==================== design 1
**Design 1: signal wires by layer**

(4 px per um) Only two layers are drawn.
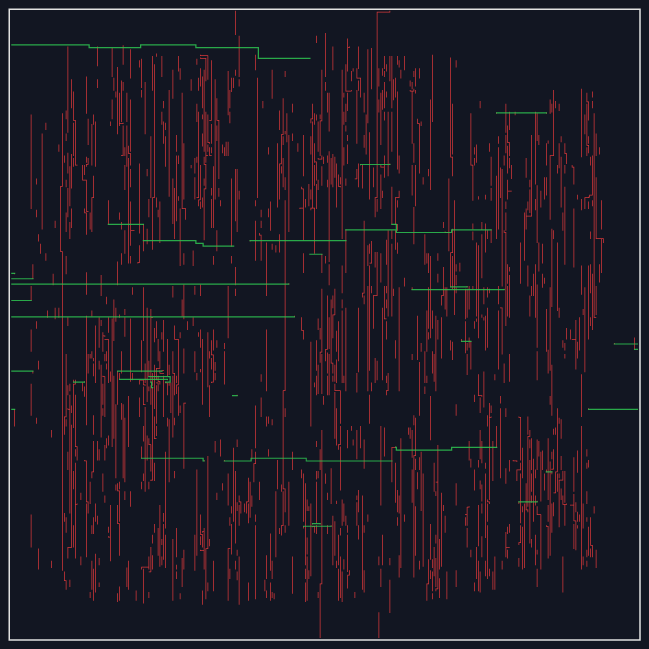
**Design 1: congestion heat map**

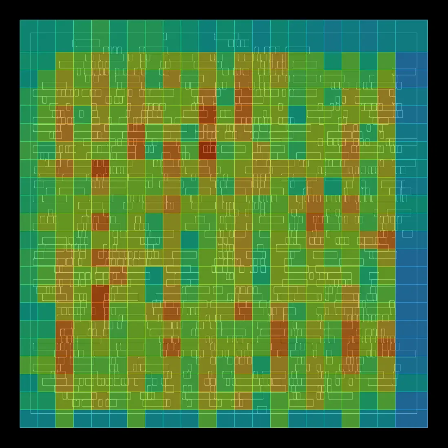
### config.mk
export PLATFORM = sky130hd
export DESIGN_NAME = stepper_cmd_sequencer
export DESIGN_NICKNAME = d
export VERILOG_FILES = /design/src/rtl/stepper_pkg.sv /design/src/rtl/input_debouncer.sv /design/src/rtl/stepper_cmd_sequencer.sv
export SDC_FILE = /design/constraint.sdc
export NUM_CORES = 1
export LEC_CHECK = 0
export ABC_AREA = 1
export CELL_PAD_IN_SITES_DETAIL_PLACEMENT = 0
export CELL_PAD_IN_SITES_GLOBAL_PLACEMENT = 2
export CORE_MARGIN = 4
export CORE_UTILIZATION = 34
export DETAILED_ROUTE_END_ITERATION = 6
export HOLD_SLACK_MARGIN = 0.06
export PLACE_DENSITY_LB_ADDON = 0.1
export SYNTH_ARGS = -nofsm -noshare
export SYNTH_HDL_FRONTEND = slang
export SYNTH_SLANG_ARGS = --single-unit
### constraint.sdc
create_clock -name clk -period 4.95 [get_ports clk]
set_input_delay 1.2375 -clock clk [delete_from_list [all_inputs] [get_ports clk]]
set_output_delay 1.2375 -clock clk [all_outputs]
set_load 0.02 [all_outputs]
### src/rtl/stepper_pkg.sv
// Shared encodings for the stepper command sequencer: FSM states, direction codes, counter widths.
package stepper_pkg;

  typedef enum logic [2:0] {
    ST_IDLE  = 3'd0,
    ST_UP    = 3'd1,
    ST_DOWN  = 3'd2,
    ST_DEAD  = 3'd3,
    ST_FAULT = 3'd4
  } state_t;

  localparam logic [1:0] DIR_HOLD = 2'b00;
  localparam logic [1:0] DIR_UP   = 2'b01;
  localparam logic [1:0] DIR_DOWN = 2'b10;

  localparam int DEB_W    = 20;
  localparam int DEAD_W   = 23;
  localparam int TRAVEL_W = 30;

  // Moore decode of the state register onto the driver's direction code.
  function automatic logic [1:0] dir_of(input state_t s);
    case (s)
      ST_UP:   dir_of = DIR_UP;
      ST_DOWN: dir_of = DIR_DOWN;
      default: dir_of = DIR_HOLD;
    endcase
  endfunction

endpackage

### src/rtl/input_debouncer.sv
// Two-flop synchroniser followed by a counter debouncer; the output follows the synced input
// only after CYCLES consecutive samples that differ from the current output.
module input_debouncer
  import stepper_pkg::*;
#(
  parameter int   CYCLES    = 500_000,
  parameter logic RESET_VAL = 1'b0
) (
  input  logic clk,
  input  logic rst,
  input  logic raw,
  output logic level
);

  logic [1:0]       sync_q;
  logic [DEB_W-1:0] cnt;

  // Sync flops reset to RESET_VAL so a released reset never looks like an input change.
  always_ff @(posedge clk or posedge rst) begin
    if (rst) begin
      sync_q <= {2{RESET_VAL}};
      cnt    <= '0;
      level  <= RESET_VAL;
    end else begin
      sync_q <= {sync_q[0], raw};
      if (sync_q[1] == level) begin
        cnt <= '0;
      end else if (cnt == DEB_W'(CYCLES - 1)) begin
        level <= sync_q[1];
        cnt   <= '0;
      end else begin
        cnt <= cnt + 1'b1;
      end
    end
  end

endmodule

### src/rtl/stepper_cmd_sequencer.sv
// Button/limit front end and motion FSM for the stepper driver, with reversal dead time.
// Optional travel-timeout fault is enabled by defining STEPPER_TIMEOUT_EN.
module stepper_cmd_sequencer
  import stepper_pkg::*;
#(
  parameter int DEBOUNCE_CYCLES = 500_000,
  parameter int REVERSE_DEAD    = 5_000_000,
  parameter int TRAVEL_TIMEOUT  = 1_000_000_000
) (
  input  logic       clk,
  input  logic       rst,
  input  logic       btn_up,
  input  logic       btn_down,
  input  logic       btn_stop,
  input  logic       lim_up_n,
  input  logic       lim_down_n,
  output logic [1:0] switch_pos,
  output logic       stop_Up,
  output logic       stop_Down,
  output logic [2:0] state_o,
  output logic       fault
);

  logic up_lvl, down_lvl, stop_lvl;
  logic up_q, down_q, stop_q;
  logic up_p, down_p, stop_p;

  input_debouncer #(.CYCLES(DEBOUNCE_CYCLES), .RESET_VAL(1'b0)) u_deb_up
    (.clk(clk), .rst(rst), .raw(btn_up), .level(up_lvl));
  input_debouncer #(.CYCLES(DEBOUNCE_CYCLES), .RESET_VAL(1'b0)) u_deb_down
    (.clk(clk), .rst(rst), .raw(btn_down), .level(down_lvl));
  input_debouncer #(.CYCLES(DEBOUNCE_CYCLES), .RESET_VAL(1'b0)) u_deb_stop
    (.clk(clk), .rst(rst), .raw(btn_stop), .level(stop_lvl));
  input_debouncer #(.CYCLES(DEBOUNCE_CYCLES), .RESET_VAL(1'b1)) u_deb_lim_up
    (.clk(clk), .rst(rst), .raw(lim_up_n), .level(stop_Up));
  input_debouncer #(.CYCLES(DEBOUNCE_CYCLES), .RESET_VAL(1'b1)) u_deb_lim_down
    (.clk(clk), .rst(rst), .raw(lim_down_n), .level(stop_Down));

  // Registered rising-edge detect: one-cycle press pulses, held buttons do not repeat.
  always_ff @(posedge clk or posedge rst) begin
    if (rst) begin
      {up_q, down_q, stop_q} <= '0;
      {up_p, down_p, stop_p} <= '0;
    end else begin
      {up_q, down_q, stop_q} <= {up_lvl, down_lvl, stop_lvl};
      up_p   <= up_lvl & ~up_q;
      down_p <= down_lvl & ~down_q;
      stop_p <= stop_lvl & ~stop_q;
    end
  end

  state_t              state, next_state;
  state_t              pending, next_pending;
  logic [DEAD_W-1:0]   dead_cnt;
  logic                timeout;

`ifdef STEPPER_TIMEOUT_EN
  logic [TRAVEL_W-1:0] travel_cnt;
  logic                travel_entry;

  assign travel_entry = (next_state != state) && ((next_state == ST_UP) || (next_state == ST_DOWN));
  assign timeout      = (travel_cnt == TRAVEL_W'(TRAVEL_TIMEOUT - 1));

  always_ff @(posedge clk or posedge rst) begin
    if (rst) begin
      travel_cnt <= '0;
    end else if (travel_entry) begin
      travel_cnt <= '0;
    end else if (((state == ST_UP) || (state == ST_DOWN)) && (travel_cnt != '1)) begin
      travel_cnt <= travel_cnt + 1'b1;
    end
  end

  assign fault = (state == ST_FAULT);
`else
  assign timeout = 1'b0;
  assign fault   = 1'b0;
`endif

  always_ff @(posedge clk or posedge rst) begin
    if (rst) begin
      state    <= ST_IDLE;
      pending  <= ST_IDLE;
      dead_cnt <= '0;
    end else begin
      state   <= next_state;
      pending <= next_pending;
      if ((state != ST_DEAD) && (next_state == ST_DEAD)) dead_cnt <= '0;
      else if (state == ST_DEAD)                         dead_cnt <= dead_cnt + 1'b1;
    end
  end

  // Limit checks come before reversal presses so an arriving limit always wins.
  always_comb begin
    next_state   = state;
    next_pending = pending;
    case (state)
      ST_IDLE: begin
        if (!stop_p) begin
          if (up_p) begin
            if (stop_Up) next_state = ST_UP;
          end else if (down_p && stop_Down) begin
            next_state = ST_DOWN;
          end
        end
      end
      ST_UP: begin
        if (!stop_Up || stop_p) next_state = ST_IDLE;
        else if (down_p) begin
          next_state   = ST_DEAD;
          next_pending = ST_DOWN;
        end else if (timeout) next_state = ST_FAULT;
      end
      ST_DOWN: begin
        if (!stop_Down || stop_p) next_state = ST_IDLE;
        else if (up_p) begin
          next_state   = ST_DEAD;
          next_pending = ST_UP;
        end else if (timeout) next_state = ST_FAULT;
      end
      ST_DEAD: begin
        if (stop_p) next_state = ST_IDLE;
        else begin
          if (up_p)        next_pending = ST_UP;
          else if (down_p) next_pending = ST_DOWN;
          if (dead_cnt == DEAD_W'(REVERSE_DEAD - 1)) begin
            if (next_pending == ST_UP) next_state = stop_Up ? ST_UP : ST_IDLE;
            else                       next_state = stop_Down ? ST_DOWN : ST_IDLE;
          end
        end
      end
      ST_FAULT: begin
        if (stop_p) next_state = ST_IDLE;
      end
      default: next_state = ST_IDLE;
    endcase
  end

  assign switch_pos = dir_of(state);
  assign state_o    = state;

endmodule

==> impl_metrics.yaml <==
# yosys + openroad results
outcome:
  status: "completed"
pwr:
  p_leak_nw: 3.716
  vdd.ir_drop.worst_uv: 205.5
  p_total_mw: 2.633
drt:
  dr_wl_met3_um: 540
  top_layer: "met4"
  ant_nets: 0
  drt_iter0_drc: 261
  wl_met2_mm: 7.641
timing:
  slew-limit-headroom_pct: 45.64
  rsz0062_at_grt: "false"
  fin_crit_ns: 3.160
  hold_violations: 0
cells_and_area:
  comb.multi_input.count: 654
  seq_share_pct: 43.58
  fill_cells: 2283
  seq_cells: 150
  regArea_um2: 3761
  dominant_cells: "flip-flops and latches"
grt:
  grt-ovfl-total: 0
  grt_pass1_vias: 5943
  grt_pass1_wl_mm: 29.11
logic_synthesis:
  ys.warnings.count: 0
  top_cells_by_area: "dfrtp_1 (48%), nand2_1 (8.2%), nor2_1 (7.9%), inv_1 (5.9%), nor3_1 (4.6%)"
  logic_family: "simple AND/OR/NAND/NOR gates"
  largest_area_cell: "dfrtp_1"
  most_common_cell: "nand2_1"
  numSynthFlops: 150
  syn-cell-area_um2: 7577
  synthCells: 934
  mux_area_share_pct: 0
hold_path:
  worstHoldEndpoint: "u_deb_stop.sync_q[1]"
  min_path_cells: 0
setup_path:
  r2r_start: "u_deb_down.cnt[0]"
  r2r-end: "u_deb_down.cnt[18]"
  r2r_slack_ns: 3.05
  r2r_cells: 8
clock_network:
  clkSinkCount: 150
  cts.htree.levels: 4
placement:
  placed_cells: 1222
  pre_cts_ws_ns: 2.183
floorplanning:
  rows: 54
  dieWidth_um: 157.3
About 'signal wires by layer' of design 1:
M2: shown in red, wire length 7640 um. M3: shown in green, wire length 541 um.

About 'congestion heat map' of design 1:
gr busiest metal: met2
M1 GR Usage: 19.97%
post-layout util: 39.43%
M3 GR Usage: 3.794%

-- worst max-delay path by stage --
stage               slack [ns]        from       endpoint
detailed placement        2.18  state_o[0]  switch_pos[0]
CTS                       1.72  state_o[0]  switch_pos[0]
global placement          2.21  state_o[0]  switch_pos[0]
floorplan                 1.83         rst    dead_cnt[0]
finish                    1.79  state_o[0]  switch_pos[0]
global route              1.65  state_o[0]  switch_pos[0]
-- power breakdown --
group          internal, mW  switching (mW)
registers              1.24         0.00892
logic                0.0166          0.0499
clock network         0.764           0.552
-- placed cells by master, fill, tap and decap left out, types with 7 or more instances in the layout --
cell type and count:
nand2_1 165, nor2_1 160, dfrtp_1 144, inv_1 118, nor3_1 70, nand3_1 60
xor2_1 38, nand4_1 27, a21oi_1 20, o21ai_0 17, clkbuf_16 17, clkdlybuf4s50_1 13
nor3b_1 12, nor4_1 11, o21ai_1 10, and3_1 9, xnor2_1 9, nor2_2 7
-- worst max-delay path, cell delays in order (launching register included) --
cell and delay (ns):
dfrtp_1 0.50, inv_2 0.13, nor3_4 0.20, clkdlybuf4s50_1 0.68

==================== design 2
**Design 2: PDN straps and rails**

(4 px per um) Pins as bars on the die edge.
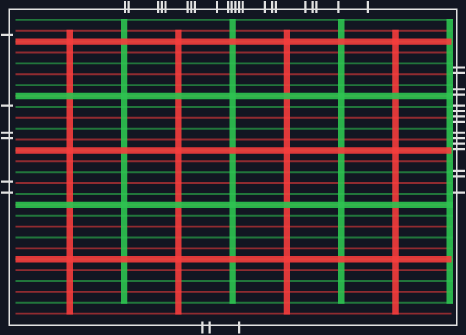
**Design 2: metal 4**

(3 px per um)
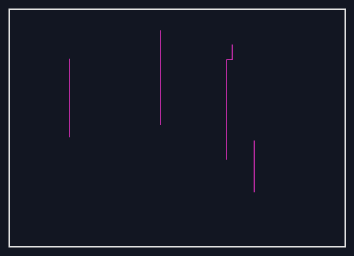
$ cat config.mk
export PLATFORM = sky130hd
export DESIGN_NAME = csi2_video_frame_gate_flat
export DESIGN_NICKNAME = d
export VERILOG_FILES = /design/src/rtl/csi2_video_frame_gate_if.sv /design/src/rtl/csi2_video_frame_gate.sv /design/src/flat_wrapper.sv
export SDC_FILE = /design/constraint.sdc
export NUM_CORES = 1
export LEC_CHECK = 0
export ABC_CLOCK_PERIOD_IN_PS = 1900
export CORE_ASPECT_RATIO = 0.7
export CORE_UTILIZATION = 40
export CTS_CLUSTER_SIZE = 8
export DETAILED_ROUTE_END_ITERATION = 10
export SYNTH_ARGS = -nofsm -noshare
export SYNTH_HDL_FRONTEND = slang
export SYNTH_SLANG_ARGS = --single-unit
$ cat constraint.sdc
create_clock -name px_clk_i -period 1.9 [get_ports px_clk_i]
set_input_delay 0.285 -clock px_clk_i [delete_from_list [all_inputs] [get_ports px_clk_i]]
set_output_delay 0.285 -clock px_clk_i [all_outputs]
set_load 0.02 [all_outputs]
$ cat src/rtl/csi2_video_frame_gate_if.sv
// rtl/csi2_video_frame_gate_if.sv - video stream bundle (tdata/tvalid/tready/tuser/tlast)
interface csi2_video_frame_gate_if #(
  parameter int DATA_WIDTH = 16
) ();
  logic [DATA_WIDTH-1:0] tdata;
  logic                  tvalid;
  logic                  tready;
  logic                  tuser;
  logic                  tlast;

  modport master (output tdata, output tvalid, output tuser, output tlast, input tready);
  modport slave  (input tdata, input tvalid, input tuser, input tlast, output tready);
endinterface

$ cat src/rtl/csi2_video_frame_gate.sv
// rtl/csi2_video_frame_gate.sv - frame geometry gate with 2-entry registered skid output
// Optional stats counters enabled by `define CSI2_FRAME_GATE_STATS_EN.
module csi2_video_frame_gate #(
  parameter int DATA_WIDTH  = 16,
  parameter int LINE_BEATS  = 960,
  parameter int FRAME_LINES = 1080
) (
  input  logic                     px_clk_i,
  input  logic                     px_arstn_i,
  csi2_video_frame_gate_if.slave   video_in,
  csi2_video_frame_gate_if.master  video_out,
  output logic                     frame_done_o,
  output logic                     err_short_o,
  output logic                     err_long_o,
  output logic                     err_sof_o
`ifdef CSI2_FRAME_GATE_STATS_EN
  ,
  output logic [31:0]              frame_cnt_o,
  output logic [31:0]              err_cnt_o
`endif
);

  localparam int BW = $clog2(LINE_BEATS);
  localparam int LW = (FRAME_LINES > 1) ? $clog2(FRAME_LINES) : 1;
  localparam int EW = DATA_WIDTH + 2;
  localparam logic [BW-1:0] LAST_BEAT = BW'(LINE_BEATS - 1);
  localparam logic [LW-1:0] LAST_LINE = LW'(FRAME_LINES - 1);
  localparam logic [0:0] S_WAIT_SOF = 1'b0;
  localparam logic [0:0] S_IN_FRAME = 1'b1;

  logic [1:0]    rst_sync_q, rst_sync_d;
  logic          rst_n;
  logic [0:0]    state_q, state_d;
  logic [BW-1:0] beat_cnt_q, beat_cnt_d;
  logic [LW-1:0] line_cnt_q, line_cnt_d;
  logic [1:0]    cnt_q, cnt_d;
  logic [EW-1:0] ent0_q, ent0_d, ent1_q, ent1_d;
  logic          frame_done_q, frame_done_d;
  logic          err_short_q, err_short_d;
  logic          err_long_q, err_long_d;
  logic          err_sof_q, err_sof_d;
  logic          tready, accept, push, pop, fwd_last;
  logic [EW-1:0] new_ent;

  assign rst_sync_d = {rst_sync_q[0], 1'b1};
  assign rst_n      = rst_sync_q[1];

  always_ff @(posedge px_clk_i or negedge px_arstn_i) begin
    if (!px_arstn_i) rst_sync_q <= 2'b00;
    else             rst_sync_q <= rst_sync_d;
  end

  // Non-SOF beats in WAIT_SOF are always swallowed; a SOF beat must wait for skid space.
  assign tready = (cnt_q == 2'd2) ? (state_q == S_WAIT_SOF && !video_in.tuser) : 1'b1;
  assign accept = video_in.tvalid & tready;
  assign pop    = (cnt_q != 2'd0) & video_out.tready;

  always_comb begin
    state_d      = state_q;
    beat_cnt_d   = beat_cnt_q;
    line_cnt_d   = line_cnt_q;
    push         = 1'b0;
    fwd_last     = video_in.tlast;
    frame_done_d = 1'b0;
    err_short_d  = 1'b0;
    err_long_d   = 1'b0;
    err_sof_d    = 1'b0;
    if (accept) begin
      if (video_in.tuser) begin
        push       = 1'b1;
        err_sof_d  = (state_q == S_IN_FRAME);
        beat_cnt_d = BW'(1);
        line_cnt_d = '0;
        if (state_q == S_WAIT_SOF && video_in.tlast) begin
          err_short_d = 1'b1;
          beat_cnt_d  = '0;
        end else begin
          state_d = S_IN_FRAME;
        end
      end else if (state_q == S_IN_FRAME) begin
        push = 1'b1;
        if (video_in.tlast && beat_cnt_q == LAST_BEAT) begin
          beat_cnt_d = '0;
          if (line_cnt_q == LAST_LINE) begin
            frame_done_d = 1'b1;
            line_cnt_d   = '0;
            state_d      = S_WAIT_SOF;
          end else begin
            line_cnt_d = line_cnt_q + LW'(1);
          end
        end else if (video_in.tlast) begin
          err_short_d = 1'b1;
          state_d     = S_WAIT_SOF;
        end else if (beat_cnt_q == LAST_BEAT) begin
          fwd_last   = 1'b1;
          err_long_d = 1'b1;
          state_d    = S_WAIT_SOF;
        end else begin
          beat_cnt_d = beat_cnt_q + BW'(1);
        end
      end
    end
  end

  assign new_ent = {video_in.tuser, fwd_last, video_in.tdata};

  // Head entry always drives the output; push never meets a full, non-popping skid.
  always_comb begin
    ent0_d = ent0_q;
    ent1_d = ent1_q;
    cnt_d  = cnt_q;
    case ({push, pop})
      2'b10: begin
        if (cnt_q == 2'd0) ent0_d = new_ent;
        else               ent1_d = new_ent;
        cnt_d = cnt_q + 2'd1;
      end
      2'b01: begin
        ent0_d = ent1_q;
        cnt_d  = cnt_q - 2'd1;
      end
      2'b11: begin
        if (cnt_q == 2'd1) begin
          ent0_d = new_ent;
        end else begin
          ent0_d = ent1_q;
          ent1_d = new_ent;
        end
      end
      default: ;
    endcase
  end

  always_ff @(posedge px_clk_i or negedge rst_n) begin
    if (!rst_n) begin
      state_q      <= S_WAIT_SOF;
      beat_cnt_q   <= '0;
      line_cnt_q   <= '0;
      cnt_q        <= 2'd0;
      ent0_q       <= '0;
      ent1_q       <= '0;
      frame_done_q <= 1'b0;
      err_short_q  <= 1'b0;
      err_long_q   <= 1'b0;
      err_sof_q    <= 1'b0;
    end else begin
      state_q      <= state_d;
      beat_cnt_q   <= beat_cnt_d;
      line_cnt_q   <= line_cnt_d;
      cnt_q        <= cnt_d;
      ent0_q       <= ent0_d;
      ent1_q       <= ent1_d;
      frame_done_q <= frame_done_d;
      err_short_q  <= err_short_d;
      err_long_q   <= err_long_d;
      err_sof_q    <= err_sof_d;
    end
  end

  assign video_in.tready  = tready;
  assign video_out.tvalid = (cnt_q != 2'd0);
  assign video_out.tuser  = ent0_q[EW-1];
  assign video_out.tlast  = ent0_q[EW-2];
  assign video_out.tdata  = ent0_q[DATA_WIDTH-1:0];
  assign frame_done_o     = frame_done_q;
  assign err_short_o      = err_short_q;
  assign err_long_o       = err_long_q;
  assign err_sof_o        = err_sof_q;

`ifdef CSI2_FRAME_GATE_STATS_EN
  logic [31:0] frame_cnt_q, frame_cnt_d, err_cnt_q, err_cnt_d;
  logic        err_any;

  assign err_any     = err_short_q | err_long_q | err_sof_q;
  assign frame_cnt_d = frame_cnt_q + {31'd0, frame_done_q};
  assign err_cnt_d   = (err_any && err_cnt_q != 32'hFFFF_FFFF) ? err_cnt_q + 32'd1 : err_cnt_q;

  always_ff @(posedge px_clk_i or negedge rst_n) begin
    if (!rst_n) begin
      frame_cnt_q <= 32'd0;
      err_cnt_q   <= 32'd0;
    end else begin
      frame_cnt_q <= frame_cnt_d;
      err_cnt_q   <= err_cnt_d;
    end
  end

  assign frame_cnt_o = frame_cnt_q;
  assign err_cnt_o   = err_cnt_q;
`endif

endmodule
$ cat src/flat_wrapper.sv
// flat-port wrapper written by rule: the top's interface ports become plain ports
module csi2_video_frame_gate_flat 
#(
  parameter int DATA_WIDTH  = 16,
  parameter int LINE_BEATS  = 960,
  parameter int FRAME_LINES = 1080
)
  (px_clk_i, px_arstn_i, frame_done_o, err_short_o, err_long_o, err_sof_o, video_in_tdata, video_in_tvalid, video_in_tuser, video_in_tlast, video_in_tready, video_out_tdata, video_out_tvalid, video_out_tuser, video_out_tlast, video_out_tready);
  csi2_video_frame_gate_if #(.DATA_WIDTH(DATA_WIDTH)) video_in_i ();
  csi2_video_frame_gate_if #(.DATA_WIDTH(DATA_WIDTH)) video_out_i ();
  input  logic px_clk_i;
  input  logic px_arstn_i;
  output logic frame_done_o;
  output logic err_short_o;
  output logic err_long_o;
  output logic err_sof_o;
  input wire logic [$bits(video_in_i.tdata)-1:0] video_in_tdata;
  input wire logic [$bits(video_in_i.tvalid)-1:0] video_in_tvalid;
  input wire logic [$bits(video_in_i.tuser)-1:0] video_in_tuser;
  input wire logic [$bits(video_in_i.tlast)-1:0] video_in_tlast;
  output wire logic [$bits(video_in_i.tready)-1:0] video_in_tready;
  output wire logic [$bits(video_out_i.tdata)-1:0] video_out_tdata;
  output wire logic [$bits(video_out_i.tvalid)-1:0] video_out_tvalid;
  output wire logic [$bits(video_out_i.tuser)-1:0] video_out_tuser;
  output wire logic [$bits(video_out_i.tlast)-1:0] video_out_tlast;
  input wire logic [$bits(video_out_i.tready)-1:0] video_out_tready;
  assign video_in_i.tdata = video_in_tdata;
  assign video_in_i.tvalid = video_in_tvalid;
  assign video_in_i.tuser = video_in_tuser;
  assign video_in_i.tlast = video_in_tlast;
  assign video_in_tready = video_in_i.tready;
  assign video_out_tdata = video_out_i.tdata;
  assign video_out_tvalid = video_out_i.tvalid;
  assign video_out_tuser = video_out_i.tuser;
  assign video_out_tlast = video_out_i.tlast;
  assign video_out_i.tready = video_out_tready;
  csi2_video_frame_gate #(.DATA_WIDTH(DATA_WIDTH), .LINE_BEATS(LINE_BEATS), .FRAME_LINES(FRAME_LINES)) u_core (.px_clk_i(px_clk_i), .px_arstn_i(px_arstn_i), .video_in(video_in_i), .video_out(video_out_i), .frame_done_o(frame_done_o), .err_short_o(err_short_o), .err_long_o(err_long_o), .err_sof_o(err_sof_o));
endmodule
==> impl_metrics.yaml <==
# yosys + openroad results
outcome:
  status: "complete, but fails checks"
  violations: "design-rule violations, negative setup slack"
setup_path:
  slowest_delay_ns: 0.38
  path_common_cell: "ha_4"
  crit_chain: "inv_2 -> ha_4 -> and2b_2 -> o21ai_4 -> inv_4 -> ha_4 -> o211a_4 -> clkbuf_16 -> mux2_4"
  crit_path_end_kind: "flop"
  worst_ep_arrival_time_ns: 2.30
  worstSetupStartpointType: "flop"
  path_delay_family: "AND-OR/OR-AND gates"
  cp_num_buf_inv: 3
  critPathMaxFanout: 5
drt:
  drc: 4
  dr_wl_met3_um: 494
  via_per_inst: 5.395
cells_and_area:
  fin_nets: 465
  drive_above_1_share_pct: 36.07
  inv_count: 10
  clock_buffers: 12
  nonClkBufAreaFrac_pct: 21.09
  num-nonclk-buffers: 112
  fin_cells: 539
  fill_cells: 639
  final_core_util_pct: 63.29
  sh_comb_area_pct: 37.68
  area_delta_synth_final_pct: 51.01
  antenna_cells: 0
timing:
  tns_ns: -5.999
  setup_ws_ns: -0.1981
  setup_viol: 39
  slew_viol_final: 0
placement:
  place_congestion: 0.9078
  dpl_cell_area_um2: 4333
  io_buffer_count: 45
pwr:
  p_switching_mw: 2.416
  pwr.group.combinational_mw: 3.35
  pwr-share-comb_pct: 47.5
  power.density_nw_per_um2: 1392
  p_seq_mw: 2.19
  p_leak_nw: 2.237
  p_total_mw: 7.055
  vdd.ir_drop.worst_uv: 869.4
  clockPowerShare_pct: 21.4
  p_int_mw: 4.639
clock_network:
  holdBufCountCts: 0
  clockBufferDepth: 2
  clkSinkCount: 66
logic_synthesis:
  largest_area_cell: "dfrtp_1"
  post-synth-top-area-fraction_pct: 49.22
  most_common_cell: "dfrtp_1"
  numSynthFlops: 66
  yosys_area_um2: 3356
  synth-async-reset-ratio_pct: 100.0
  synth-edff-count: 0
floorplanning:
  chipArea_um2: 8765
  nWellTaps: 101
grt:
  grt_pass1_vias: 2929
  antenna_found_initial: 0
  track_usage_pct: 22.38
hold_path:
  min_path_type: "in2async"
About 'PDN straps and rails' of design 2:
VDD: shown in green. VSS: shown in red.
8 straps on met4. 5 straps on met5. 46 signal pins sit on the boundary. The core has 27 rows. 28 met1 rails follow the rows.
Core Area: 8006 um2
die height: 78.63 um

About 'metal 4' of design 2:
The wires run mostly vertical. The layer holds 1.3% of the routed length. The longest straight run is 33.2 um. The layer carries 114 um of wire. 3 nets have wire on it.
total routed wirelength: 9.150 mm
via count: 2908

## path summary, 6_finish.rpt
kind,start,endpoint,cells past startpoint
max in group asynchronous,u_core.rst_sync_q[1],u_core.line_cnt_q[6],1
hold reg to reg,u_core.rst_sync_q[1],u_core.beat_cnt_q[7],0
min in group px_clk_i,u_core.rst_sync_q[0],u_core.rst_sync_q[1],0
setup reg to reg,u_core.cnt_q[0],u_core.ent1_q[1],9
hold / removal,px_arstn_i,u_core.rst_sync_q[0],1
setup / recovery,u_core.cnt_q[0],u_core.ent1_q[1],9
## kinds of logic after synthesis
group / after synthesis / share of synthesized area (%)
other: 1 / 0.1117
xor gates and xnor gates: 3 / 0.7831
AOI/OAI and AO/OA: 88 / 18.42
adders and majority gates: 8 / 2.983
muxes: 20 / 6.599
DFF: 66 / 49.22
and+or+nand+nor: 116 / 18.53
buffers and inverters: 23 / 3.355
## flip-flops by register name, indices dropped and copies added (netlist names)
signal and flops:
u_core.err_short_o 1, u_core.rst_sync_q 2, u_core.line_cnt_q 11, u_core.ent1_q 18
u_core.cnt_q 2, u_core.ent0_q 18, u_core.frame_done_o 1, u_core.err_sof_o 1
u_core.beat_cnt_q 10, u_core.err_long_o 1, u_core.state_q 1

==================== design 3
**Design 3: congestion heat map**

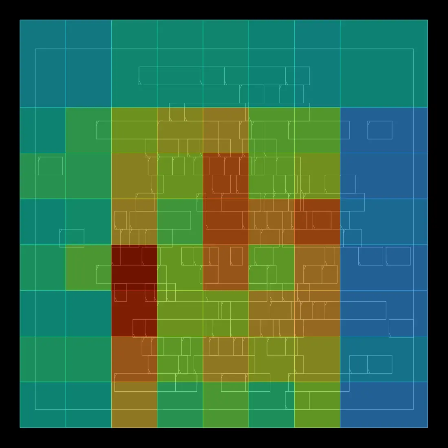
**Design 3: clock wires, drivers and flops**

(10 px per um)
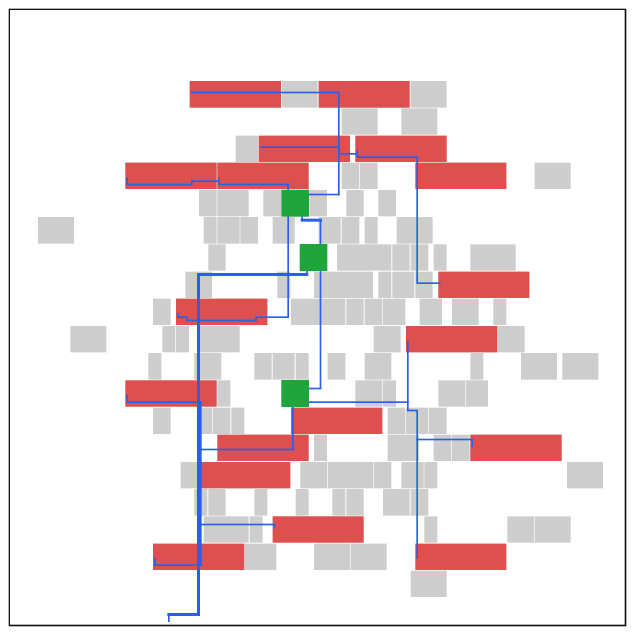
**config.mk**
```make
export PLATFORM = sky130hd
export DESIGN_NAME = frame_sync_ctrl
export DESIGN_NICKNAME = d
export VERILOG_FILES = /design/src/rtl/frame_sync_ctrl.sv
export SDC_FILE = /design/constraint.sdc
export NUM_CORES = 1
export LEC_CHECK = 0
export CAP_MARGIN = 20
export CORE_MARGIN = 2
export CORE_UTILIZATION = 30
export CTS_CLUSTER_SIZE = 14
export DETAILED_ROUTE_END_ITERATION = 10
export GPL_TIMING_DRIVEN = 1
export PLACE_DENSITY = 0.55
export SYNTH_ARGS = -nofsm -noshare
export SYNTH_HDL_FRONTEND = slang
export SYNTH_SLANG_ARGS = --single-unit
```
**constraint.sdc**
```tcl
create_clock -name clk -period 2.15 [get_ports clk]
set_input_delay 0.43 -clock clk [delete_from_list [all_inputs] [get_ports clk]]
set_output_delay 0.43 -clock clk [all_outputs]
set_load 0.01 [all_outputs]
```
**src/rtl/frame_sync_ctrl.sv**
```systemverilog
// Serial frame-sync hunter with confirm, lock and flywheel states.
// Optional loss counter output under FRAME_SYNC_LOSS_CNT_EN.
module frame_sync_ctrl #(
  parameter int                SYNC_W    = 4,
  parameter logic [SYNC_W-1:0] SYNC_WORD = 4'b1001,
  parameter int                FRAME_LEN = 16,
  parameter int                LOCK_CNT  = 3,
  parameter int                MISS_CNT  = 2,
  localparam int               BW = $clog2(FRAME_LEN)
) (
  input  logic          clk,
  input  logic          rst_n,
  input  logic          enable,
  input  logic          din_valid,
  input  logic          din,
  input  logic          hunt_restart,
  output logic [1:0]    state,
  output logic          locked,
  output logic          frame_start,
  output logic          sync_err,
  output logic [BW-1:0] bit_idx
`ifdef FRAME_SYNC_LOSS_CNT_EN
  ,
  output logic [7:0]    loss_cnt
`endif
);

  localparam int CW = $clog2(LOCK_CNT + 1);
  localparam int MW = $clog2(MISS_CNT + 1);
  localparam int FW = $clog2(SYNC_W);

  typedef enum logic [1:0] {
    HUNT     = 2'd0,
    CONFIRM  = 2'd1,
    LOCKED   = 2'd2,
    FLYWHEEL = 2'd3
  } state_t;

  state_t            st, st_nx;
  logic [SYNC_W-2:0] hist, hist_nx;
  logic [FW-1:0]     fill, fill_nx;
  logic [CW-1:0]     conf, conf_nx;
  logic [MW-1:0]     miss, miss_nx;
  logic [BW-1:0]     idx_nx;
  logic              fs_nx, se_nx;
  logic              acc, match, bnd;
  logic [SYNC_W-1:0] word;

  assign acc   = enable & din_valid;
  assign word  = {hist, din};
  assign match = (fill == FW'(SYNC_W - 1)) && (word == SYNC_WORD);
  assign bnd   = (bit_idx == BW'(FRAME_LEN - 1));
  assign state = st;

  always_comb begin
    st_nx   = st;
    hist_nx = hist;
    fill_nx = fill;
    conf_nx = conf;
    miss_nx = miss;
    idx_nx  = bit_idx;
    fs_nx   = 1'b0;
    se_nx   = 1'b0;
    if (hunt_restart) begin
      st_nx   = HUNT;
      hist_nx = '0;
      fill_nx = '0;
      conf_nx = '0;
      miss_nx = '0;
      idx_nx  = '0;
    end else if (acc) begin
      hist_nx = word[SYNC_W-2:0];
      if (fill != FW'(SYNC_W - 1))
        fill_nx = fill + FW'(1);
      idx_nx = bnd ? '0 : bit_idx + BW'(1);
      unique case (st)
        HUNT: begin
          idx_nx = '0;
          if (match) begin
            conf_nx = CW'(1);
            st_nx   = CONFIRM;
          end
        end
        CONFIRM: begin
          if (bnd && match) begin
            conf_nx = conf + CW'(1);
            if (conf_nx == CW'(LOCK_CNT))
              st_nx = LOCKED;
          end else if (bnd) begin
            conf_nx = '0;
            st_nx   = HUNT;
          end
        end
        LOCKED, FLYWHEEL: begin
          if (bnd && match) begin
            miss_nx = '0;
            fs_nx   = 1'b1;
            st_nx   = LOCKED;
          end else if (bnd) begin
            se_nx   = 1'b1;
            miss_nx = miss + MW'(1);
            st_nx   = FLYWHEEL;
            if (miss_nx == MW'(MISS_CNT)) begin
              miss_nx = '0;
              conf_nx = '0;
              st_nx   = HUNT;
            end
          end
        end
        default: st_nx = HUNT;
      endcase
    end
  end

  always_ff @(posedge clk or negedge rst_n) begin
    if (!rst_n) begin
      st          <= HUNT;
      hist        <= '0;
      fill        <= '0;
      conf        <= '0;
      miss        <= '0;
      bit_idx     <= '0;
      locked      <= 1'b0;
      frame_start <= 1'b0;
      sync_err    <= 1'b0;
    end else begin
      st          <= st_nx;
      hist        <= hist_nx;
      fill        <= fill_nx;
      conf        <= conf_nx;
      miss        <= miss_nx;
      bit_idx     <= idx_nx;
      locked      <= (st_nx == LOCKED) || (st_nx == FLYWHEEL);
      frame_start <= fs_nx;
      sync_err    <= se_nx;
    end
  end

`ifdef FRAME_SYNC_LOSS_CNT_EN
  logic lost;

  // Only losses out of lock count; CONFIRM falling back is a failed hunt.
  assign lost = acc & ~hunt_restart
              & ((st == LOCKED) || (st == FLYWHEEL))
              & (st_nx == HUNT);

  always_ff @(posedge clk or negedge rst_n) begin
    if (!rst_n)
      loss_cnt <= '0;
    else if (hunt_restart)
      loss_cnt <= '0;
    else if (lost && loss_cnt != 8'hff)
      loss_cnt <= loss_cnt + 8'd1;
  end
`endif

endmodule

```
==> impl_metrics.yaml <==
# yosys + openroad results
outcome:
  status: "completed"
timing:
  max_freq_mhz: 530.2
  setup_viol: 0
  rsz0062_at_grt: "false"
  fin_crit_ns: 1.886
  fin_worst_skew_ns: 0.0009591
  min_period_over_period_pct: 87.72
  setup_ws_ns: 0.2640
  slew-limit-headroom_pct: 75.54
logic_synthesis:
  ys.warnings.count: 0
  synth-edff-count: 0
  numSynthFlops: 18
  syn_nets: 115
  largest_area_cell: "dfrtp_1"
  yosys-top-cells-count: "dfrtp_1 (18), nand2_1 (13), a21oi_1 (11)"
flow_run:
  warning_count: 26
  drv_cap: 0
drt:
  ant_nets: 0
  via_per_inst: 5.067
  finalWirelength_mm: 2.069
setup_path:
  path_delay_family: "buffers and inverters"
  r2r-end: "miss[0]"
  critPathMaxFanout: 10
  cp_num_buf_inv: 1
  slowest_delay_ns: 0.61
cells_and_area:
  regArea_um2: 450.4
  fin_area_um2: 1182
  logic_area_um2: 480.5
  top_register: "bit_idx"
floorplanning:
  fp_util_pct: 31.94
  dieWidth_um: 61.48
clock_network:
  holdBufCountCts: 0
pwr:
  vdd.ir_drop.worst_uv: 159.5
  p_leak_nw: 0.4653
  p_total_uw: 567.5
placement:
  pre_cts_ws_ns: 0.1084
  io_buffer_count: 14
About 'congestion heat map' of design 3:
M2 GR Usage: 19.60%
M1 GR Usage: 18.17%
Total GRT Usage: 12.97%
wire per inst: 12.62 um

About 'clock wires, drivers and flops' of design 3:
clock-net drivers: shown in green, count 3. clock wires: shown in blue, length 271 um. flip-flops: shown in red, count 18.
There are 4 routed clock nets.

==> layout make-up <==
cell class	count	area share (%)
Sequential cell	18	38.10
Clock buffer	3	1.905
Tap cell	44	4.656
Timing Repair Buffer	18	14.39
Multi-Input combinational cell	80	40.64
Inverter	1	0.3175
==> routing by layer <==
| layer | track usage, % | wire [um] | up-vias |
|---|---|---|---|
| li1 | - | - | 407 |
| met1 | 18.17 | 995 | 393 |
| met2 | 19.60 | 948 | 29 |
| met3 | 1.261 | 91 | 2 |
| met4 | 7.295 | 34 | 0 |
| met5 | 0 | 0 | - |
==> logic make-up after synthesis <==
logic type | count (synthesis) | share of synthesized area [%]
and+or+nand+nor | 49 | 26.26
AOI/OAI and AO/OA | 26 | 16.54
DFF | 18 | 45.45
buffers and inverters | 8 | 6.060
adders and majority gates | 3 | 3.788
xor gates and xnor gates | 1 | 0.8840
muxes | 1 | 1.010
==> report_power, final <==
| part | leakage (nW) | switching [mW] | total, mW | internal (mW) |
|---|---|---|---|---|
| registers | 0.250 | 0.00252 | 0.344 | 0.342 |
| logic | 0.201 | 0.0284 | 0.0496 | 0.0212 |
| clock network | 0.0138 | 0.108 | 0.174 | 0.0651 |
| total | 0.465 | 0.139 | 0.568 | 0.428 |

==================== design 4
File: config.mk
export PLATFORM = sky130hd
export DESIGN_NAME = pmt_lookup_ctrl
export DESIGN_NICKNAME = d
export VERILOG_FILES = /design/src/rtl/pmt_lookup_ctrl.sv
export SDC_FILE = /design/constraint.sdc
export NUM_CORES = 1
export LEC_CHECK = 0
export ABC_AREA = 1
export CORE_ASPECT_RATIO = 1.25
export CORE_MARGIN = 3
export CORE_UTILIZATION = 45
export DETAILED_ROUTE_END_ITERATION = 10
export GPL_TIMING_DRIVEN = 0
export PLACE_DENSITY = 0.77
export SETUP_SLACK_MARGIN = 0.15
export SKIP_LAST_GASP = 1
export SYNTH_ARGS = -nofsm -noshare
export SYNTH_HDL_FRONTEND = slang
export SYNTH_SLANG_ARGS = --single-unit
File: constraint.sdc
create_clock -name clk -period 1.7 [get_ports clk]
set_clock_uncertainty 0.05 [all_clocks]
set_input_delay 0.51 -clock clk [delete_from_list [all_inputs] [get_ports clk]]
set_output_delay 0.51 -clock clk [all_outputs]
set_load 0.005 [all_outputs]
File: src/rtl/pmt_lookup_ctrl.sv
// pmt_lookup_ctrl: TCAM search then action SRAM read per key, with default-action
// substitution on miss, read timeout detection and saturating statistics.
module pmt_lookup_ctrl #(
  parameter int DATA_WIDTH = 32,
  parameter int ADDR_WIDTH = 5,
  parameter int TCAM_LAT = 1,
  parameter int RD_TIMEOUT = 15,
  parameter logic [DATA_WIDTH-1:0] DEFAULT_ACTION = '0,
  parameter int CNT_WIDTH = 32
) (
  input  logic                  clk,
  input  logic                  rst_n,
  input  logic                  key_valid,
  output logic                  key_ready,
  input  logic [DATA_WIDTH-1:0] key_data,
  output logic                  tcam_search_en,
  output logic [DATA_WIDTH-1:0] tcam_search_key,
  input  logic                  tcam_match_found,
  input  logic [ADDR_WIDTH-1:0] tcam_match_addr,
  output logic                  sram_rd_en,
  output logic [ADDR_WIDTH-1:0] sram_rd_addr,
  input  logic [DATA_WIDTH-1:0] sram_rd_data,
  input  logic                  sram_rd_valid,
  output logic                  res_valid,
  input  logic                  res_ready,
  output logic                  res_hit,
  output logic                  res_err,
  output logic [ADDR_WIDTH-1:0] res_addr,
  output logic [DATA_WIDTH-1:0] res_key,
  output logic [DATA_WIDTH-1:0] res_action,
  input  logic                  cfg_def_we,
  input  logic [DATA_WIDTH-1:0] cfg_def_data,
  input  logic                  cnt_clr,
  output logic [CNT_WIDTH-1:0]  hit_cnt,
  output logic [CNT_WIDTH-1:0]  miss_cnt,
  output logic [CNT_WIDTH-1:0]  err_cnt
);
  localparam logic [2:0] S_IDLE   = 3'd0;
  localparam logic [2:0] S_SEARCH = 3'd1;
  localparam logic [2:0] S_WAIT_M = 3'd2;
  localparam logic [2:0] S_READ   = 3'd3;
  localparam logic [2:0] S_WAIT_D = 3'd4;
  localparam logic [2:0] S_RESP   = 3'd5;
  localparam int LW = $clog2(TCAM_LAT + 1);
  localparam int TW = $clog2(RD_TIMEOUT + 1);

  logic [2:0]            state_q, state_d;
  logic                  key_ready_q, key_ready_d;
  logic                  srch_en_q, srch_en_d;
  logic [DATA_WIDTH-1:0] key_q, key_d;
  logic [LW-1:0]         lat_q, lat_d;
  logic                  rd_en_q, rd_en_d;
  logic [ADDR_WIDTH-1:0] addr_q, addr_d;
  logic [TW-1:0]         to_q, to_d;
  logic                  res_valid_q, res_valid_d;
  logic                  res_hit_q, res_hit_d;
  logic                  res_err_q, res_err_d;
  logic [ADDR_WIDTH-1:0] res_addr_q, res_addr_d;
  logic [DATA_WIDTH-1:0] res_key_q, res_key_d;
  logic [DATA_WIDTH-1:0] res_action_q, res_action_d;
  logic [DATA_WIDTH-1:0] def_q, def_d;
  logic [CNT_WIDTH-1:0]  hit_q, hit_d, miss_q, miss_d, err_q, err_d;
  logic                  hit_inc, miss_inc, err_inc;

  always_comb begin
    state_d      = state_q;
    key_ready_d  = key_ready_q;
    srch_en_d    = 1'b0;
    key_d        = key_q;
    lat_d        = lat_q;
    rd_en_d      = 1'b0;
    addr_d       = addr_q;
    to_d         = to_q;
    res_valid_d  = res_valid_q;
    res_hit_d    = res_hit_q;
    res_err_d    = res_err_q;
    res_addr_d   = res_addr_q;
    res_key_d    = res_key_q;
    res_action_d = res_action_q;
    hit_inc      = 1'b0;
    miss_inc     = 1'b0;
    err_inc      = 1'b0;
    case (state_q)
      S_IDLE: if (key_valid) begin
        key_d       = key_data;
        key_ready_d = 1'b0;
        srch_en_d   = 1'b1;
        state_d     = S_SEARCH;
      end
      S_SEARCH: begin
        lat_d   = LW'(TCAM_LAT);
        state_d = S_WAIT_M;
      end
      S_WAIT_M: if (lat_q == LW'(1)) begin
        if (tcam_match_found) begin
          addr_d  = tcam_match_addr;
          rd_en_d = 1'b1;
          state_d = S_READ;
        end else begin
          res_action_d = def_q;
          res_hit_d    = 1'b0;
          res_err_d    = 1'b0;
          res_addr_d   = '0;
          res_key_d    = key_q;
          res_valid_d  = 1'b1;
          miss_inc     = 1'b1;
          state_d      = S_RESP;
        end
      end else lat_d = lat_q - LW'(1);
      S_READ: begin
        to_d    = '0;
        state_d = S_WAIT_D;
      end
      S_WAIT_D: if (sram_rd_valid || to_q == TW'(RD_TIMEOUT - 1)) begin
        res_action_d = sram_rd_valid ? sram_rd_data : def_q;
        res_hit_d    = 1'b1;
        res_err_d    = !sram_rd_valid;
        res_addr_d   = addr_q;
        res_key_d    = key_q;
        res_valid_d  = 1'b1;
        hit_inc      = sram_rd_valid;
        err_inc      = !sram_rd_valid;
        state_d      = S_RESP;
      end else to_d = to_q + TW'(1);
      S_RESP: if (res_ready) begin
        res_valid_d = 1'b0;
        key_ready_d = 1'b1;
        state_d     = S_IDLE;
      end
      default: state_d = S_IDLE;
    endcase
  end

  // clear dominates a coincident increment; increments stop at all-ones
  assign hit_d  = cnt_clr ? '0 : (hit_inc && !(&hit_q)) ? hit_q + CNT_WIDTH'(1) : hit_q;
  assign miss_d = cnt_clr ? '0 : (miss_inc && !(&miss_q)) ? miss_q + CNT_WIDTH'(1) : miss_q;
  assign err_d  = cnt_clr ? '0 : (err_inc && !(&err_q)) ? err_q + CNT_WIDTH'(1) : err_q;
  assign def_d  = cfg_def_we ? cfg_def_data : def_q;

  always_ff @(posedge clk or negedge rst_n) begin
    if (!rst_n) begin
      state_q      <= S_IDLE;
      key_ready_q  <= 1'b1;
      srch_en_q    <= 1'b0;
      key_q        <= '0;
      lat_q        <= '0;
      rd_en_q      <= 1'b0;
      addr_q       <= '0;
      to_q         <= '0;
      res_valid_q  <= 1'b0;
      res_hit_q    <= 1'b0;
      res_err_q    <= 1'b0;
      res_addr_q   <= '0;
      res_key_q    <= '0;
      res_action_q <= '0;
      def_q        <= DEFAULT_ACTION;
      hit_q        <= '0;
      miss_q       <= '0;
      err_q        <= '0;
    end else begin
      state_q      <= state_d;
      key_ready_q  <= key_ready_d;
      srch_en_q    <= srch_en_d;
      key_q        <= key_d;
      lat_q        <= lat_d;
      rd_en_q      <= rd_en_d;
      addr_q       <= addr_d;
      to_q         <= to_d;
      res_valid_q  <= res_valid_d;
      res_hit_q    <= res_hit_d;
      res_err_q    <= res_err_d;
      res_addr_q   <= res_addr_d;
      res_key_q    <= res_key_d;
      res_action_q <= res_action_d;
      def_q        <= def_d;
      hit_q        <= hit_d;
      miss_q       <= miss_d;
      err_q        <= err_d;
    end
  end

  assign key_ready       = key_ready_q;
  assign tcam_search_en  = srch_en_q;
  assign tcam_search_key = key_q;
  assign sram_rd_en      = rd_en_q;
  assign sram_rd_addr    = addr_q;
  assign res_valid       = res_valid_q;
  assign res_hit         = res_hit_q;
  assign res_err         = res_err_q;
  assign res_addr        = res_addr_q;
  assign res_key         = res_key_q;
  assign res_action      = res_action_q;
  assign hit_cnt         = hit_q;
  assign miss_cnt        = miss_q;
  assign err_cnt         = err_q;
endmodule

==> impl_metrics.yaml <==
# yosys + openroad results
outcome:
  status: "complete, but fails checks"
  violations: "negative setup slack"
logic_synthesis:
  aoi_share_pct: 8.354
  ys_cells: 1688
  post-synth-top-area-fraction_pct: 48.61
  synth-edff-count: 0
timing:
  setup_viol: 183
  rsz0062_at_grt: "true"
  setup_ws_ns: -0.2527
drt:
  top_layer: "met5"
  wl_met2_mm: 25.68
placement:
  dpl_cell_area_um2: 16530
setup_path:
  required_ns: 2.12
cells_and_area:
  fin_area_um2: 20410
  seq_share_pct: 30.75
hold_path:
  hp-start: "res_key[31]"
pwr:
  power.density_nw_per_um2: 1138
clock_network:
  cts-root-buf: "clkbuf_16"
## cell usage after synthesis, types with 6 or more instances
cell,count
nand3_1,85
nor2_1,179
xor2_1,26
buf_6,11
nand2_2,23
dfrtp_1,247
xnor2_1,7
o21ai_0,120
nor2_4,8
nor2_2,14
or2_2,8
clkbuf_1,18
buf_2,15
inv_1,172
buf_1,6
nor3_1,8
o21ai_1,67
nand4_1,28
nand2_1,602
## repair_timing
item                                   in CTS  in global routing
pin swaps                                  45                 81
resized                                  1113                249
endpoints found under the hold margin      36                 81
setup buffers                             194                 46
setup endpoints to repair                 419                541
hold buffers                                2                  1
cloned                                      7                 10
## sequential cells by signal (all words and copies together) (netlist names), 3 cells and up
signal           count
sram_rd_addr         5
miss_cnt            32
res_action          32
res_key             32
tcam_search_key     32
err_cnt             32
def_q               32
state_q              3
res_addr             5
to_q                 4
hit_cnt             32
## through the flow
stage          setup TNS [ns]  instances
3_3_place_gp         -2762.13       2352
2_1_floorplan               0       1688
5_1_grt                -34.20       2662
6_report               -18.88       2662
3_5_place_dp          -141.73       2354
4_1_cts                -11.41       2605
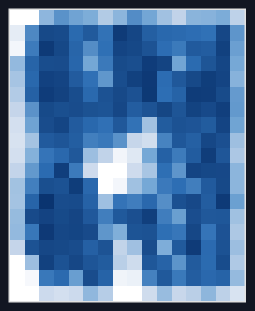
**Above:** design 4 (cell density map).
(1.5 px per um) 16 x 19 tiles, from white (low) to dark blue (high), 0 to 100% covered.
The emptiest ninth of the die: center. 3.6% of the tiles are nearly empty. The mean over all tiles is 66%. 54% of the tiles are over 75% full.
Initial Util: 45.85%
Core Area: 27740 um2
post-layout util: 73.59%

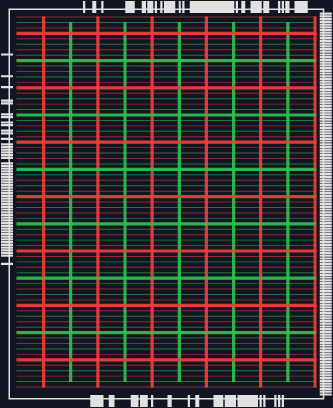
**Above:** design 4 (PDN straps and rails).
(2 px per um) Pins as bars on the die edge.
VDD: shown in green. VSS: shown in red.
11 straps on met4. 317 signal pins sit on the boundary. 69 met1 rails follow the rows.
die height: 193.9 um
Peak VDD IR: 695.4 uV
Die W: 156.4 um

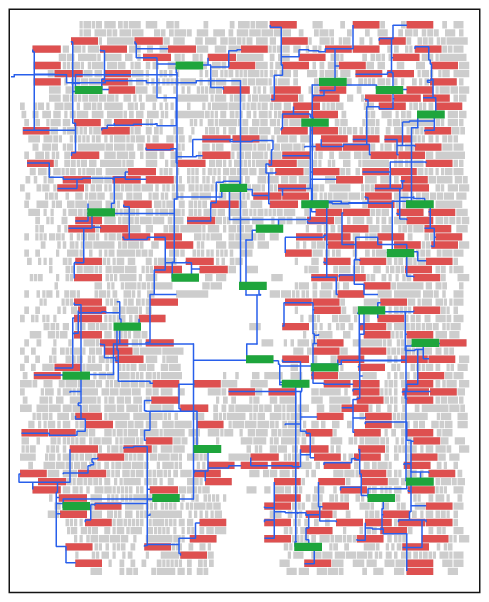
**Above:** design 4 (clock wires, drivers and flops).
(3 px per um)
clock wires: shown in blue, length 3310 um. flip-flops: shown in red, count 248. clock-net drivers: shown in green, count 27.
There are 28 routed clock nets.
worst skew pair latency: 0.53 ns
Clk network pwr share: 26.7%
Clk power: 6.21 mW


==================== design 5
**Design 5: congestion heat map**

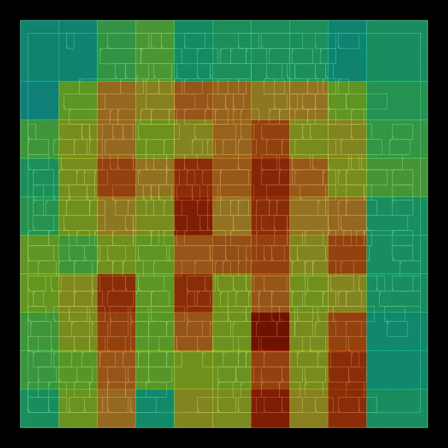
**Design 5: cell density map**

(4 px per um) 7 x 7 tiles, from white (low) to dark blue (high), 0 to 100% covered.
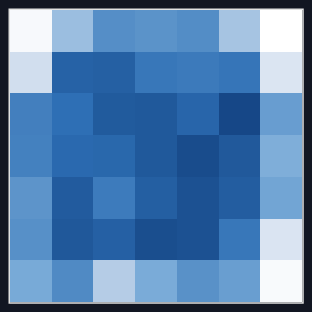
**Design 5: clock wires, drivers and flops**

(8 px per um)
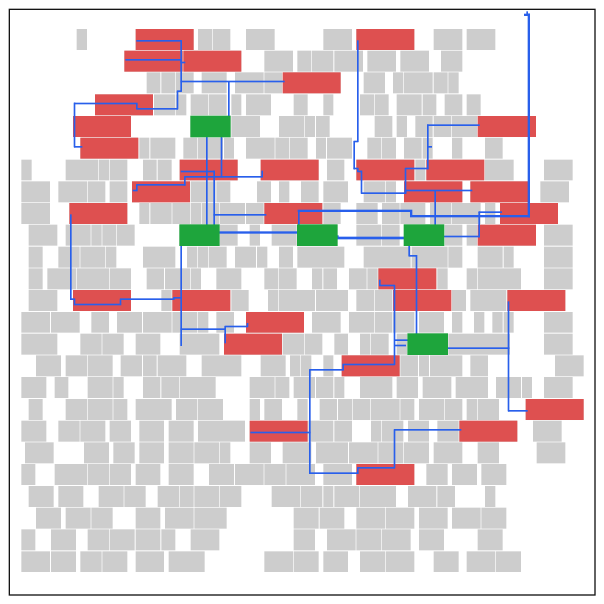
$ cat config.mk
export PLATFORM = sky130hd
export DESIGN_NAME = hazard_unit
export DESIGN_NICKNAME = d
export VERILOG_FILES = /design/src/rtl/hazard_unit.sv
export SDC_FILE = /design/constraint.sdc
export NUM_CORES = 1
export LEC_CHECK = 0
export CORE_UTILIZATION = 45
export CTS_CLUSTER_DIAMETER = 100
export DETAILED_ROUTE_END_ITERATION = 7
export PLACE_DENSITY = 0.82
export SYNTH_ARGS = -nofsm -noshare
export SYNTH_HDL_FRONTEND = slang
export SYNTH_SLANG_ARGS = --single-unit
$ cat constraint.sdc
create_clock -name clk_i -period 3.7 [get_ports clk_i]
set_input_delay 1.11 -clock clk_i [delete_from_list [all_inputs] [get_ports clk_i]]
set_output_delay 1.11 -clock clk_i [all_outputs]
set_load 0.01 [all_outputs]
$ cat src/rtl/hazard_unit.sv
// Hazard and pipeline-control unit for the 5-stage RV32I pipeline (F/D/E/M/W).
// Latency: forwarding/stall/flush are combinational; the memory-wait state and the stall counter are registered.
// Backpressure: stalls F/D while a RAW hazard is unresolved, and stalls F/D/E/M while a slow load occupies M.
//
// Ports:
//   clk_i, rst_i                  clock, synchronous active-high reset
//   Rs1D_i/Rs2D_i, Rs1E_i/Rs2E_i  source register indices in D and E
//   RdE_i/RdM_i/RdW_i             destination indices in E/M/W, qualified by RegWrite*_i
//   LoadE_i, LoadM_i              load instruction present in E / M
//   PCSrcE_i                      taken branch/jump resolved in E
//   ForwardAE_o/ForwardBE_o       00 regfile, 10 ALUResultM, 01 Result (W)
//   Stall*_o, Flush*_o            enable/clear controls for the pipeline registers
//   StallCycles_o                 saturating count of cycles with StallF_o=1
module hazard_unit #(
    parameter int ADDRESS_WIDTH = 5,
    parameter int FWD_EN        = 1,
    parameter int MEM_LATENCY   = 0,
    parameter int CNT_WIDTH     = 32
) (
    input  logic                     clk_i,
    input  logic                     rst_i,
    input  logic [ADDRESS_WIDTH-1:0] Rs1D_i,
    input  logic [ADDRESS_WIDTH-1:0] Rs2D_i,
    input  logic [ADDRESS_WIDTH-1:0] Rs1E_i,
    input  logic [ADDRESS_WIDTH-1:0] Rs2E_i,
    input  logic [ADDRESS_WIDTH-1:0] RdE_i,
    input  logic [ADDRESS_WIDTH-1:0] RdM_i,
    input  logic [ADDRESS_WIDTH-1:0] RdW_i,
    input  logic                     RegWriteE_i,
    input  logic                     RegWriteM_i,
    input  logic                     RegWriteW_i,
    input  logic                     LoadE_i,
    input  logic                     LoadM_i,
    input  logic                     PCSrcE_i,
    output logic [1:0]               ForwardAE_o,
    output logic [1:0]               ForwardBE_o,
    output logic                     StallF_o,
    output logic                     StallD_o,
    output logic                     StallE_o,
    output logic                     StallM_o,
    output logic                     FlushD_o,
    output logic                     FlushE_o,
    output logic                     FlushW_o,
    output logic [CNT_WIDTH-1:0]     StallCycles_o
);

    logic ms;   // memory wait in progress
    logic ds;   // data (RAW) hazard on a D-stage source

    // Some inputs are only consumed in certain parameterisations.
    logic unused_inputs;
    assign unused_inputs = LoadM_i ^ LoadE_i;

    // x0 is hard-wired to zero, so it never produces a dependency.
    function automatic logic hit(input logic                     we,
                                 input logic [ADDRESS_WIDTH-1:0] rd,
                                 input logic [ADDRESS_WIDTH-1:0] rs);
        return we && (rd != '0) && (rd == rs);
    endfunction

    function automatic logic [1:0] fwd_sel(input logic [ADDRESS_WIDTH-1:0] rs);
        logic [1:0] sel;
        sel = 2'b00;
        if (FWD_EN != 0) begin
            if (hit(RegWriteM_i, RdM_i, rs))      sel = 2'b10;   // youngest producer wins
            else if (hit(RegWriteW_i, RdW_i, rs)) sel = 2'b01;
        end
        return sel;
    endfunction

    always_comb begin
        ds = 1'b0;
        if (FWD_EN != 0) begin
            // Only a load in E cannot be covered by forwarding.
            ds = LoadE_i && (hit(1'b1, RdE_i, Rs1D_i) || hit(1'b1, RdE_i, Rs2D_i));
        end else begin
            // Without bypass every in-flight writer blocks; W is included because
            // the register file does not write before read.
            ds = hit(RegWriteE_i, RdE_i, Rs1D_i) || hit(RegWriteE_i, RdE_i, Rs2D_i) ||
                 hit(RegWriteM_i, RdM_i, Rs1D_i) || hit(RegWriteM_i, RdM_i, Rs2D_i) ||
                 hit(RegWriteW_i, RdW_i, Rs1D_i) || hit(RegWriteW_i, RdW_i, Rs2D_i);
        end
    end

    generate
        if (MEM_LATENCY > 0) begin : g_mem_wait
            typedef enum logic [1:0] {IDLE, WAIT, RELEASE} state_t;
            state_t     state_q, state_d;
            logic [3:0] cnt_q, cnt_d;

            always_ff @(posedge clk_i) begin
                if (rst_i) begin
                    state_q <= IDLE;
                    cnt_q   <= '0;
                end else begin
                    state_q <= state_d;
                    cnt_q   <= cnt_d;
                end
            end

            // WAIT lasts cnt+1 cycles, so loading LATENCY-1 gives exactly LATENCY
            // stalled cycles. RELEASE lets the load move on to W before a new
            // load in M can be accepted.
            always_comb begin
                state_d = state_q;
                cnt_d   = cnt_q;
                ms      = 1'b0;
                case (state_q)
                    IDLE: begin
                        if (LoadM_i) begin
                            cnt_d   = 4'(MEM_LATENCY - 1);
                            state_d = WAIT;
                        end
                    end
                    WAIT: begin
                        ms = 1'b1;
                        if (cnt_q == 4'd0) state_d = RELEASE;
                        else               cnt_d   = cnt_q - 4'd1;
                    end
                    RELEASE: state_d = IDLE;
                    default: state_d = IDLE;
                endcase
            end
        end else begin : g_no_mem_wait
            assign ms = 1'b0;
        end
    endgenerate

    always_comb begin
        ForwardAE_o = fwd_sel(Rs1E_i);
        ForwardBE_o = fwd_sel(Rs2E_i);
        StallM_o    = ms;
        StallE_o    = ms;
        FlushW_o    = ms;
        // A redirect in E supersedes a load-use stall: the dependent instruction is squashed anyway.
        StallF_o    = ms || (ds && !PCSrcE_i);
        StallD_o    = ms || (ds && !PCSrcE_i);
        // Flushes wait until M releases; a branch held in E is acted on afterwards.
        FlushE_o    = !ms && (PCSrcE_i || ds);
        FlushD_o    = !ms && PCSrcE_i;
        if (rst_i) begin
            ForwardAE_o = 2'b00;
            ForwardBE_o = 2'b00;
            StallF_o    = 1'b0;
            StallD_o    = 1'b0;
            StallE_o    = 1'b0;
            StallM_o    = 1'b0;
            FlushD_o    = 1'b1;
            FlushE_o    = 1'b1;
            FlushW_o    = 1'b1;
        end
    end

    always_ff @(posedge clk_i) begin
        if (rst_i) begin
            StallCycles_o <= '0;
        end else if (StallF_o && (StallCycles_o != '1)) begin
            StallCycles_o <= StallCycles_o + 1'b1;
        end
    end

endmodule

==> impl_metrics.yaml <==
# yosys + openroad results
timing:
  tightest_slew_ns: 0.6511
  slew-limit-headroom_pct: 56.26
setup_path:
  required_ns: 2.59
  path_delay_family: "simple AND/OR/NAND/NOR gates"
  crit_path_start: "RdM_i[2]"
  crit_chain: "clkdlybuf4s15_1 -> or4_4 -> o21ai_4 -> nor3_2 -> nor4_2 -> buf_2"
logic_synthesis:
  synthCells: 277
  fa_ha_area_share_pct: 0.5510
cells_and_area:
  fin_cells: 450
  regArea_um2: 640.6
outcome:
  status: "completed"
drt:
  wl_met2_mm: 3.186
  vias: 2411
clock_network:
  holdBufCountCts: 0
  cts-root-buf: "clkbuf_8"
hold_path:
  min_path_type: "reg2reg"
About 'congestion heat map' of design 5:
gr busiest metal: met2
Total GRT Usage: 24.59%

About 'cell density map' of design 5:
39% of the tiles are over 75% full. The fullest tile reaches 91%. The mean over all tiles is 62%. The densest ninth of the die: center. 2.0% of the tiles are nearly empty.
Initial Util: 47.45%
Core Area: 4786 um2

About 'clock wires, drivers and flops' of design 5:
clock-net drivers: shown in green, count 5. flip-flops: shown in red, count 32. clock wires: shown in blue, length 445 um.
There are 6 routed clock nets.
worst skew pair latency: 0.28 ns
Clk network pwr share: 36.7%
Clk power: 279 uW

how the worst min path moves through the flow:
stage                           from  slack (ns)  cells past startpoint                to
global placement    StallCycles_o[2]        0.50                      1  StallCycles_o[2]
CTS                 StallCycles_o[2]        0.54                      1  StallCycles_o[2]
global route        StallCycles_o[2]        0.56                      1  StallCycles_o[2]
finish              StallCycles_o[2]        0.54                      1  StallCycles_o[2]
floorplan           StallCycles_o[2]        0.51                      1  StallCycles_o[2]
detailed placement  StallCycles_o[2]        0.52                      1  StallCycles_o[2]
report_power, final:
group	internal [mW]	switching (mW)	total [mW]
Combinational	0.0755	0.0622	0.138
Clock	0.152	0.128	0.279
Sequential	0.344	0.000185	0.345
Total	0.572	0.190	0.762
layout by cell type, fill, tap and decap left out, drive strengths merged, types with 7 or more instances in the layout:
cell type	n
a21oi	13
a31o	8
and3	8
buf	34
clkbuf	13
clkdlybuf4s50	51
dfxtp	32
dlygate4sd2	17
inv	12
mux2	7
nand2	10
nand3	13
nand4	16
nor2	32
nor2b	7
nor3	10
nor4	13
xnor2	19
xor2	20

==================== design 6
--- src/rtl/score_tracker.sv ---
// BCD score and high-score tracker for the runner game.
// Scores frame ticks while running, freezes on collision, latches the best run.
module score_tracker #(
   parameter int DIGITS          = 4,
   parameter int TICKS_PER_POINT = 6
) (
   input  logic                  clk,
   input  logic                  reset,
   input  logic                  start,
   input  logic                  tick,
   input  logic                  hit,
   output logic [4*DIGITS-1:0]   score,
   output logic [4*DIGITS-1:0]   high_score,
   output logic [1:0]            state,
   output logic                  new_high
);

   localparam int PW = (TICKS_PER_POINT > 1) ? $clog2(TICKS_PER_POINT) : 1;
   localparam logic [PW-1:0] PS_MAX = PW'(TICKS_PER_POINT - 1);

   typedef enum logic [1:0] {
      ST_IDLE = 2'b00,
      ST_RUN  = 2'b01,
      ST_OVER = 2'b10,
      ST_BAD  = 2'b11
   } state_e;

   state_e                state_q;
   logic [PW-1:0]         ps_q;
   logic [4*DIGITS-1:0]   score_q;
   logic [4*DIGITS-1:0]   high_q;
   logic                  new_high_q;

   logic [4*DIGITS-1:0]   score_inc;
   logic [4*DIGITS-1:0]   score_d;
   logic                  carry;

   // Ripple a +1 through the digits; a carry out means all nines, so hold.
   always_comb begin
      score_inc = score_q;
      carry     = 1'b1;
      for (int i = 0; i < DIGITS; i++) begin
         if (carry) begin
            if (score_q[4*i +: 4] == 4'd9) begin
               score_inc[4*i +: 4] = 4'd0;
            end else begin
               score_inc[4*i +: 4] = score_q[4*i +: 4] + 4'd1;
               carry               = 1'b0;
            end
         end
      end
      score_d = carry ? score_q : score_inc;
   end

   always_ff @(posedge clk) begin
      if (reset) begin
         state_q    <= ST_IDLE;
         ps_q       <= '0;
         score_q    <= '0;
         high_q     <= '0;
         new_high_q <= 1'b0;
      end else begin
         case (state_q)
            ST_IDLE, ST_OVER: begin
               if (start) begin
                  state_q    <= ST_RUN;
                  ps_q       <= '0;
                  score_q    <= '0;
                  new_high_q <= 1'b0;
               end
            end
            ST_RUN: begin
               if (hit) begin
                  state_q <= ST_OVER;
                  if (score_q > high_q) begin
                     high_q     <= score_q;
                     new_high_q <= 1'b1;
                  end else begin
                     new_high_q <= 1'b0;
                  end
               end else if (tick) begin
                  if (ps_q == PS_MAX) begin
                     ps_q    <= '0;
                     score_q <= score_d;
                  end else begin
                     ps_q <= ps_q + 1'b1;
                  end
               end
            end
            default: state_q <= ST_IDLE;
         endcase
      end
   end

   assign score      = score_q;
   assign high_score = high_q;
   assign state      = state_q;
   assign new_high   = new_high_q;

endmodule

--- config.mk ---
export PLATFORM = sky130hd
export DESIGN_NAME = score_tracker
export DESIGN_NICKNAME = d
export VERILOG_FILES = /design/src/rtl/score_tracker.sv
export SDC_FILE = /design/constraint.sdc
export NUM_CORES = 1
export LEC_CHECK = 0
export ABC_AREA = 1
export CAP_MARGIN = 20
export CORE_MARGIN = 1.5
export CORE_UTILIZATION = 58
export CTS_BUF_LIST = sky130_fd_sc_hd__clkbuf_16
export DETAILED_ROUTE_END_ITERATION = 10
export GPL_TIMING_DRIVEN = 0
export PLACE_DENSITY = 0.9
export REMOVE_ABC_BUFFERS = 1
export SYNTH_ARGS = -nofsm -noshare
export SYNTH_HDL_FRONTEND = slang
export SYNTH_SLANG_ARGS = --single-unit
--- constraint.sdc ---
create_clock -name clk -period 2.44 [get_ports clk]
set_input_delay 0.488 -clock clk [delete_from_list [all_inputs] [get_ports clk]]
set_output_delay 0.488 -clock clk [all_outputs]
set_load 0.05 [all_outputs]
==> impl_metrics.yaml <==
# yosys + openroad results
cells_and_area:
  clock_buffers: 5
  lay_top_cells: "nand2_1 (73), inv_1 (54), nor2_1 (51)"
  clockNetworkAreaShare_pct: 4.450
  seq_share_pct: 25.52
  drive_above_1_share_pct: 6.045
  final_core_util_pct: 73.98
  inv_count: 55
timing:
  fin_worst_skew_ns: 0.003350
  rsz0062_at_grt: "false"
  max_freq_mhz: 464.3
  hold_violations: 0
  slew_viol_final: 0
drt:
  top_layer: "met4"
  wl_met2_mm: 2.661
  ant_nets: 0
  vias: 2370
  m1WireLength_mm: 2.455
  via_per_inst: 5.302
  dr_wl_met3_um: 224
clock_network:
  clkSinkCount: 38
  cts.htree.levels: 2
  post_cts_buffers: 0
logic_synthesis:
  ys.warnings.count: 0
  syn-cell-area_um2: 2439
  ff_type: "dfxtp_1"
  fa_ha_area_share_pct: 12.31
  numSynthFlops: 38
  xor_share_pct: 0.7183
  ys_sh_simple_pct: 33.66
  ys_seq_share_pct: 31.20
  synth-async-reset-ratio_pct: 0
  avgSynthCellArea_um2: 6.774
hold_path:
  worstHoldEndpoint: "new_high"
  min_path_type: "reg2reg"
placement:
  dp_hpwl_mm: 3.888
  io_buffer_count: 39
  placed_cells: 440
setup_path:
  endpoint: "score[6]"
  slowest_delay_ns: 0.68
  slowest_stage: "clkdlybuf4s50_1"
  r2r-end: "high_score[13]"
  worstSetupStartpointType: "input pin"
  r2r_slack_ns: 0.29
  path_common_cell: "o21ai_0"
flow_run:
  warning_count: 29
floorplanning:
  coreArea_um2: 4029
  rows: 23
  chipArea_um2: 4602
grt:
  grt-ovfl-total: 0
  use_met1_pct: 30.28
outcome:
  status: "completed"
pwr:
  power.density_nw_per_um2: 783.2
==> where the power goes <==
part / internal (mW) / switching, mW / leakage [nW]
clock network: 0.365 / 0.229 / 0.0723
logic: 0.289 / 0.723 / 0.860
registers: 0.679 / 0.0501 / 0.308
==> flip-flops by register name (all words and copies together) (netlist names) <==
register    flops
high_score     16
new_high        1
ps_q            3
score          16
state           2
==> synthesized netlist by cell type (3+ instances only) <==
cell / n
a21oi_1: 38
nand2_1: 74
nand3_1: 31
o21ai_0: 10
nand4_1: 3
buf_2: 4
nor2_1: 51
ha_1: 24
dfxtp_1: 38
inv_1: 52
nor3_1: 3
==> per-stage QoR <==
stage | cell area, um2 | hold slack, ns | worst slack [ns] | total power [mW]
after floorplan | 2392 | 0.4597 | 0.1767 | 1.456
after global placement | 2845 | 0.4788 | 0.02258 | 1.721
after detailed placement | 2845 | 0.4782 | 0.02426 | 1.743
after CTS | 2980 | 0.4909 | 0.3008 | 2.346
after global routing | 2980 | 0.5251 | 0.1213 | 2.486
final | 2980 | 0.4879 | 0.2860 | 2.334
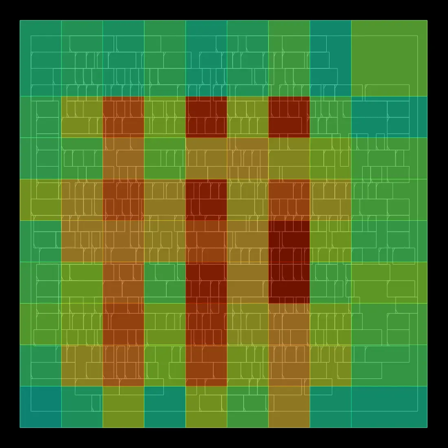
**Above:** design 6 (congestion heat map).
M2 GR Usage: 43.50%
M3 GR Usage: 6.414%
Total GRT Usage: 25.30%
wire per inst: 12.18 um

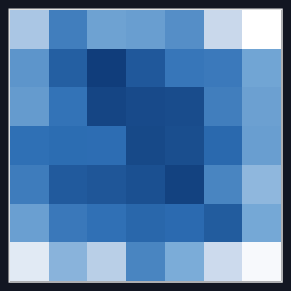
**Above:** design 6 (cell density map).
(4 px per um) 7 x 7 tiles, from white (low) to dark blue (high), 0 to 100% covered.
37% of the tiles are over 75% full. 2.0% of the tiles are nearly empty. The densest ninth of the die: center. The mean over all tiles is 63%. The fullest tile reaches 95%.


==================== design 7
**Design 7: clock wires, drivers and flops**

(6 px per um)
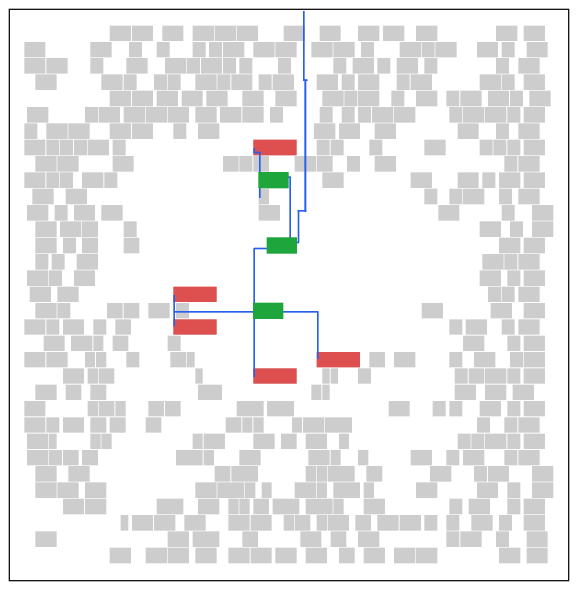
===== src/rtl/imem_arbiter_if.sv =====
// Bus bundle between the instruction-memory arbiter, its two requesters and the memory macro.
// The slave modport is the arbiter's view; master is the environment (fetch, loader, memory).
interface imem_arbiter_if #(
    parameter int ADDR_W = 14,
    parameter int DATA_W = 32
) ();
    logic              f_req;
    logic [31:0]       f_pc;
    logic              f_gnt;
    logic              f_rvalid;
    logic [DATA_W-1:0] f_rdata;
    logic              f_err;

    logic              l_req;
    logic              l_we;
    logic [ADDR_W-1:0] l_addr;
    logic [DATA_W-1:0] l_wdata;
    logic              l_lock;
    logic              l_gnt;
    logic              l_rvalid;
    logic [DATA_W-1:0] l_rdata;

    logic [ADDR_W-1:0] m_addr;
    logic              m_we;
    logic [DATA_W-1:0] m_din;
    logic [DATA_W-1:0] m_dout;

    modport slave (
        input  f_req, f_pc, l_req, l_we, l_addr, l_wdata, l_lock, m_dout,
        output f_gnt, f_rvalid, f_rdata, f_err, l_gnt, l_rvalid, l_rdata,
               m_addr, m_we, m_din
    );

    modport master (
        output f_req, f_pc, l_req, l_we, l_addr, l_wdata, l_lock, m_dout,
        input  f_gnt, f_rvalid, f_rdata, f_err, l_gnt, l_rvalid, l_rdata,
               m_addr, m_we, m_din
    );
endinterface


===== src/rtl/imem_arbiter.sv =====
// Single-port instruction-memory arbiter: round-robin fetch/loader with a loader lock mode.
// Optional stall counters are enabled by defining IMEM_ARB_PERF_EN.
module imem_arbiter #(
    parameter int ADDR_W = 14,
    parameter int DATA_W = 32
) (
    input  logic        clock,
    input  logic        reset,
    imem_arbiter_if.slave bus
`ifdef IMEM_ARB_PERF_EN
    ,
    output logic [31:0] f_stall_cnt,
    output logic [31:0] l_stall_cnt
`endif
);

    localparam logic [0:0] ST_RR      = 1'b0;
    localparam logic [0:0] ST_LOCK    = 1'b1;
    localparam logic       OWN_FETCH  = 1'b0;
    localparam logic       OWN_LOADER = 1'b1;

    logic [0:0] r_state;
    logic       r_last_owner;
    logic       r_f_pend;
    logic       r_f_err;
    logic       r_l_pend;

    logic       w_f_err;
    logic       w_f_gnt;
    logic       w_l_gnt;

    assign w_f_err = (bus.f_pc[1:0] != 2'b00) || (bus.f_pc[31:ADDR_W+2] != '0);

    always_comb begin
        w_f_gnt = 1'b0;
        w_l_gnt = 1'b0;
        if (r_state == ST_LOCK) begin
            w_l_gnt = bus.l_req;
        end else if (bus.f_req && bus.l_req) begin
            w_f_gnt = (r_last_owner == OWN_LOADER);
            w_l_gnt = (r_last_owner == OWN_FETCH);
        end else begin
            w_f_gnt = bus.f_req;
            w_l_gnt = bus.l_req;
        end
    end

    // Errored fetches are consumed but leave the memory port idle.
    always_comb begin
        bus.m_addr = '0;
        bus.m_we   = 1'b0;
        bus.m_din  = '0;
        if (w_f_gnt) begin
            if (!w_f_err) begin
                bus.m_addr = bus.f_pc[ADDR_W+1:2];
            end
        end else if (w_l_gnt) begin
            bus.m_addr = bus.l_addr;
            bus.m_we   = bus.l_we;
            bus.m_din  = bus.l_wdata;
        end
    end

    always_ff @(posedge clock) begin
        if (reset) begin
            r_state      <= ST_RR;
            r_last_owner <= OWN_LOADER;
            r_f_pend     <= 1'b0;
            r_f_err      <= 1'b0;
            r_l_pend     <= 1'b0;
        end else begin
            r_state <= bus.l_lock ? ST_LOCK : ST_RR;
            if (r_state == ST_LOCK && !bus.l_lock) begin
                r_last_owner <= OWN_LOADER;
            end else if (w_f_gnt) begin
                r_last_owner <= OWN_FETCH;
            end else if (w_l_gnt) begin
                r_last_owner <= OWN_LOADER;
            end
            r_f_pend <= w_f_gnt;
            r_f_err  <= w_f_gnt && w_f_err;
            r_l_pend <= w_l_gnt && !bus.l_we;
        end
    end

    assign bus.f_gnt    = w_f_gnt;
    assign bus.l_gnt    = w_l_gnt;
    assign bus.f_rvalid = r_f_pend;
    assign bus.f_err    = r_f_err;
    assign bus.f_rdata  = (r_f_pend && !r_f_err) ? bus.m_dout : '0;
    assign bus.l_rvalid = r_l_pend;
    assign bus.l_rdata  = r_l_pend ? bus.m_dout : '0;

`ifdef IMEM_ARB_PERF_EN
    logic [31:0] r_f_stall_cnt;
    logic [31:0] r_l_stall_cnt;

    always_ff @(posedge clock) begin
        if (reset) begin
            r_f_stall_cnt <= '0;
            r_l_stall_cnt <= '0;
        end else begin
            if (bus.f_req && !w_f_gnt && r_f_stall_cnt != '1) begin
                r_f_stall_cnt <= r_f_stall_cnt + 32'd1;
            end
            if (bus.l_req && !w_l_gnt && r_l_stall_cnt != '1) begin
                r_l_stall_cnt <= r_l_stall_cnt + 32'd1;
            end
        end
    end

    assign f_stall_cnt = r_f_stall_cnt;
    assign l_stall_cnt = r_l_stall_cnt;
`endif

endmodule


===== src/flat_wrapper.sv =====
// flat-port wrapper written by rule: the top's interface ports become plain ports
module imem_arbiter_flat 
#(
    parameter int ADDR_W = 14,
    parameter int DATA_W = 32
)
  (clock, reset, bus_f_req, bus_f_pc, bus_l_req, bus_l_we, bus_l_addr, bus_l_wdata, bus_l_lock, bus_m_dout, bus_f_gnt, bus_f_rvalid, bus_f_rdata, bus_f_err, bus_l_gnt, bus_l_rvalid, bus_l_rdata, bus_m_addr, bus_m_we, bus_m_din);
  imem_arbiter_if #(.ADDR_W(ADDR_W), .DATA_W(DATA_W)) bus_i ();
  input  logic clock;
  input  logic reset;
  input wire logic [$bits(bus_i.f_req)-1:0] bus_f_req;
  input wire logic [$bits(bus_i.f_pc)-1:0] bus_f_pc;
  input wire logic [$bits(bus_i.l_req)-1:0] bus_l_req;
  input wire logic [$bits(bus_i.l_we)-1:0] bus_l_we;
  input wire logic [$bits(bus_i.l_addr)-1:0] bus_l_addr;
  input wire logic [$bits(bus_i.l_wdata)-1:0] bus_l_wdata;
  input wire logic [$bits(bus_i.l_lock)-1:0] bus_l_lock;
  input wire logic [$bits(bus_i.m_dout)-1:0] bus_m_dout;
  output wire logic [$bits(bus_i.f_gnt)-1:0] bus_f_gnt;
  output wire logic [$bits(bus_i.f_rvalid)-1:0] bus_f_rvalid;
  output wire logic [$bits(bus_i.f_rdata)-1:0] bus_f_rdata;
  output wire logic [$bits(bus_i.f_err)-1:0] bus_f_err;
  output wire logic [$bits(bus_i.l_gnt)-1:0] bus_l_gnt;
  output wire logic [$bits(bus_i.l_rvalid)-1:0] bus_l_rvalid;
  output wire logic [$bits(bus_i.l_rdata)-1:0] bus_l_rdata;
  output wire logic [$bits(bus_i.m_addr)-1:0] bus_m_addr;
  output wire logic [$bits(bus_i.m_we)-1:0] bus_m_we;
  output wire logic [$bits(bus_i.m_din)-1:0] bus_m_din;
  assign bus_i.f_req = bus_f_req;
  assign bus_i.f_pc = bus_f_pc;
  assign bus_i.l_req = bus_l_req;
  assign bus_i.l_we = bus_l_we;
  assign bus_i.l_addr = bus_l_addr;
  assign bus_i.l_wdata = bus_l_wdata;
  assign bus_i.l_lock = bus_l_lock;
  assign bus_i.m_dout = bus_m_dout;
  assign bus_f_gnt = bus_i.f_gnt;
  assign bus_f_rvalid = bus_i.f_rvalid;
  assign bus_f_rdata = bus_i.f_rdata;
  assign bus_f_err = bus_i.f_err;
  assign bus_l_gnt = bus_i.l_gnt;
  assign bus_l_rvalid = bus_i.l_rvalid;
  assign bus_l_rdata = bus_i.l_rdata;
  assign bus_m_addr = bus_i.m_addr;
  assign bus_m_we = bus_i.m_we;
  assign bus_m_din = bus_i.m_din;
  imem_arbiter #(.ADDR_W(ADDR_W), .DATA_W(DATA_W)) u_core (.clock(clock), .reset(reset), .bus(bus_i));
endmodule

===== config.mk =====
export PLATFORM = sky130hd
export DESIGN_NAME = imem_arbiter_flat
export DESIGN_NICKNAME = d
export VERILOG_FILES = /design/src/rtl/imem_arbiter_if.sv /design/src/rtl/imem_arbiter.sv /design/src/flat_wrapper.sv
export SDC_FILE = /design/constraint.sdc
export NUM_CORES = 1
export LEC_CHECK = 0
export CAP_MARGIN = 20
export CORE_AREA = 2 2 91 93
export DETAILED_ROUTE_END_ITERATION = 8
export DIE_AREA = 0 0 93 95
export PLACE_DENSITY = 0.67
export SLEW_MARGIN = 25
export SYNTH_ARGS = -nofsm -noshare
export SYNTH_HDL_FRONTEND = slang
export SYNTH_SLANG_ARGS = --single-unit
export TNS_END_PERCENT = 5

===== constraint.sdc =====
create_clock -name clock -period 2.8 [get_ports clock]
set_input_delay 0.42 -clock clock [delete_from_list [all_inputs] [get_ports clock]]
set_output_delay 0.42 -clock clock [all_outputs]
set_load 0.03 [all_outputs]

==> impl_metrics.yaml <==
# yosys + openroad results
clock_network:
  cts_buffers: 3
  cts_resized: 0
  cts-root-buf: "clkbuf_8"
  cts.htree.levels: 1
  tritoncts: "done"
logic_synthesis:
  ys_sh_simple_pct: 69.20
  largest_area_cell: "and2_1"
  avgSynthCellArea_um2: 6.655
  ys.warnings.count: 0
  ys_seq_share_pct: 8.000
  syn-cell-area_um2: 1251
  xor_share_pct: 0
  numSynthFlops: 5
  aoi_share_pct: 13.90
pwr:
  p_seq_uw: 78.0
  p_leak_nw: 1.487
  pwr.group.combinational_uw: 562
  p_int_uw: 469.1
  clockPowerShare_pct: 17.5
  pg_clk_uw: 135
  swShare_pct: 39.46
  pwr-share-comb_pct: 72.5
setup_path:
  worst_ep_arrival_time_ns: 2.14
  worstSetupStartpointType: "input pin"
  critPathMaxFanout: 30
  r2r_start: "u_core.r_state"
drt:
  firstDrtPassIters: 4
  vias: 2211
  ant_nets: 0
  drc: 0
  finalWirelength_mm: 7.083
cells_and_area:
  nonClkBufAreaFrac_pct: 63.89
  layout_top_cell: "clkdlybuf4s50_1"
  seq_cells: 5
  logic_area_um2: 1040
  final_core_util_pct: 46.29
  num-nonclk-buffers: 241
  lay_top_cells: "clkdlybuf4s50_1 (214), and2_1 (65), and3_1 (33)"
timing:
  tns_ns: 0
  max_freq_mhz: 391.1
  setup_ws_ns: 0.2429
  rsz0062_at_grt: "false"
  slew-limit-headroom_pct: 76.61
  whs_ns: 0.5336
  fin_crit_ns: 2.557
floorplanning:
  rows: 33
  nWellTaps: 105
  fp_util_pct: 15.78
  coreArea_um2: 7928
  ioPinCount: 232
placement:
  io_buffer_count: 231
  dpl_cell_area_um2: 3623
hold_path:
  worstHoldEndpoint: "u_core.r_last_owner"
outcome:
  status: "completed"
grt:
  antenna_found_initial: 0
  grt_pass1_wl_mm: 10.39
flow_run:
  warning_count: 26
About 'clock wires, drivers and flops' of design 7:
clock wires: shown in blue, length 138 um. clock-net drivers: shown in green, count 3. flip-flops: shown in red, count 5.
Position of the flops: center. There are 4 routed clock nets.

[state kept, by name, indices dropped and copies added, names as in the netlist]
name / count
u_core.bus.f_err: 1
u_core.bus.f_rvalid: 1
u_core.bus.l_rvalid: 1
u_core.r_last_owner: 1
u_core.r_state: 1
[Yosys cell counts, drive strengths merged]
library cell,instances
o31ai,15
nor2,2
nand2b,1
nand3,29
nor2b,4
nand3b,1
clkbuf,12
and3,33
and2,65
inv,2
nor3b,1
nor4,4
o2111a,1
nand2,3
buf,10
dfxtp,5
[stage by stage]
stage | instances | total power [mW]
after floorplan | 188 | 0.3267
after global placement | 512 | 0.6405
after detailed placement | 512 | 0.6432
after CTS | 516 | 0.7844
after global routing | 516 | 0.8243
final | 516 | 0.7749
[metal layers]
| metal | vias to the layer above | share of wire [%] | global-route usage (%) |
|---|---|---|---|
| met1 | 980 | 37 | 16.43 |
| met4 | 0 | 0.30 | 2.574 |
| met2 | 133 | 52 | 27.05 |
| met3 | 2 | 11 | 3.911 |
| li1 | 1096 | - | - |
| met5 | - | 0 | 0 |
[worst max-delay path: cells and delay by family]
kind	cells	cell delay, ns
and+or+nand+nor	2	0.32
buffers and inverters	3	1.40

==================== design 8
==> config.mk <==
export PLATFORM = sky130hd
export DESIGN_NAME = dbus_dma
export DESIGN_NICKNAME = d
export VERILOG_FILES = /design/src/rtl/dbus_pkg.sv /design/src/rtl/dbus_dma.sv
export SDC_FILE = /design/constraint.sdc
export NUM_CORES = 1
export LEC_CHECK = 0
export CAP_MARGIN = 20
export CORE_MARGIN = 4
export CORE_UTILIZATION = 51
export CTS_BUF_LIST = sky130_fd_sc_hd__clkbuf_4
export CTS_CLUSTER_SIZE = 8
export DETAILED_ROUTE_END_ITERATION = 16
export PLACE_DENSITY = 0.82
export SYNTH_ARGS = -nofsm -noshare
export SYNTH_HDL_FRONTEND = slang
export SYNTH_SLANG_ARGS = --single-unit
==> constraint.sdc <==
create_clock -name clk -period 4 [get_ports clk]
set_input_delay 0.8 -clock clk [delete_from_list [all_inputs] [get_ports clk]]
set_output_delay 0.8 -clock clk [all_outputs]
set_load 0.02 [all_outputs]
==> src/rtl/dbus_pkg.sv <==
// Shared types and defaults for the dbus copy engine: FSM states, default widths,
// bus-idle drive values and a state-classification helper.
package dbus_pkg;

    localparam int DW_DEF = 16;
    localparam int AW_DEF = 16;

    // Value driven on bus_we whenever the engine does not own a bus cycle;
    // address and write data idle at all-zeros so the bus can OR-mux initiators.
    localparam logic BUS_WE_IDLE = 1'b0;

    typedef enum logic [2:0] {
        IDLE = 3'd0,
        REQ  = 3'd1,
        RD   = 3'd2,
        CAP  = 3'd3,
        WR   = 3'd4,
        DONE = 3'd5
    } dma_state_e;

    // States in which the engine holds (or is waiting for) the bus.
    function automatic logic is_active(input dma_state_e s);
        return (s == REQ) || (s == RD) || (s == CAP) || (s == WR);
    endfunction

endpackage

==> src/rtl/dbus_dma.sv <==
// Copies len words src->dst over dbus, 3 cycles/word after grant, +1 cycle DONE.
// Waits in REQ with the bus idle until granted; start is ignored unless IDLE.
module dbus_dma
    import dbus_pkg::*;
#(
    parameter int DW = DW_DEF,
    parameter int AW = AW_DEF
) (
    input  logic          clk,
    input  logic          rst,
    input  logic          start,
    input  logic [AW-1:0] src,
    input  logic [AW-1:0] dst,
    input  logic [AW-1:0] len,
    output logic          busy,
    output logic          done,
    output logic          bus_req,
    input  logic          bus_gnt,
    output logic [AW-1:0] bus_addr,
    output logic          bus_we,
    output logic [DW-1:0] bus_wdata,
    input  logic [DW-1:0] bus_rdata
);

    dma_state_e    state, state_n;
    logic [AW-1:0] src_ptr, src_n;
    logic [AW-1:0] dst_ptr, dst_n;
    logic [AW-1:0] rem, rem_n;
    logic [DW-1:0] data_q, data_n;

    logic [AW-1:0] addr_n;
    logic          we_n;
    logic [DW-1:0] wdata_n;

    always_ff @(posedge clk or posedge rst) begin
        if (rst) begin
            state   <= IDLE;
            src_ptr <= '0;
            dst_ptr <= '0;
            rem     <= '0;
            data_q  <= '0;
        end else begin
            state   <= state_n;
            src_ptr <= src_n;
            dst_ptr <= dst_n;
            rem     <= rem_n;
            data_q  <= data_n;
        end
    end

    always_comb begin
        state_n = state;
        src_n   = src_ptr;
        dst_n   = dst_ptr;
        rem_n   = rem;
        data_n  = data_q;
        unique case (state)
            IDLE: begin
                if (start) begin
                    if (len != '0) begin
                        src_n   = src;
                        dst_n   = dst;
                        rem_n   = len;
                        state_n = REQ;
                    end else begin
                        state_n = DONE;
                    end
                end
            end
            REQ: begin
                if (bus_gnt) state_n = RD;
            end
            RD: begin
                state_n = CAP;
            end
            CAP: begin
                data_n  = bus_rdata;
                state_n = WR;
            end
            WR: begin
                src_n   = src_ptr + AW'(1);
                dst_n   = dst_ptr + AW'(1);
                rem_n   = rem - AW'(1);
                state_n = (rem == AW'(1)) ? DONE : RD;
            end
            DONE: begin
                state_n = IDLE;
            end
            default: begin
                state_n = IDLE;
            end
        endcase
    end

    // Bus outputs are computed from the next state so they can be registered
    // and still line up with the state they belong to.
    always_comb begin
        addr_n  = '0;
        we_n    = BUS_WE_IDLE;
        wdata_n = '0;
        case (state_n)
            RD, CAP: begin
                addr_n = src_n;
            end
            WR: begin
                addr_n  = dst_n;
                we_n    = 1'b1;
                wdata_n = data_n;
            end
            default: begin
            end
        endcase
    end

    always_ff @(posedge clk or posedge rst) begin
        if (rst) begin
            busy      <= 1'b0;
            done      <= 1'b0;
            bus_req   <= 1'b0;
            bus_addr  <= '0;
            bus_we    <= BUS_WE_IDLE;
            bus_wdata <= '0;
        end else begin
            busy      <= is_active(state_n);
            done      <= (state_n == DONE);
            bus_req   <= is_active(state_n);
            bus_addr  <= addr_n;
            bus_we    <= we_n;
            bus_wdata <= wdata_n;
        end
    end

endmodule

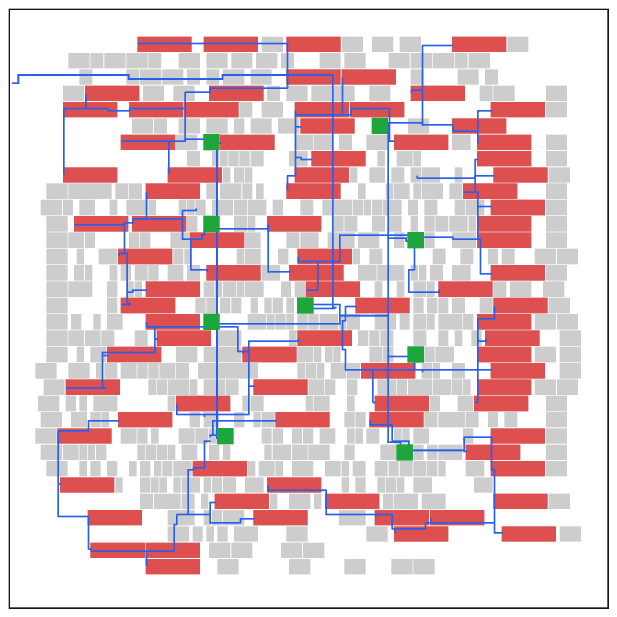
**Above:** design 8 (clock wires, drivers and flops).
(6 px per um)
clock-net drivers: shown in green, count 9. flip-flops: shown in red, count 86. clock wires: shown in blue, length 1010 um.
Position of the flops: widely spread. There are 10 routed clock nets.
Clk power: 407 uW
Fin Clk Skew: 0.01210 ns

==> impl_metrics.yaml <==
# yosys + openroad results
logic_synthesis:
  syn_nets: 519
  ys_cells: 447
  mux_area_share_pct: 1.931
  most_common_cell: "dfrtp_1"
  ff_type: "dfrtp_1"
  top_cells_by_area: "dfrtp_1 (50%), nor2_1 (4.0%), nand2_1 (3.5%), o21ai_0 (3.3%), a21oi_1 (2.9%)"
setup_path:
  crit_path_end_kind: "flop"
  r2r_cells: 7
  r2r_slack_ns: 0.97
  endpoint: "bus_addr[12]"
  critPathMaxFanout: 21
drt:
  drc: 0
  dr_wl_met3_mm: 1.112
  vias: 4002
pwr:
  p_leak_nw: 2.205
  p_total_mw: 3.689
  p_switching_mw: 1.612
clock_network:
  cts.htree.levels: 3
  tritoncts: "done"
  post_cts_buffers: 0
hold_path:
  min_path_cells: 1
outcome:
  status: "completed"
timing:
  min_period_over_period_pct: 77.48
  slew-limit-headroom_pct: 30.89
  rsz0062_at_grt: "false"
  tightest_slew_ns: 1.033
  whs_ns: 0.5134
  fin_crit_ns: 3.099
cells_and_area:
  regArea_um2: 2152
  antenna_cells: 0
  logic_area_um2: 1973
placement:
  place_congestion: 0.9071
  io_buffer_count: 103
  dp_hpwl_mm: 8.256
  dpl_cell_area_um2: 5406
flow_run:
  drv_cap: 0
  warning_count: 27
floorplanning:
  fp_util_pct: 52.31
  dieWidth_um: 99.57
grt:
  grt_max_degree: 87
[placed cells by master, fill, tap and decap left out, drive strengths merged, types with 4 or more instances in the layout]
master | Yosys | final
nand4 | 9 | 9
and2 | 18 | 18
clkbuf | 18 | 9
o21ai | 28 | 28
a21oi | 26 | 26
ha | 4 | 4
a211oi | 9 | 9
o211ai | 7 | 7
nor4 | 5 | 5
inv | 7 | 6
a22o | 9 | 9
clkdlybuf4s50 | 0 | 103
o2bb2ai | 5 | 5
or2 | 4 | 4
nand2 | 41 | 41
buf | 7 | 10
mux2i | 6 | 6
or4 | 5 | 5
o22ai | 18 | 18
and4 | 5 | 5
and3 | 6 | 6
nor3 | 18 | 18
clkinv | 1 | 7
nor2 | 47 | 47
nand3 | 25 | 25
o221a | 4 | 4
dfrtp | 86 | 86
[critical path, cell delays in order]
cell,delay (ns)
clkdlybuf4s50_1,0.43
or4_4,0.59
o41a_1,0.58
nand2_1,0.40
buf_4,0.35
o22ai_1,0.14
o2bb2ai_1,0.15
[flip-flops by register name (all words and copies together) (netlist names)]
name / flops
bus_addr: 16
bus_req: 1
rem: 16
done: 1
dst_ptr: 16
src_ptr: 16
state: 3
bus_wdata: 16
bus_we: 1

==================== design 9
## config.mk

```make
export PLATFORM = sky130hd
export DESIGN_NAME = distortion_frame_ctrl
export DESIGN_NICKNAME = d
export VERILOG_FILES = /design/src/rtl/distortion_frame_ctrl.sv
export SDC_FILE = /design/constraint.sdc
export NUM_CORES = 1
export LEC_CHECK = 0
export CORE_ASPECT_RATIO = 1.4
export CORE_MARGIN = 1.5
export CORE_UTILIZATION = 45
export CTS_CLUSTER_SIZE = 20
export DETAILED_ROUTE_END_ITERATION = 8
export GPL_TIMING_DRIVEN = 0
export PLACE_DENSITY = 0.66
export SLEW_MARGIN = 20
export SYNTH_ARGS = -nofsm -noshare
export SYNTH_HDL_FRONTEND = slang
export SYNTH_SLANG_ARGS = --single-unit
```

## constraint.sdc

```tcl
create_clock -name clk -period 7.7 [get_ports clk]
set_input_delay 1.54 -clock clk [delete_from_list [all_inputs] [get_ports clk]]
set_output_delay 1.54 -clock clk [all_outputs]
set_load 0.05 [all_outputs]
```

## src/rtl/distortion_frame_ctrl.sv

```systemverilog
// distortion_frame_ctrl
// Frame and line-window sequencer for the barrel distortion correction path.
// Tracks accepted input/output AXI4-Stream beats, opens the upstream tready
// window only while a line-buffer slot is free, lets the remap engine issue an
// output line only once enough source lines are buffered, checks SOF/EOL
// framing and swaps in the distortion coefficient at frame boundaries.

module distortion_frame_ctrl #(
    parameter int WIDTH        = 1920,
    parameter int HEIGHT       = 1080,
    parameter int BUFFER_LINES = 4,
    parameter int LOOKAHEAD    = 2,
    parameter int COORD_WIDTH  = 16,
    parameter int K_WIDTH      = 16
) (
    input  logic                   clk,
    input  logic                   rst,
    input  logic [K_WIDTH-1:0]     cfg_k1,
    input  logic                   cfg_enable,
    input  logic                   cfg_update,
    output logic [K_WIDTH-1:0]     active_k1,
    output logic                   active_bypass,
    input  logic                   in_beat,
    input  logic                   in_last,
    input  logic                   in_user,
    output logic                   in_allow,
    input  logic                   out_beat,
    output logic                   out_allow,
    output logic                   out_abort,
    output logic [COORD_WIDTH-1:0] in_line,
    output logic [COORD_WIDTH-1:0] out_line,
    output logic                   frame_done,
    output logic                   err_sof,
    output logic                   err_eol,
    input  logic                   err_clear,
    output logic [1:0]             state
);

    typedef enum logic [1:0] {
        ST_IDLE   = 2'd0,
        ST_RUN    = 2'd1,
        ST_DRAIN  = 2'd2,
        ST_RESYNC = 2'd3
    } state_t;

    // Geometry constants in counter width; the window math uses one extra
    // bit so out_line+LOOKAHEAD cannot wrap.
    localparam logic [COORD_WIDTH-1:0] LP_X_LAST    = COORD_WIDTH'(WIDTH - 1);
    localparam logic [COORD_WIDTH-1:0] LP_HEIGHT    = COORD_WIDTH'(HEIGHT);
    localparam logic [COORD_WIDTH:0]   LP_HEIGHT_M1 = (COORD_WIDTH + 1)'(HEIGHT - 1);
    localparam logic [COORD_WIDTH:0]   LP_LOOK      = (COORD_WIDTH + 1)'(LOOKAHEAD);
    localparam logic [COORD_WIDTH:0]   LP_BUF       = (COORD_WIDTH + 1)'(BUFFER_LINES);

    // Registered state
    state_t                   r_state;
    logic [COORD_WIDTH-1:0]   r_in_x;
    logic [COORD_WIDTH-1:0]   r_in_line;
    logic [COORD_WIDTH-1:0]   r_out_x;
    logic [COORD_WIDTH-1:0]   r_out_line;
    logic                     r_in_allow;
    logic                     r_out_allow;
    logic                     r_out_abort;
    logic                     r_frame_done;
    logic                     r_err_sof;
    logic                     r_err_eol;
    logic [K_WIDTH-1:0]       r_pend_k1;
    logic                     r_pend_en;
    logic                     r_pend_vld;
    logic [K_WIDTH-1:0]       r_active_k1;
    logic                     r_active_bypass;

    // Next-state / combinational wires
    state_t                   w_state_nx;
    logic [COORD_WIDTH-1:0]   w_in_x_nx;
    logic [COORD_WIDTH-1:0]   w_in_line_nx;
    logic [COORD_WIDTH-1:0]   w_out_x_nx;
    logic [COORD_WIDTH-1:0]   w_out_line_nx;
    logic [COORD_WIDTH-1:0]   w_in_x_adv;
    logic [COORD_WIDTH-1:0]   w_in_line_adv;
    logic [COORD_WIDTH-1:0]   w_out_x_adv;
    logic [COORD_WIDTH-1:0]   w_out_line_adv;
    logic                     w_sof;
    logic                     w_set_sof;
    logic                     w_set_eol;
    logic                     w_abort_nx;
    logic                     w_done_nx;
    logic                     w_in_allow_nx;
    logic                     w_out_allow_nx;

    // Saturating line increment: line counts stop at HEIGHT.
    function automatic logic [COORD_WIDTH-1:0] f_line_inc(input logic [COORD_WIDTH-1:0] i_l);
        return (i_l < LP_HEIGHT) ? (i_l + COORD_WIDTH'(1)) : i_l;
    endfunction

    // Output window: line out_line may be produced once the source line
    // out_line+LOOKAHEAD (clamped to the last line) is fully buffered.
    function automatic logic f_out_window(input logic [COORD_WIDTH-1:0] i_l,
                                          input logic [COORD_WIDTH-1:0] o_l);
        logic [COORD_WIDTH:0] v_need;
        v_need = {1'b0, o_l} + LP_LOOK;
        v_need = (v_need > LP_HEIGHT_M1) ? LP_HEIGHT_M1 : v_need;
        return (o_l < LP_HEIGHT) && ({1'b0, i_l} > v_need);
    endfunction

    // Input window: a free line slot exists and the frame is not fully read.
    // If the engine ever ran ahead of the input the difference is treated as
    // zero rather than letting the subtraction wrap.
    function automatic logic f_in_window(input logic [COORD_WIDTH-1:0] i_l,
                                         input logic [COORD_WIDTH-1:0] o_l);
        logic [COORD_WIDTH-1:0] v_diff;
        v_diff = i_l - o_l;
        return (i_l < LP_HEIGHT) && ((i_l <= o_l) || ({1'b0, v_diff} < LP_BUF));
    endfunction

    // Column/line position each side would reach if it accepted a beat now
    always_comb begin
        w_in_x_adv     = '0;
        w_in_line_adv  = r_in_line;
        w_out_x_adv    = '0;
        w_out_line_adv = r_out_line;
        if (r_in_x == LP_X_LAST) begin
            w_in_x_adv    = '0;
            w_in_line_adv = f_line_inc(r_in_line);
        end else begin
            w_in_x_adv    = r_in_x + COORD_WIDTH'(1);
            w_in_line_adv = r_in_line;
        end
        if (r_out_x == LP_X_LAST) begin
            w_out_x_adv    = '0;
            w_out_line_adv = f_line_inc(r_out_line);
        end else begin
            w_out_x_adv    = r_out_x + COORD_WIDTH'(1);
            w_out_line_adv = r_out_line;
        end
    end

    // Frame FSM next state, counter updates, framing checks and pulses
    always_comb begin
        w_state_nx    = r_state;
        w_in_x_nx     = r_in_x;
        w_in_line_nx  = r_in_line;
        w_out_x_nx    = r_out_x;
        w_out_line_nx = r_out_line;
        w_sof         = 1'b0;
        w_set_sof     = 1'b0;
        w_set_eol     = 1'b0;
        w_abort_nx    = 1'b0;
        w_done_nx     = 1'b0;
        case (r_state)
            ST_IDLE, ST_RESYNC: begin
                // Only an SOF beat starts a frame; everything else is dropped.
                if (in_beat && in_user) begin
                    w_sof         = 1'b1;
                    w_state_nx    = ST_RUN;
                    w_in_x_nx     = COORD_WIDTH'(1);
                    w_in_line_nx  = '0;
                    w_out_x_nx    = '0;
                    w_out_line_nx = '0;
                end else begin
                    w_state_nx    = r_state;
                    w_in_x_nx     = r_in_x;
                    w_in_line_nx  = r_in_line;
                end
            end
            ST_RUN: begin
                w_set_sof = in_beat && in_user;
                w_set_eol = in_beat && (in_last != (r_in_x == LP_X_LAST));
                if (w_set_sof || w_set_eol) begin
                    // Malformed frame: flush the engine and wait for a new SOF.
                    w_abort_nx    = 1'b1;
                    w_state_nx    = ST_RESYNC;
                    w_in_x_nx     = '0;
                    w_in_line_nx  = '0;
                    w_out_x_nx    = '0;
                    w_out_line_nx = '0;
                end else begin
                    if (in_beat) begin
                        w_in_x_nx    = w_in_x_adv;
                        w_in_line_nx = w_in_line_adv;
                    end else begin
                        w_in_x_nx    = r_in_x;
                        w_in_line_nx = r_in_line;
                    end
                    if (out_beat) begin
                        w_out_x_nx    = w_out_x_adv;
                        w_out_line_nx = w_out_line_adv;
                    end else begin
                        w_out_x_nx    = r_out_x;
                        w_out_line_nx = r_out_line;
                    end
                    if (w_in_line_nx == LP_HEIGHT) begin
                        w_state_nx = ST_DRAIN;
                    end else begin
                        w_state_nx = ST_RUN;
                    end
                end
            end
            ST_DRAIN: begin
                // Input side is closed; late input beats are ignored.
                if (out_beat) begin
                    w_out_x_nx    = w_out_x_adv;
                    w_out_line_nx = w_out_line_adv;
                end else begin
                    w_out_x_nx    = r_out_x;
                    w_out_line_nx = r_out_line;
                end
                if (w_out_line_nx == LP_HEIGHT) begin
                    w_done_nx     = 1'b1;
                    w_state_nx    = ST_IDLE;
                    w_in_x_nx     = '0;
                    w_in_line_nx  = '0;
                    w_out_x_nx    = '0;
                    w_out_line_nx = '0;
                end else begin
                    w_state_nx    = ST_DRAIN;
                end
            end
            default: begin
                w_state_nx    = ST_IDLE;
                w_in_x_nx     = '0;
                w_in_line_nx  = '0;
                w_out_x_nx    = '0;
                w_out_line_nx = '0;
            end
        endcase
    end

    // Window enables decoded from the next state so they register cleanly
    always_comb begin
        w_in_allow_nx  = 1'b0;
        w_out_allow_nx = 1'b0;
        case (w_state_nx)
            ST_IDLE, ST_RESYNC: begin
                w_in_allow_nx  = 1'b1;
                w_out_allow_nx = 1'b0;
            end
            ST_RUN: begin
                w_in_allow_nx  = f_in_window(w_in_line_nx, w_out_line_nx);
                w_out_allow_nx = f_out_window(w_in_line_nx, w_out_line_nx);
            end
            ST_DRAIN: begin
                w_in_allow_nx  = 1'b0;
                w_out_allow_nx = f_out_window(w_in_line_nx, w_out_line_nx);
            end
            default: begin
                w_in_allow_nx  = 1'b0;
                w_out_allow_nx = 1'b0;
            end
        endcase
    end

    // FSM state, beat counters, window enables and one-cycle pulses
    always_ff @(posedge clk) begin
        if (rst) begin
            r_state      <= ST_IDLE;
            r_in_x       <= '0;
            r_in_line    <= '0;
            r_out_x      <= '0;
            r_out_line   <= '0;
            r_in_allow   <= 1'b0;
            r_out_allow  <= 1'b0;
            r_out_abort  <= 1'b0;
            r_frame_done <= 1'b0;
        end else begin
            r_state      <= w_state_nx;
            r_in_x       <= w_in_x_nx;
            r_in_line    <= w_in_line_nx;
            r_out_x      <= w_out_x_nx;
            r_out_line   <= w_out_line_nx;
            r_in_allow   <= w_in_allow_nx;
            r_out_allow  <= w_out_allow_nx;
            r_out_abort  <= w_abort_nx;
            r_frame_done <= w_done_nx;
        end
    end

    // Sticky framing errors; a new error event beats a same-cycle clear
    always_ff @(posedge clk) begin
        if (rst) begin
            r_err_sof <= 1'b0;
            r_err_eol <= 1'b0;
        end else begin
            r_err_sof <= (r_err_sof && !err_clear) || w_set_sof;
            r_err_eol <= (r_err_eol && !err_clear) || w_set_eol;
        end
    end

    // Coefficient shadowing: pending value is applied only at an SOF, and an
    // update landing on the SOF cycle is kept for the following frame
    always_ff @(posedge clk) begin
        if (rst) begin
            r_pend_k1       <= '0;
            r_pend_en       <= 1'b0;
            r_pend_vld      <= 1'b0;
            r_active_k1     <= '0;
            r_active_bypass <= 1'b1;
        end else begin
            if (w_sof && r_pend_vld) begin
                r_active_k1     <= r_pend_k1;
                r_active_bypass <= !r_pend_en;
            end else begin
                r_active_k1     <= r_active_k1;
                r_active_bypass <= r_active_bypass;
            end
            if (cfg_update) begin
                r_pend_k1  <= cfg_k1;
                r_pend_en  <= cfg_enable;
                r_pend_vld <= 1'b1;
            end else if (w_sof) begin
                r_pend_vld <= 1'b0;
            end else begin
                r_pend_vld <= r_pend_vld;
            end
        end
    end

    assign active_k1     = r_active_k1;
    assign active_bypass = r_active_bypass;
    assign in_allow      = r_in_allow;
    assign out_allow     = r_out_allow;
    assign out_abort     = r_out_abort;
    assign in_line       = r_in_line;
    assign out_line      = r_out_line;
    assign frame_done    = r_frame_done;
    assign err_sof       = r_err_sof;
    assign err_eol       = r_err_eol;
    assign state         = r_state;

endmodule

```

==> impl_metrics.yaml <==
# yosys + openroad results
clock_network:
  holdBufCountCts: 0
  cts.reportedPaths.clkPinSlew_ns: 0.08
  cts_buffers: 9
  cts.htree.levels: 3
  clockBufferDepth: 2
  tritoncts: "done"
hold_path:
  min_path_type: "reg2reg"
  hp-start: "r_pend_k1[13]"
pwr:
  p_leak_nw: 3.358
cells_and_area:
  logic_area_um2: 4888
  layout_top_cell: "nor2_1"
  fin_cells: 1262
  final_core_util_pct: 55.68
  fin_area_um2: 8728
  area_delta_synth_final_pct: 20.55
  lay_top_cells: "nor2_1 (125), nand2_1 (114), dfxtp_1 (107)"
drt:
  m1WireLength_mm: 9.449
  wl_met2_mm: 10.67
  drt_iter0_drc: 407
  ant_nets: 0
  vias: 7371
setup_path:
  crit_path_start: "in_last"
  endpoint: "out_allow"
  crit_type: "in2reg"
  critPathMaxFanout: 9
  r2r_cells: 29
  required_ns: 7.95
  crit_path_end_kind: "flop"
  r2r_start: "state[0]"
  r2r_slack_ns: 1.09
timing:
  setup_ws_ns: 0.3792
  rsz0062_at_grt: "false"
  whs_ns: 0.4490
  max_freq_mhz: 136.6
  slew-limit-headroom_pct: 46.53
logic_synthesis:
  top_cells_by_area: "dfxtp_1 (30%), ha_1 (7.1%), nor2_1 (6.5%), nand2_1 (6.0%), a21oi_1 (5.9%)"
  avgSynthCellArea_um2: 7.519
  largest_area_cell: "dfxtp_1"
  ys_cells: 963
outcome:
  status: "completed"
flow_run:
  warning_count: 29
placement:
  dp_hpwl_mm: 16.85
  pre_cts_ws_ns: -0.5504
  dpl_cell_area_um2: 8302
  placed_cells: 1243
grt:
  antenna_found_initial: 0
  track_usage_pct: 26.70
floorplanning:
  die_h_um: 153.1
  fp_util_pct: 46.19
## where the power goes
group | switching [mW] | internal (mW)
combinational | 0.154 | 0.0650
clock | 0.232 | 0.227
sequential | 0.00826 | 0.567
total | 0.395 | 0.859
## registers in the layout, indices dropped and copies added (netlist names), 2 cells and up
| register | flops |
|---|---|
| active_k1 | 16 |
| in_line | 16 |
| out_line | 16 |
| r_in_x | 16 |
| r_out_x | 16 |
| r_pend_k1 | 16 |
| state | 2 |
## cells by family after synthesis
logic type / after synthesis / share of synthesized area (%)
buffers and inverters: 82 / 4.562
flip-flops: 107 / 29.58
AND-OR/OR-AND: 245 / 21.82
AND/OR/NAND/NOR: 441 / 30.88
adder cells (fa/ha/maj): 42 / 7.223
multiplexers: 22 / 3.093
other: 1 / 0.05179
XOR/XNOR: 23 / 2.782
## what timing repair did
item / in CTS / in global routing
resized: 4 / 25
endpoints found under the setup margin: 2 / 2
setup buffers: 1 / 3
pin swaps: 1 / 2
## final cells by class
cell class | instances | share of cell area, %
repair buffers | 84 | 9.576
multi-input cells | 778 | 56.01
flip-flops and latches | 107 | 24.54
well taps | 196 | 2.810
clock inverters | 6 | 0.7024
clock buffers | 10 | 2.623
inverters | 28 | 1.204
plain buffers | 53 | 2.537
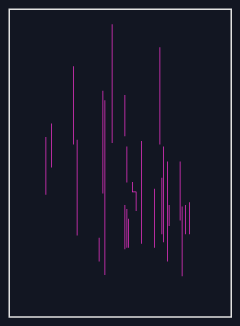
**Above:** design 9 (metal 4).
(2 px per um)
The longest straight run is 87.0 um. The layer holds 3.7% of the routed length. The wires run mostly vertical.

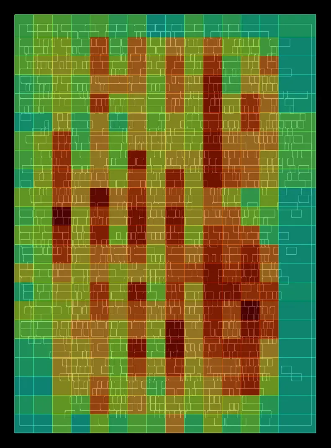
**Above:** design 9 (congestion heat map).
M3 GR Usage: 3.241%
gr busiest metal: met2


==================== design 10
===== src/rtl/pwm_pkg.sv =====
// Shared types and defaults for the PWM timebase controller and pwm_gen.
package pwm_pkg;

  localparam int unsigned CNT_W_DEF  = 16;
  localparam int unsigned PSC_W_DEF  = 8;
  localparam int unsigned FUNC_W_DEF = 8;

  typedef enum logic [1:0] {
    IDLE  = 2'd0,
    RUN   = 2'd1,
    DRAIN = 2'd2
  } pwm_state_e;

  // Alignment field occupies functions[1:0]; decoded by pwm_gen.
  localparam int unsigned FUNC_ALIGN_LSB = 0;
  localparam int unsigned FUNC_ALIGN_W   = 2;

  typedef enum logic [1:0] {
    ALIGN_LEFT      = 2'd0,
    ALIGN_RIGHT     = 2'd1,
    ALIGN_UNALIGNED = 2'd2
  } pwm_align_e;

endpackage


===== src/rtl/pwm_prescaler.sv =====
// Prescaler: psc counts 0..prescale while enabled, tick on the terminal count.
module pwm_prescaler #(
  parameter int unsigned PSC_W = 8
) (
  input  logic             clk,
  input  logic             rst_n,
  input  logic             en,
  input  logic             clr,
  input  logic [PSC_W-1:0] prescale,
  output logic             tick
);

  logic [PSC_W-1:0] psc;

  assign tick = en && (psc >= prescale);

  always_ff @(posedge clk or negedge rst_n) begin
    if (!rst_n) begin
      psc <= '0;
    end else if (clr) begin
      psc <= '0;
    end else if (en) begin
      psc <= tick ? '0 : psc + PSC_W'(1);
    end
  end

endmodule


===== src/rtl/pwm_timebase_ctrl.sv =====
// PWM timebase: IDLE/RUN/DRAIN sequencing, prescaled counter, double-buffered config.
// Optional one-shot mode enabled by defining PWM_ONESHOT_EN (adds cfg_oneshot input).
module pwm_timebase_ctrl
  import pwm_pkg::*;
#(
  parameter int unsigned CNT_W  = CNT_W_DEF,
  parameter int unsigned PSC_W  = PSC_W_DEF,
  parameter int unsigned FUNC_W = FUNC_W_DEF
) (
  input  logic              clk,
  input  logic              rst_n,
  input  logic              cfg_en,
  input  logic              cfg_stop_grace,
  input  logic              cfg_update,
  input  logic [CNT_W-1:0]  cfg_period,
  input  logic [PSC_W-1:0]  cfg_prescale,
  input  logic [CNT_W-1:0]  cfg_compare1,
  input  logic [CNT_W-1:0]  cfg_compare2,
  input  logic [FUNC_W-1:0] cfg_functions,
`ifdef PWM_ONESHOT_EN
  input  logic              cfg_oneshot,
`endif
  output logic              pwm_en,
  output logic [CNT_W-1:0]  count_val,
  output logic [CNT_W-1:0]  period,
  output logic [CNT_W-1:0]  compare1,
  output logic [CNT_W-1:0]  compare2,
  output logic [FUNC_W-1:0] functions,
  output logic              ovf_pulse,
  output logic              upd_done,
  output logic              busy
);

  pwm_state_e       state_q, state_d;
  logic [PSC_W-1:0] prescale_q;
  logic             pend_q, pend_d;
  logic             load, load_q;
  logic             run_cnt, cnt_clr, en_d;
  logic             tick, boundary;
  logic             start_ok, os_stop;

  pwm_prescaler #(.PSC_W(PSC_W)) u_psc (
    .clk      (clk),
    .rst_n    (rst_n),
    .en       (state_q != IDLE),
    .clr      (cnt_clr),
    .prescale (prescale_q),
    .tick     (tick)
  );

  assign boundary = tick && (count_val >= period);
  assign busy     = (state_q != IDLE);

`ifdef PWM_ONESHOT_EN
  // After a one-shot completes, cfg_en must be seen low before the next start.
  logic os_block_q;
  assign start_ok = cfg_en && !os_block_q;
  assign os_stop  = cfg_oneshot;

  always_ff @(posedge clk or negedge rst_n) begin
    if (!rst_n) os_block_q <= 1'b0;
    else        os_block_q <= cfg_en && (os_block_q || (run_cnt && boundary && state_d == IDLE));
  end
`else
  assign start_ok = cfg_en;
  assign os_stop  = 1'b0;
`endif

  always_comb begin
    state_d = state_q;
    pend_d  = pend_q;
    load    = 1'b0;
    run_cnt = 1'b0;
    cnt_clr = 1'b0;
    en_d    = pwm_en;
    unique case (state_q)
      IDLE: begin
        if (start_ok) begin
          state_d = RUN;
          load    = 1'b1;
          cnt_clr = 1'b1;
          en_d    = 1'b1;
          pend_d  = 1'b0;
        end else if (cfg_update) begin
          load = 1'b1;
        end
      end
      RUN: begin
        if (!cfg_en && !cfg_stop_grace) begin
          state_d = IDLE;
          cnt_clr = 1'b1;
          en_d    = 1'b0;
          pend_d  = 1'b0;
        end else begin
          run_cnt = 1'b1;
          if (boundary && (!cfg_en || os_stop)) begin
            state_d = IDLE;
            en_d    = 1'b0;
          end else if (!cfg_en) begin
            state_d = DRAIN;
          end
        end
      end
      DRAIN: begin
        run_cnt = 1'b1;
        if (boundary && (!cfg_en || os_stop)) begin
          state_d = IDLE;
          en_d    = 1'b0;
        end else if (cfg_en) begin
          state_d = RUN;
        end
      end
      default: begin
        state_d = IDLE;
        cnt_clr = 1'b1;
        en_d    = 1'b0;
      end
    endcase
    // A request coinciding with the boundary is applied at that boundary.
    if (run_cnt) begin
      if (boundary) begin
        load   = pend_q || cfg_update;
        pend_d = 1'b0;
      end else if (cfg_update) begin
        pend_d = 1'b1;
      end
    end
  end

  always_ff @(posedge clk or negedge rst_n) begin
    if (!rst_n) begin
      state_q    <= IDLE;
      pend_q     <= 1'b0;
      pwm_en     <= 1'b0;
      count_val  <= '0;
      ovf_pulse  <= 1'b0;
      load_q     <= 1'b0;
      upd_done   <= 1'b0;
      period     <= '0;
      prescale_q <= '0;
      compare1   <= '0;
      compare2   <= '0;
      functions  <= '0;
    end else begin
      state_q   <= state_d;
      pend_q    <= pend_d;
      pwm_en    <= en_d;
      ovf_pulse <= run_cnt && boundary;
      load_q    <= load;
      upd_done  <= load_q;
      if (cnt_clr) begin
        count_val <= '0;
      end else if (run_cnt && tick) begin
        count_val <= boundary ? '0 : count_val + CNT_W'(1);
      end
      if (load) begin
        period     <= cfg_period;
        prescale_q <= cfg_prescale;
        compare1   <= cfg_compare1;
        compare2   <= cfg_compare2;
        functions  <= cfg_functions;
      end
    end
  end

endmodule


===== config.mk =====
export PLATFORM = sky130hd
export DESIGN_NAME = pwm_timebase_ctrl
export DESIGN_NICKNAME = d
export VERILOG_FILES = /design/src/rtl/pwm_pkg.sv /design/src/rtl/pwm_prescaler.sv /design/src/rtl/pwm_timebase_ctrl.sv
export SDC_FILE = /design/constraint.sdc
export NUM_CORES = 1
export LEC_CHECK = 0
export ABC_AREA = 1
export CAP_MARGIN = 10
export CORE_ASPECT_RATIO = 0.75
export CORE_UTILIZATION = 50
export CTS_BUF_LIST = sky130_fd_sc_hd__clkbuf_4
export DETAILED_ROUTE_END_ITERATION = 12
export GPL_TIMING_DRIVEN = 0
export HOLD_SLACK_MARGIN = 0.15
export PLACE_DENSITY = 0.8
export SETUP_SLACK_MARGIN = 0.02
export SLEW_MARGIN = 20
export SYNTH_ARGS = -nofsm -noshare
export SYNTH_HDL_FRONTEND = slang
export SYNTH_SLANG_ARGS = --single-unit

===== constraint.sdc =====
create_clock -name clk -period 3.6 [get_ports clk]
set_clock_uncertainty 0.15 [all_clocks]
set_input_delay 1.08 -clock clk [delete_from_list [all_inputs] [get_ports clk]]
set_output_delay 1.08 -clock clk [all_outputs]
set_load 0.1 [all_outputs]

==> impl_metrics.yaml <==
# yosys + openroad results
outcome:
  status: "completed"
setup_path:
  crit_chain: "clkdlybuf4s50_1"
  endpoint: "count_val[7]"
  cp_num_buf_inv: 1
  slowest_delay_ns: 1.19
  required_ns: 2.37
hold_path:
  worstHoldEndpoint: "upd_done"
logic_synthesis:
  synthCells: 633
  avgSynthCellArea_um2: 8.027
  synth-async-reset-ratio_pct: 100.0
  syn-cell-area_um2: 5081
  mux_area_share_pct: 0
  synth-edff-count: 0
  yosys_area_um2: 5081
timing:
  min_period_over_period_pct: 94.78
  whs_ns: 0.2219
  fin_crit_ns: 3.412
  tightest_slew_ns: 1.033
cells_and_area:
  inv_count: 55
  fin_nets: 887
  area_delta_synth_final_pct: 34.57
  fill_cells: 800
  clockNetworkAreaShare_pct: 1.995
  seq_share_pct: 34.77
  dominant_cells: "flip-flops and latches"
placement:
  io_buffer_count: 143
  dp_hpwl_mm: 10.13
flow_run:
  warning_count: 29
drt:
  drt_iter0_drc: 236
  ant_nets: 0
clock_network:
  clkSinkCount: 95
grt:
  grt_pass1_wl_mm: 21.74
  grt-ovfl-total: 0
  grt_max_degree: 63
  antenna_found_initial: 0
repair_timing:
| action | CTS | global route |
|---|---|---|
| setup endpoints to repair | 1 | 1 |
| setup buffers | 0 | 0 |
| hold endpoints to repair | 0 | 0 |
| gates resized | 2 | 1 |
cells in the mapped netlist, types with 2 or more instances:
master	instances	area share [%]
nand2_1	236	17
dfrtp_1	95	47
nand3_1	89	8.8
inv_1	48	3.5
ha_1	30	7.4
nor2_1	28	2.1
a21oi_1	24	2.4
xor2_1	18	3.1
buf_4	8	1.2
nand4_1	8	0.99
buf_6	6	1.3
clkbuf_1	6	0.44
inv_2	6	0.44
o21ai_0	6	0.59
buf_2	4	0.39
nand2_2	3	0.37
nor3_1	3	0.30
buf_1	2	0.15
o31ai_1	2	0.30
stage by stage:
step                cell area [um2]  worst slack [ns]  cells
finish                         6838            0.1878    925
global route                   6838            0.1225    925
CTS                            6843           0.03829    925
detailed placement             6706            0.2575    909
global placement               6678            -2.240    908
floorplan                      5081            0.9637    633
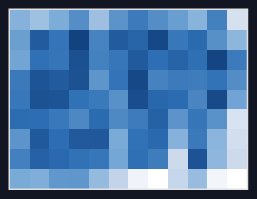
**Above:** design 10 (cell density map).
(2 px per um) 12 x 9 tiles, from white (low) to dark blue (high), 0 to 100% covered.
31% of the tiles are over 75% full. The fullest tile reaches 93%. The mean over all tiles is 63%. The emptiest ninth of the die: south-east. 1.9% of the tiles are nearly empty.
Core Area: 9774 um2
Initial Util: 51.98%
post-layout util: 69.96%



## Gallery

Signal wires by layer.
panel A
(6 px per um) Only two layers are drawn.
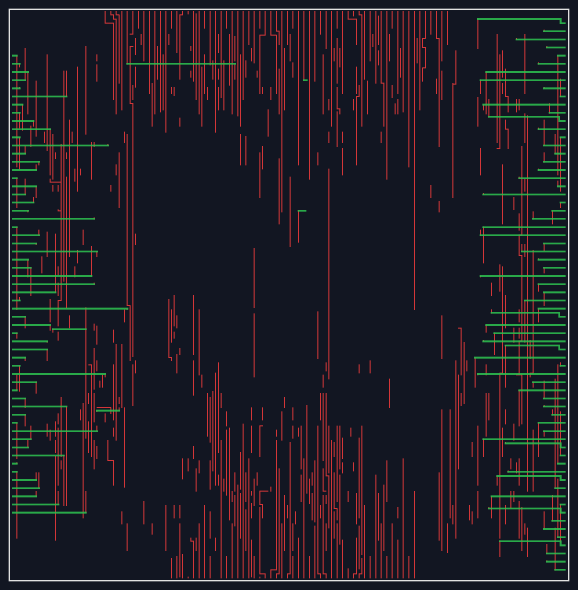
panel B
(8 px per um) Only two layers are drawn.
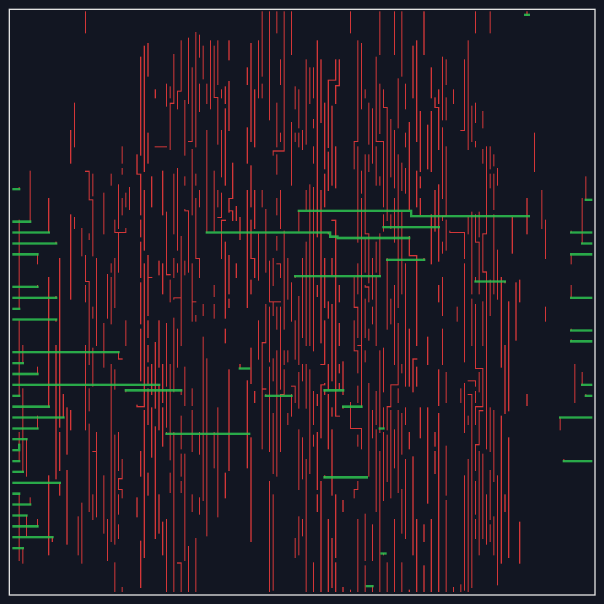
panel C
(10 px per um) Only two layers are drawn.
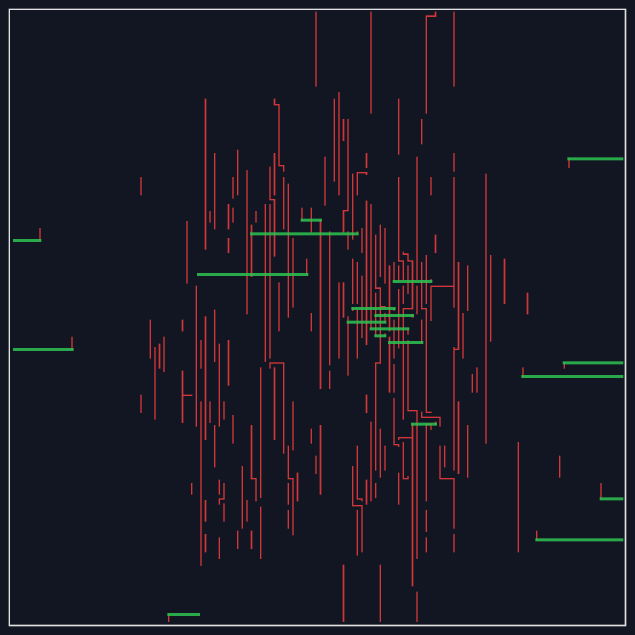
panel D
(8 px per um) Only two layers are drawn.
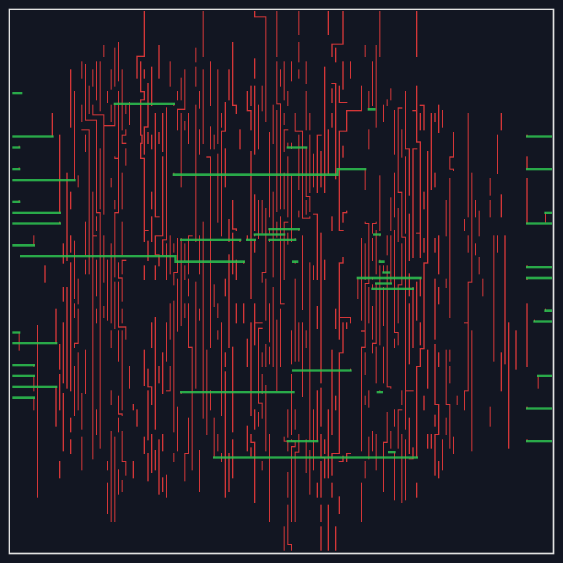
Of these, largest die: panel A
Of these, smallest die: panel C
Panel D comes from design 6.
Panel B comes from design 5.
Panel A comes from design 7.
Panel C comes from design 3.


## Gallery

Congestion heat map.
Plate I
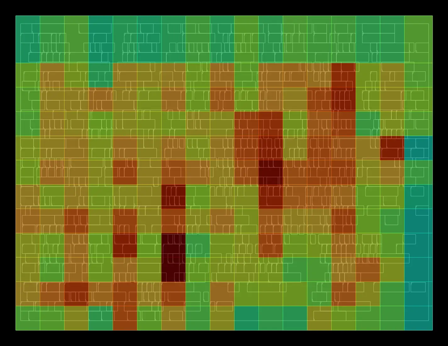
Plate II
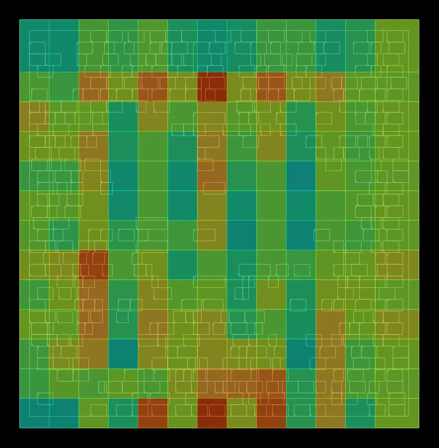
Plate III
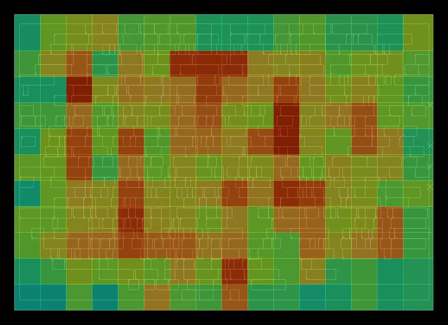
Plate IV
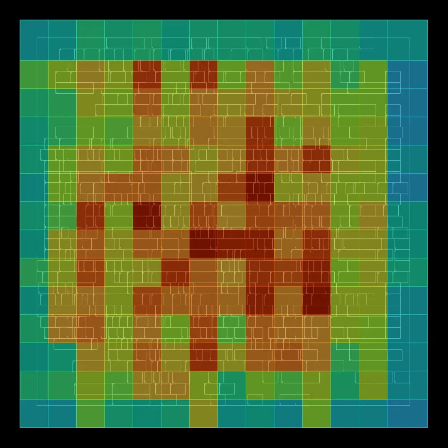
Plate V
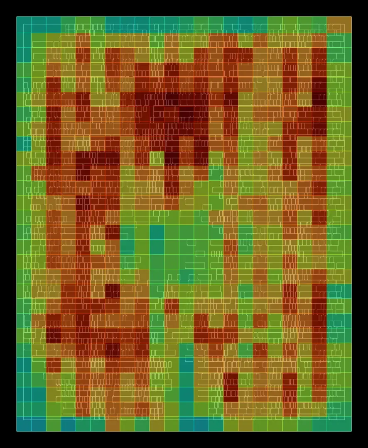
Plate V: design 4
Plate II: design 7
Plate IV: design 8
Plate III: design 2
Plate I: design 10

No activity file was given, so power comes from the tool's default toggle rates.
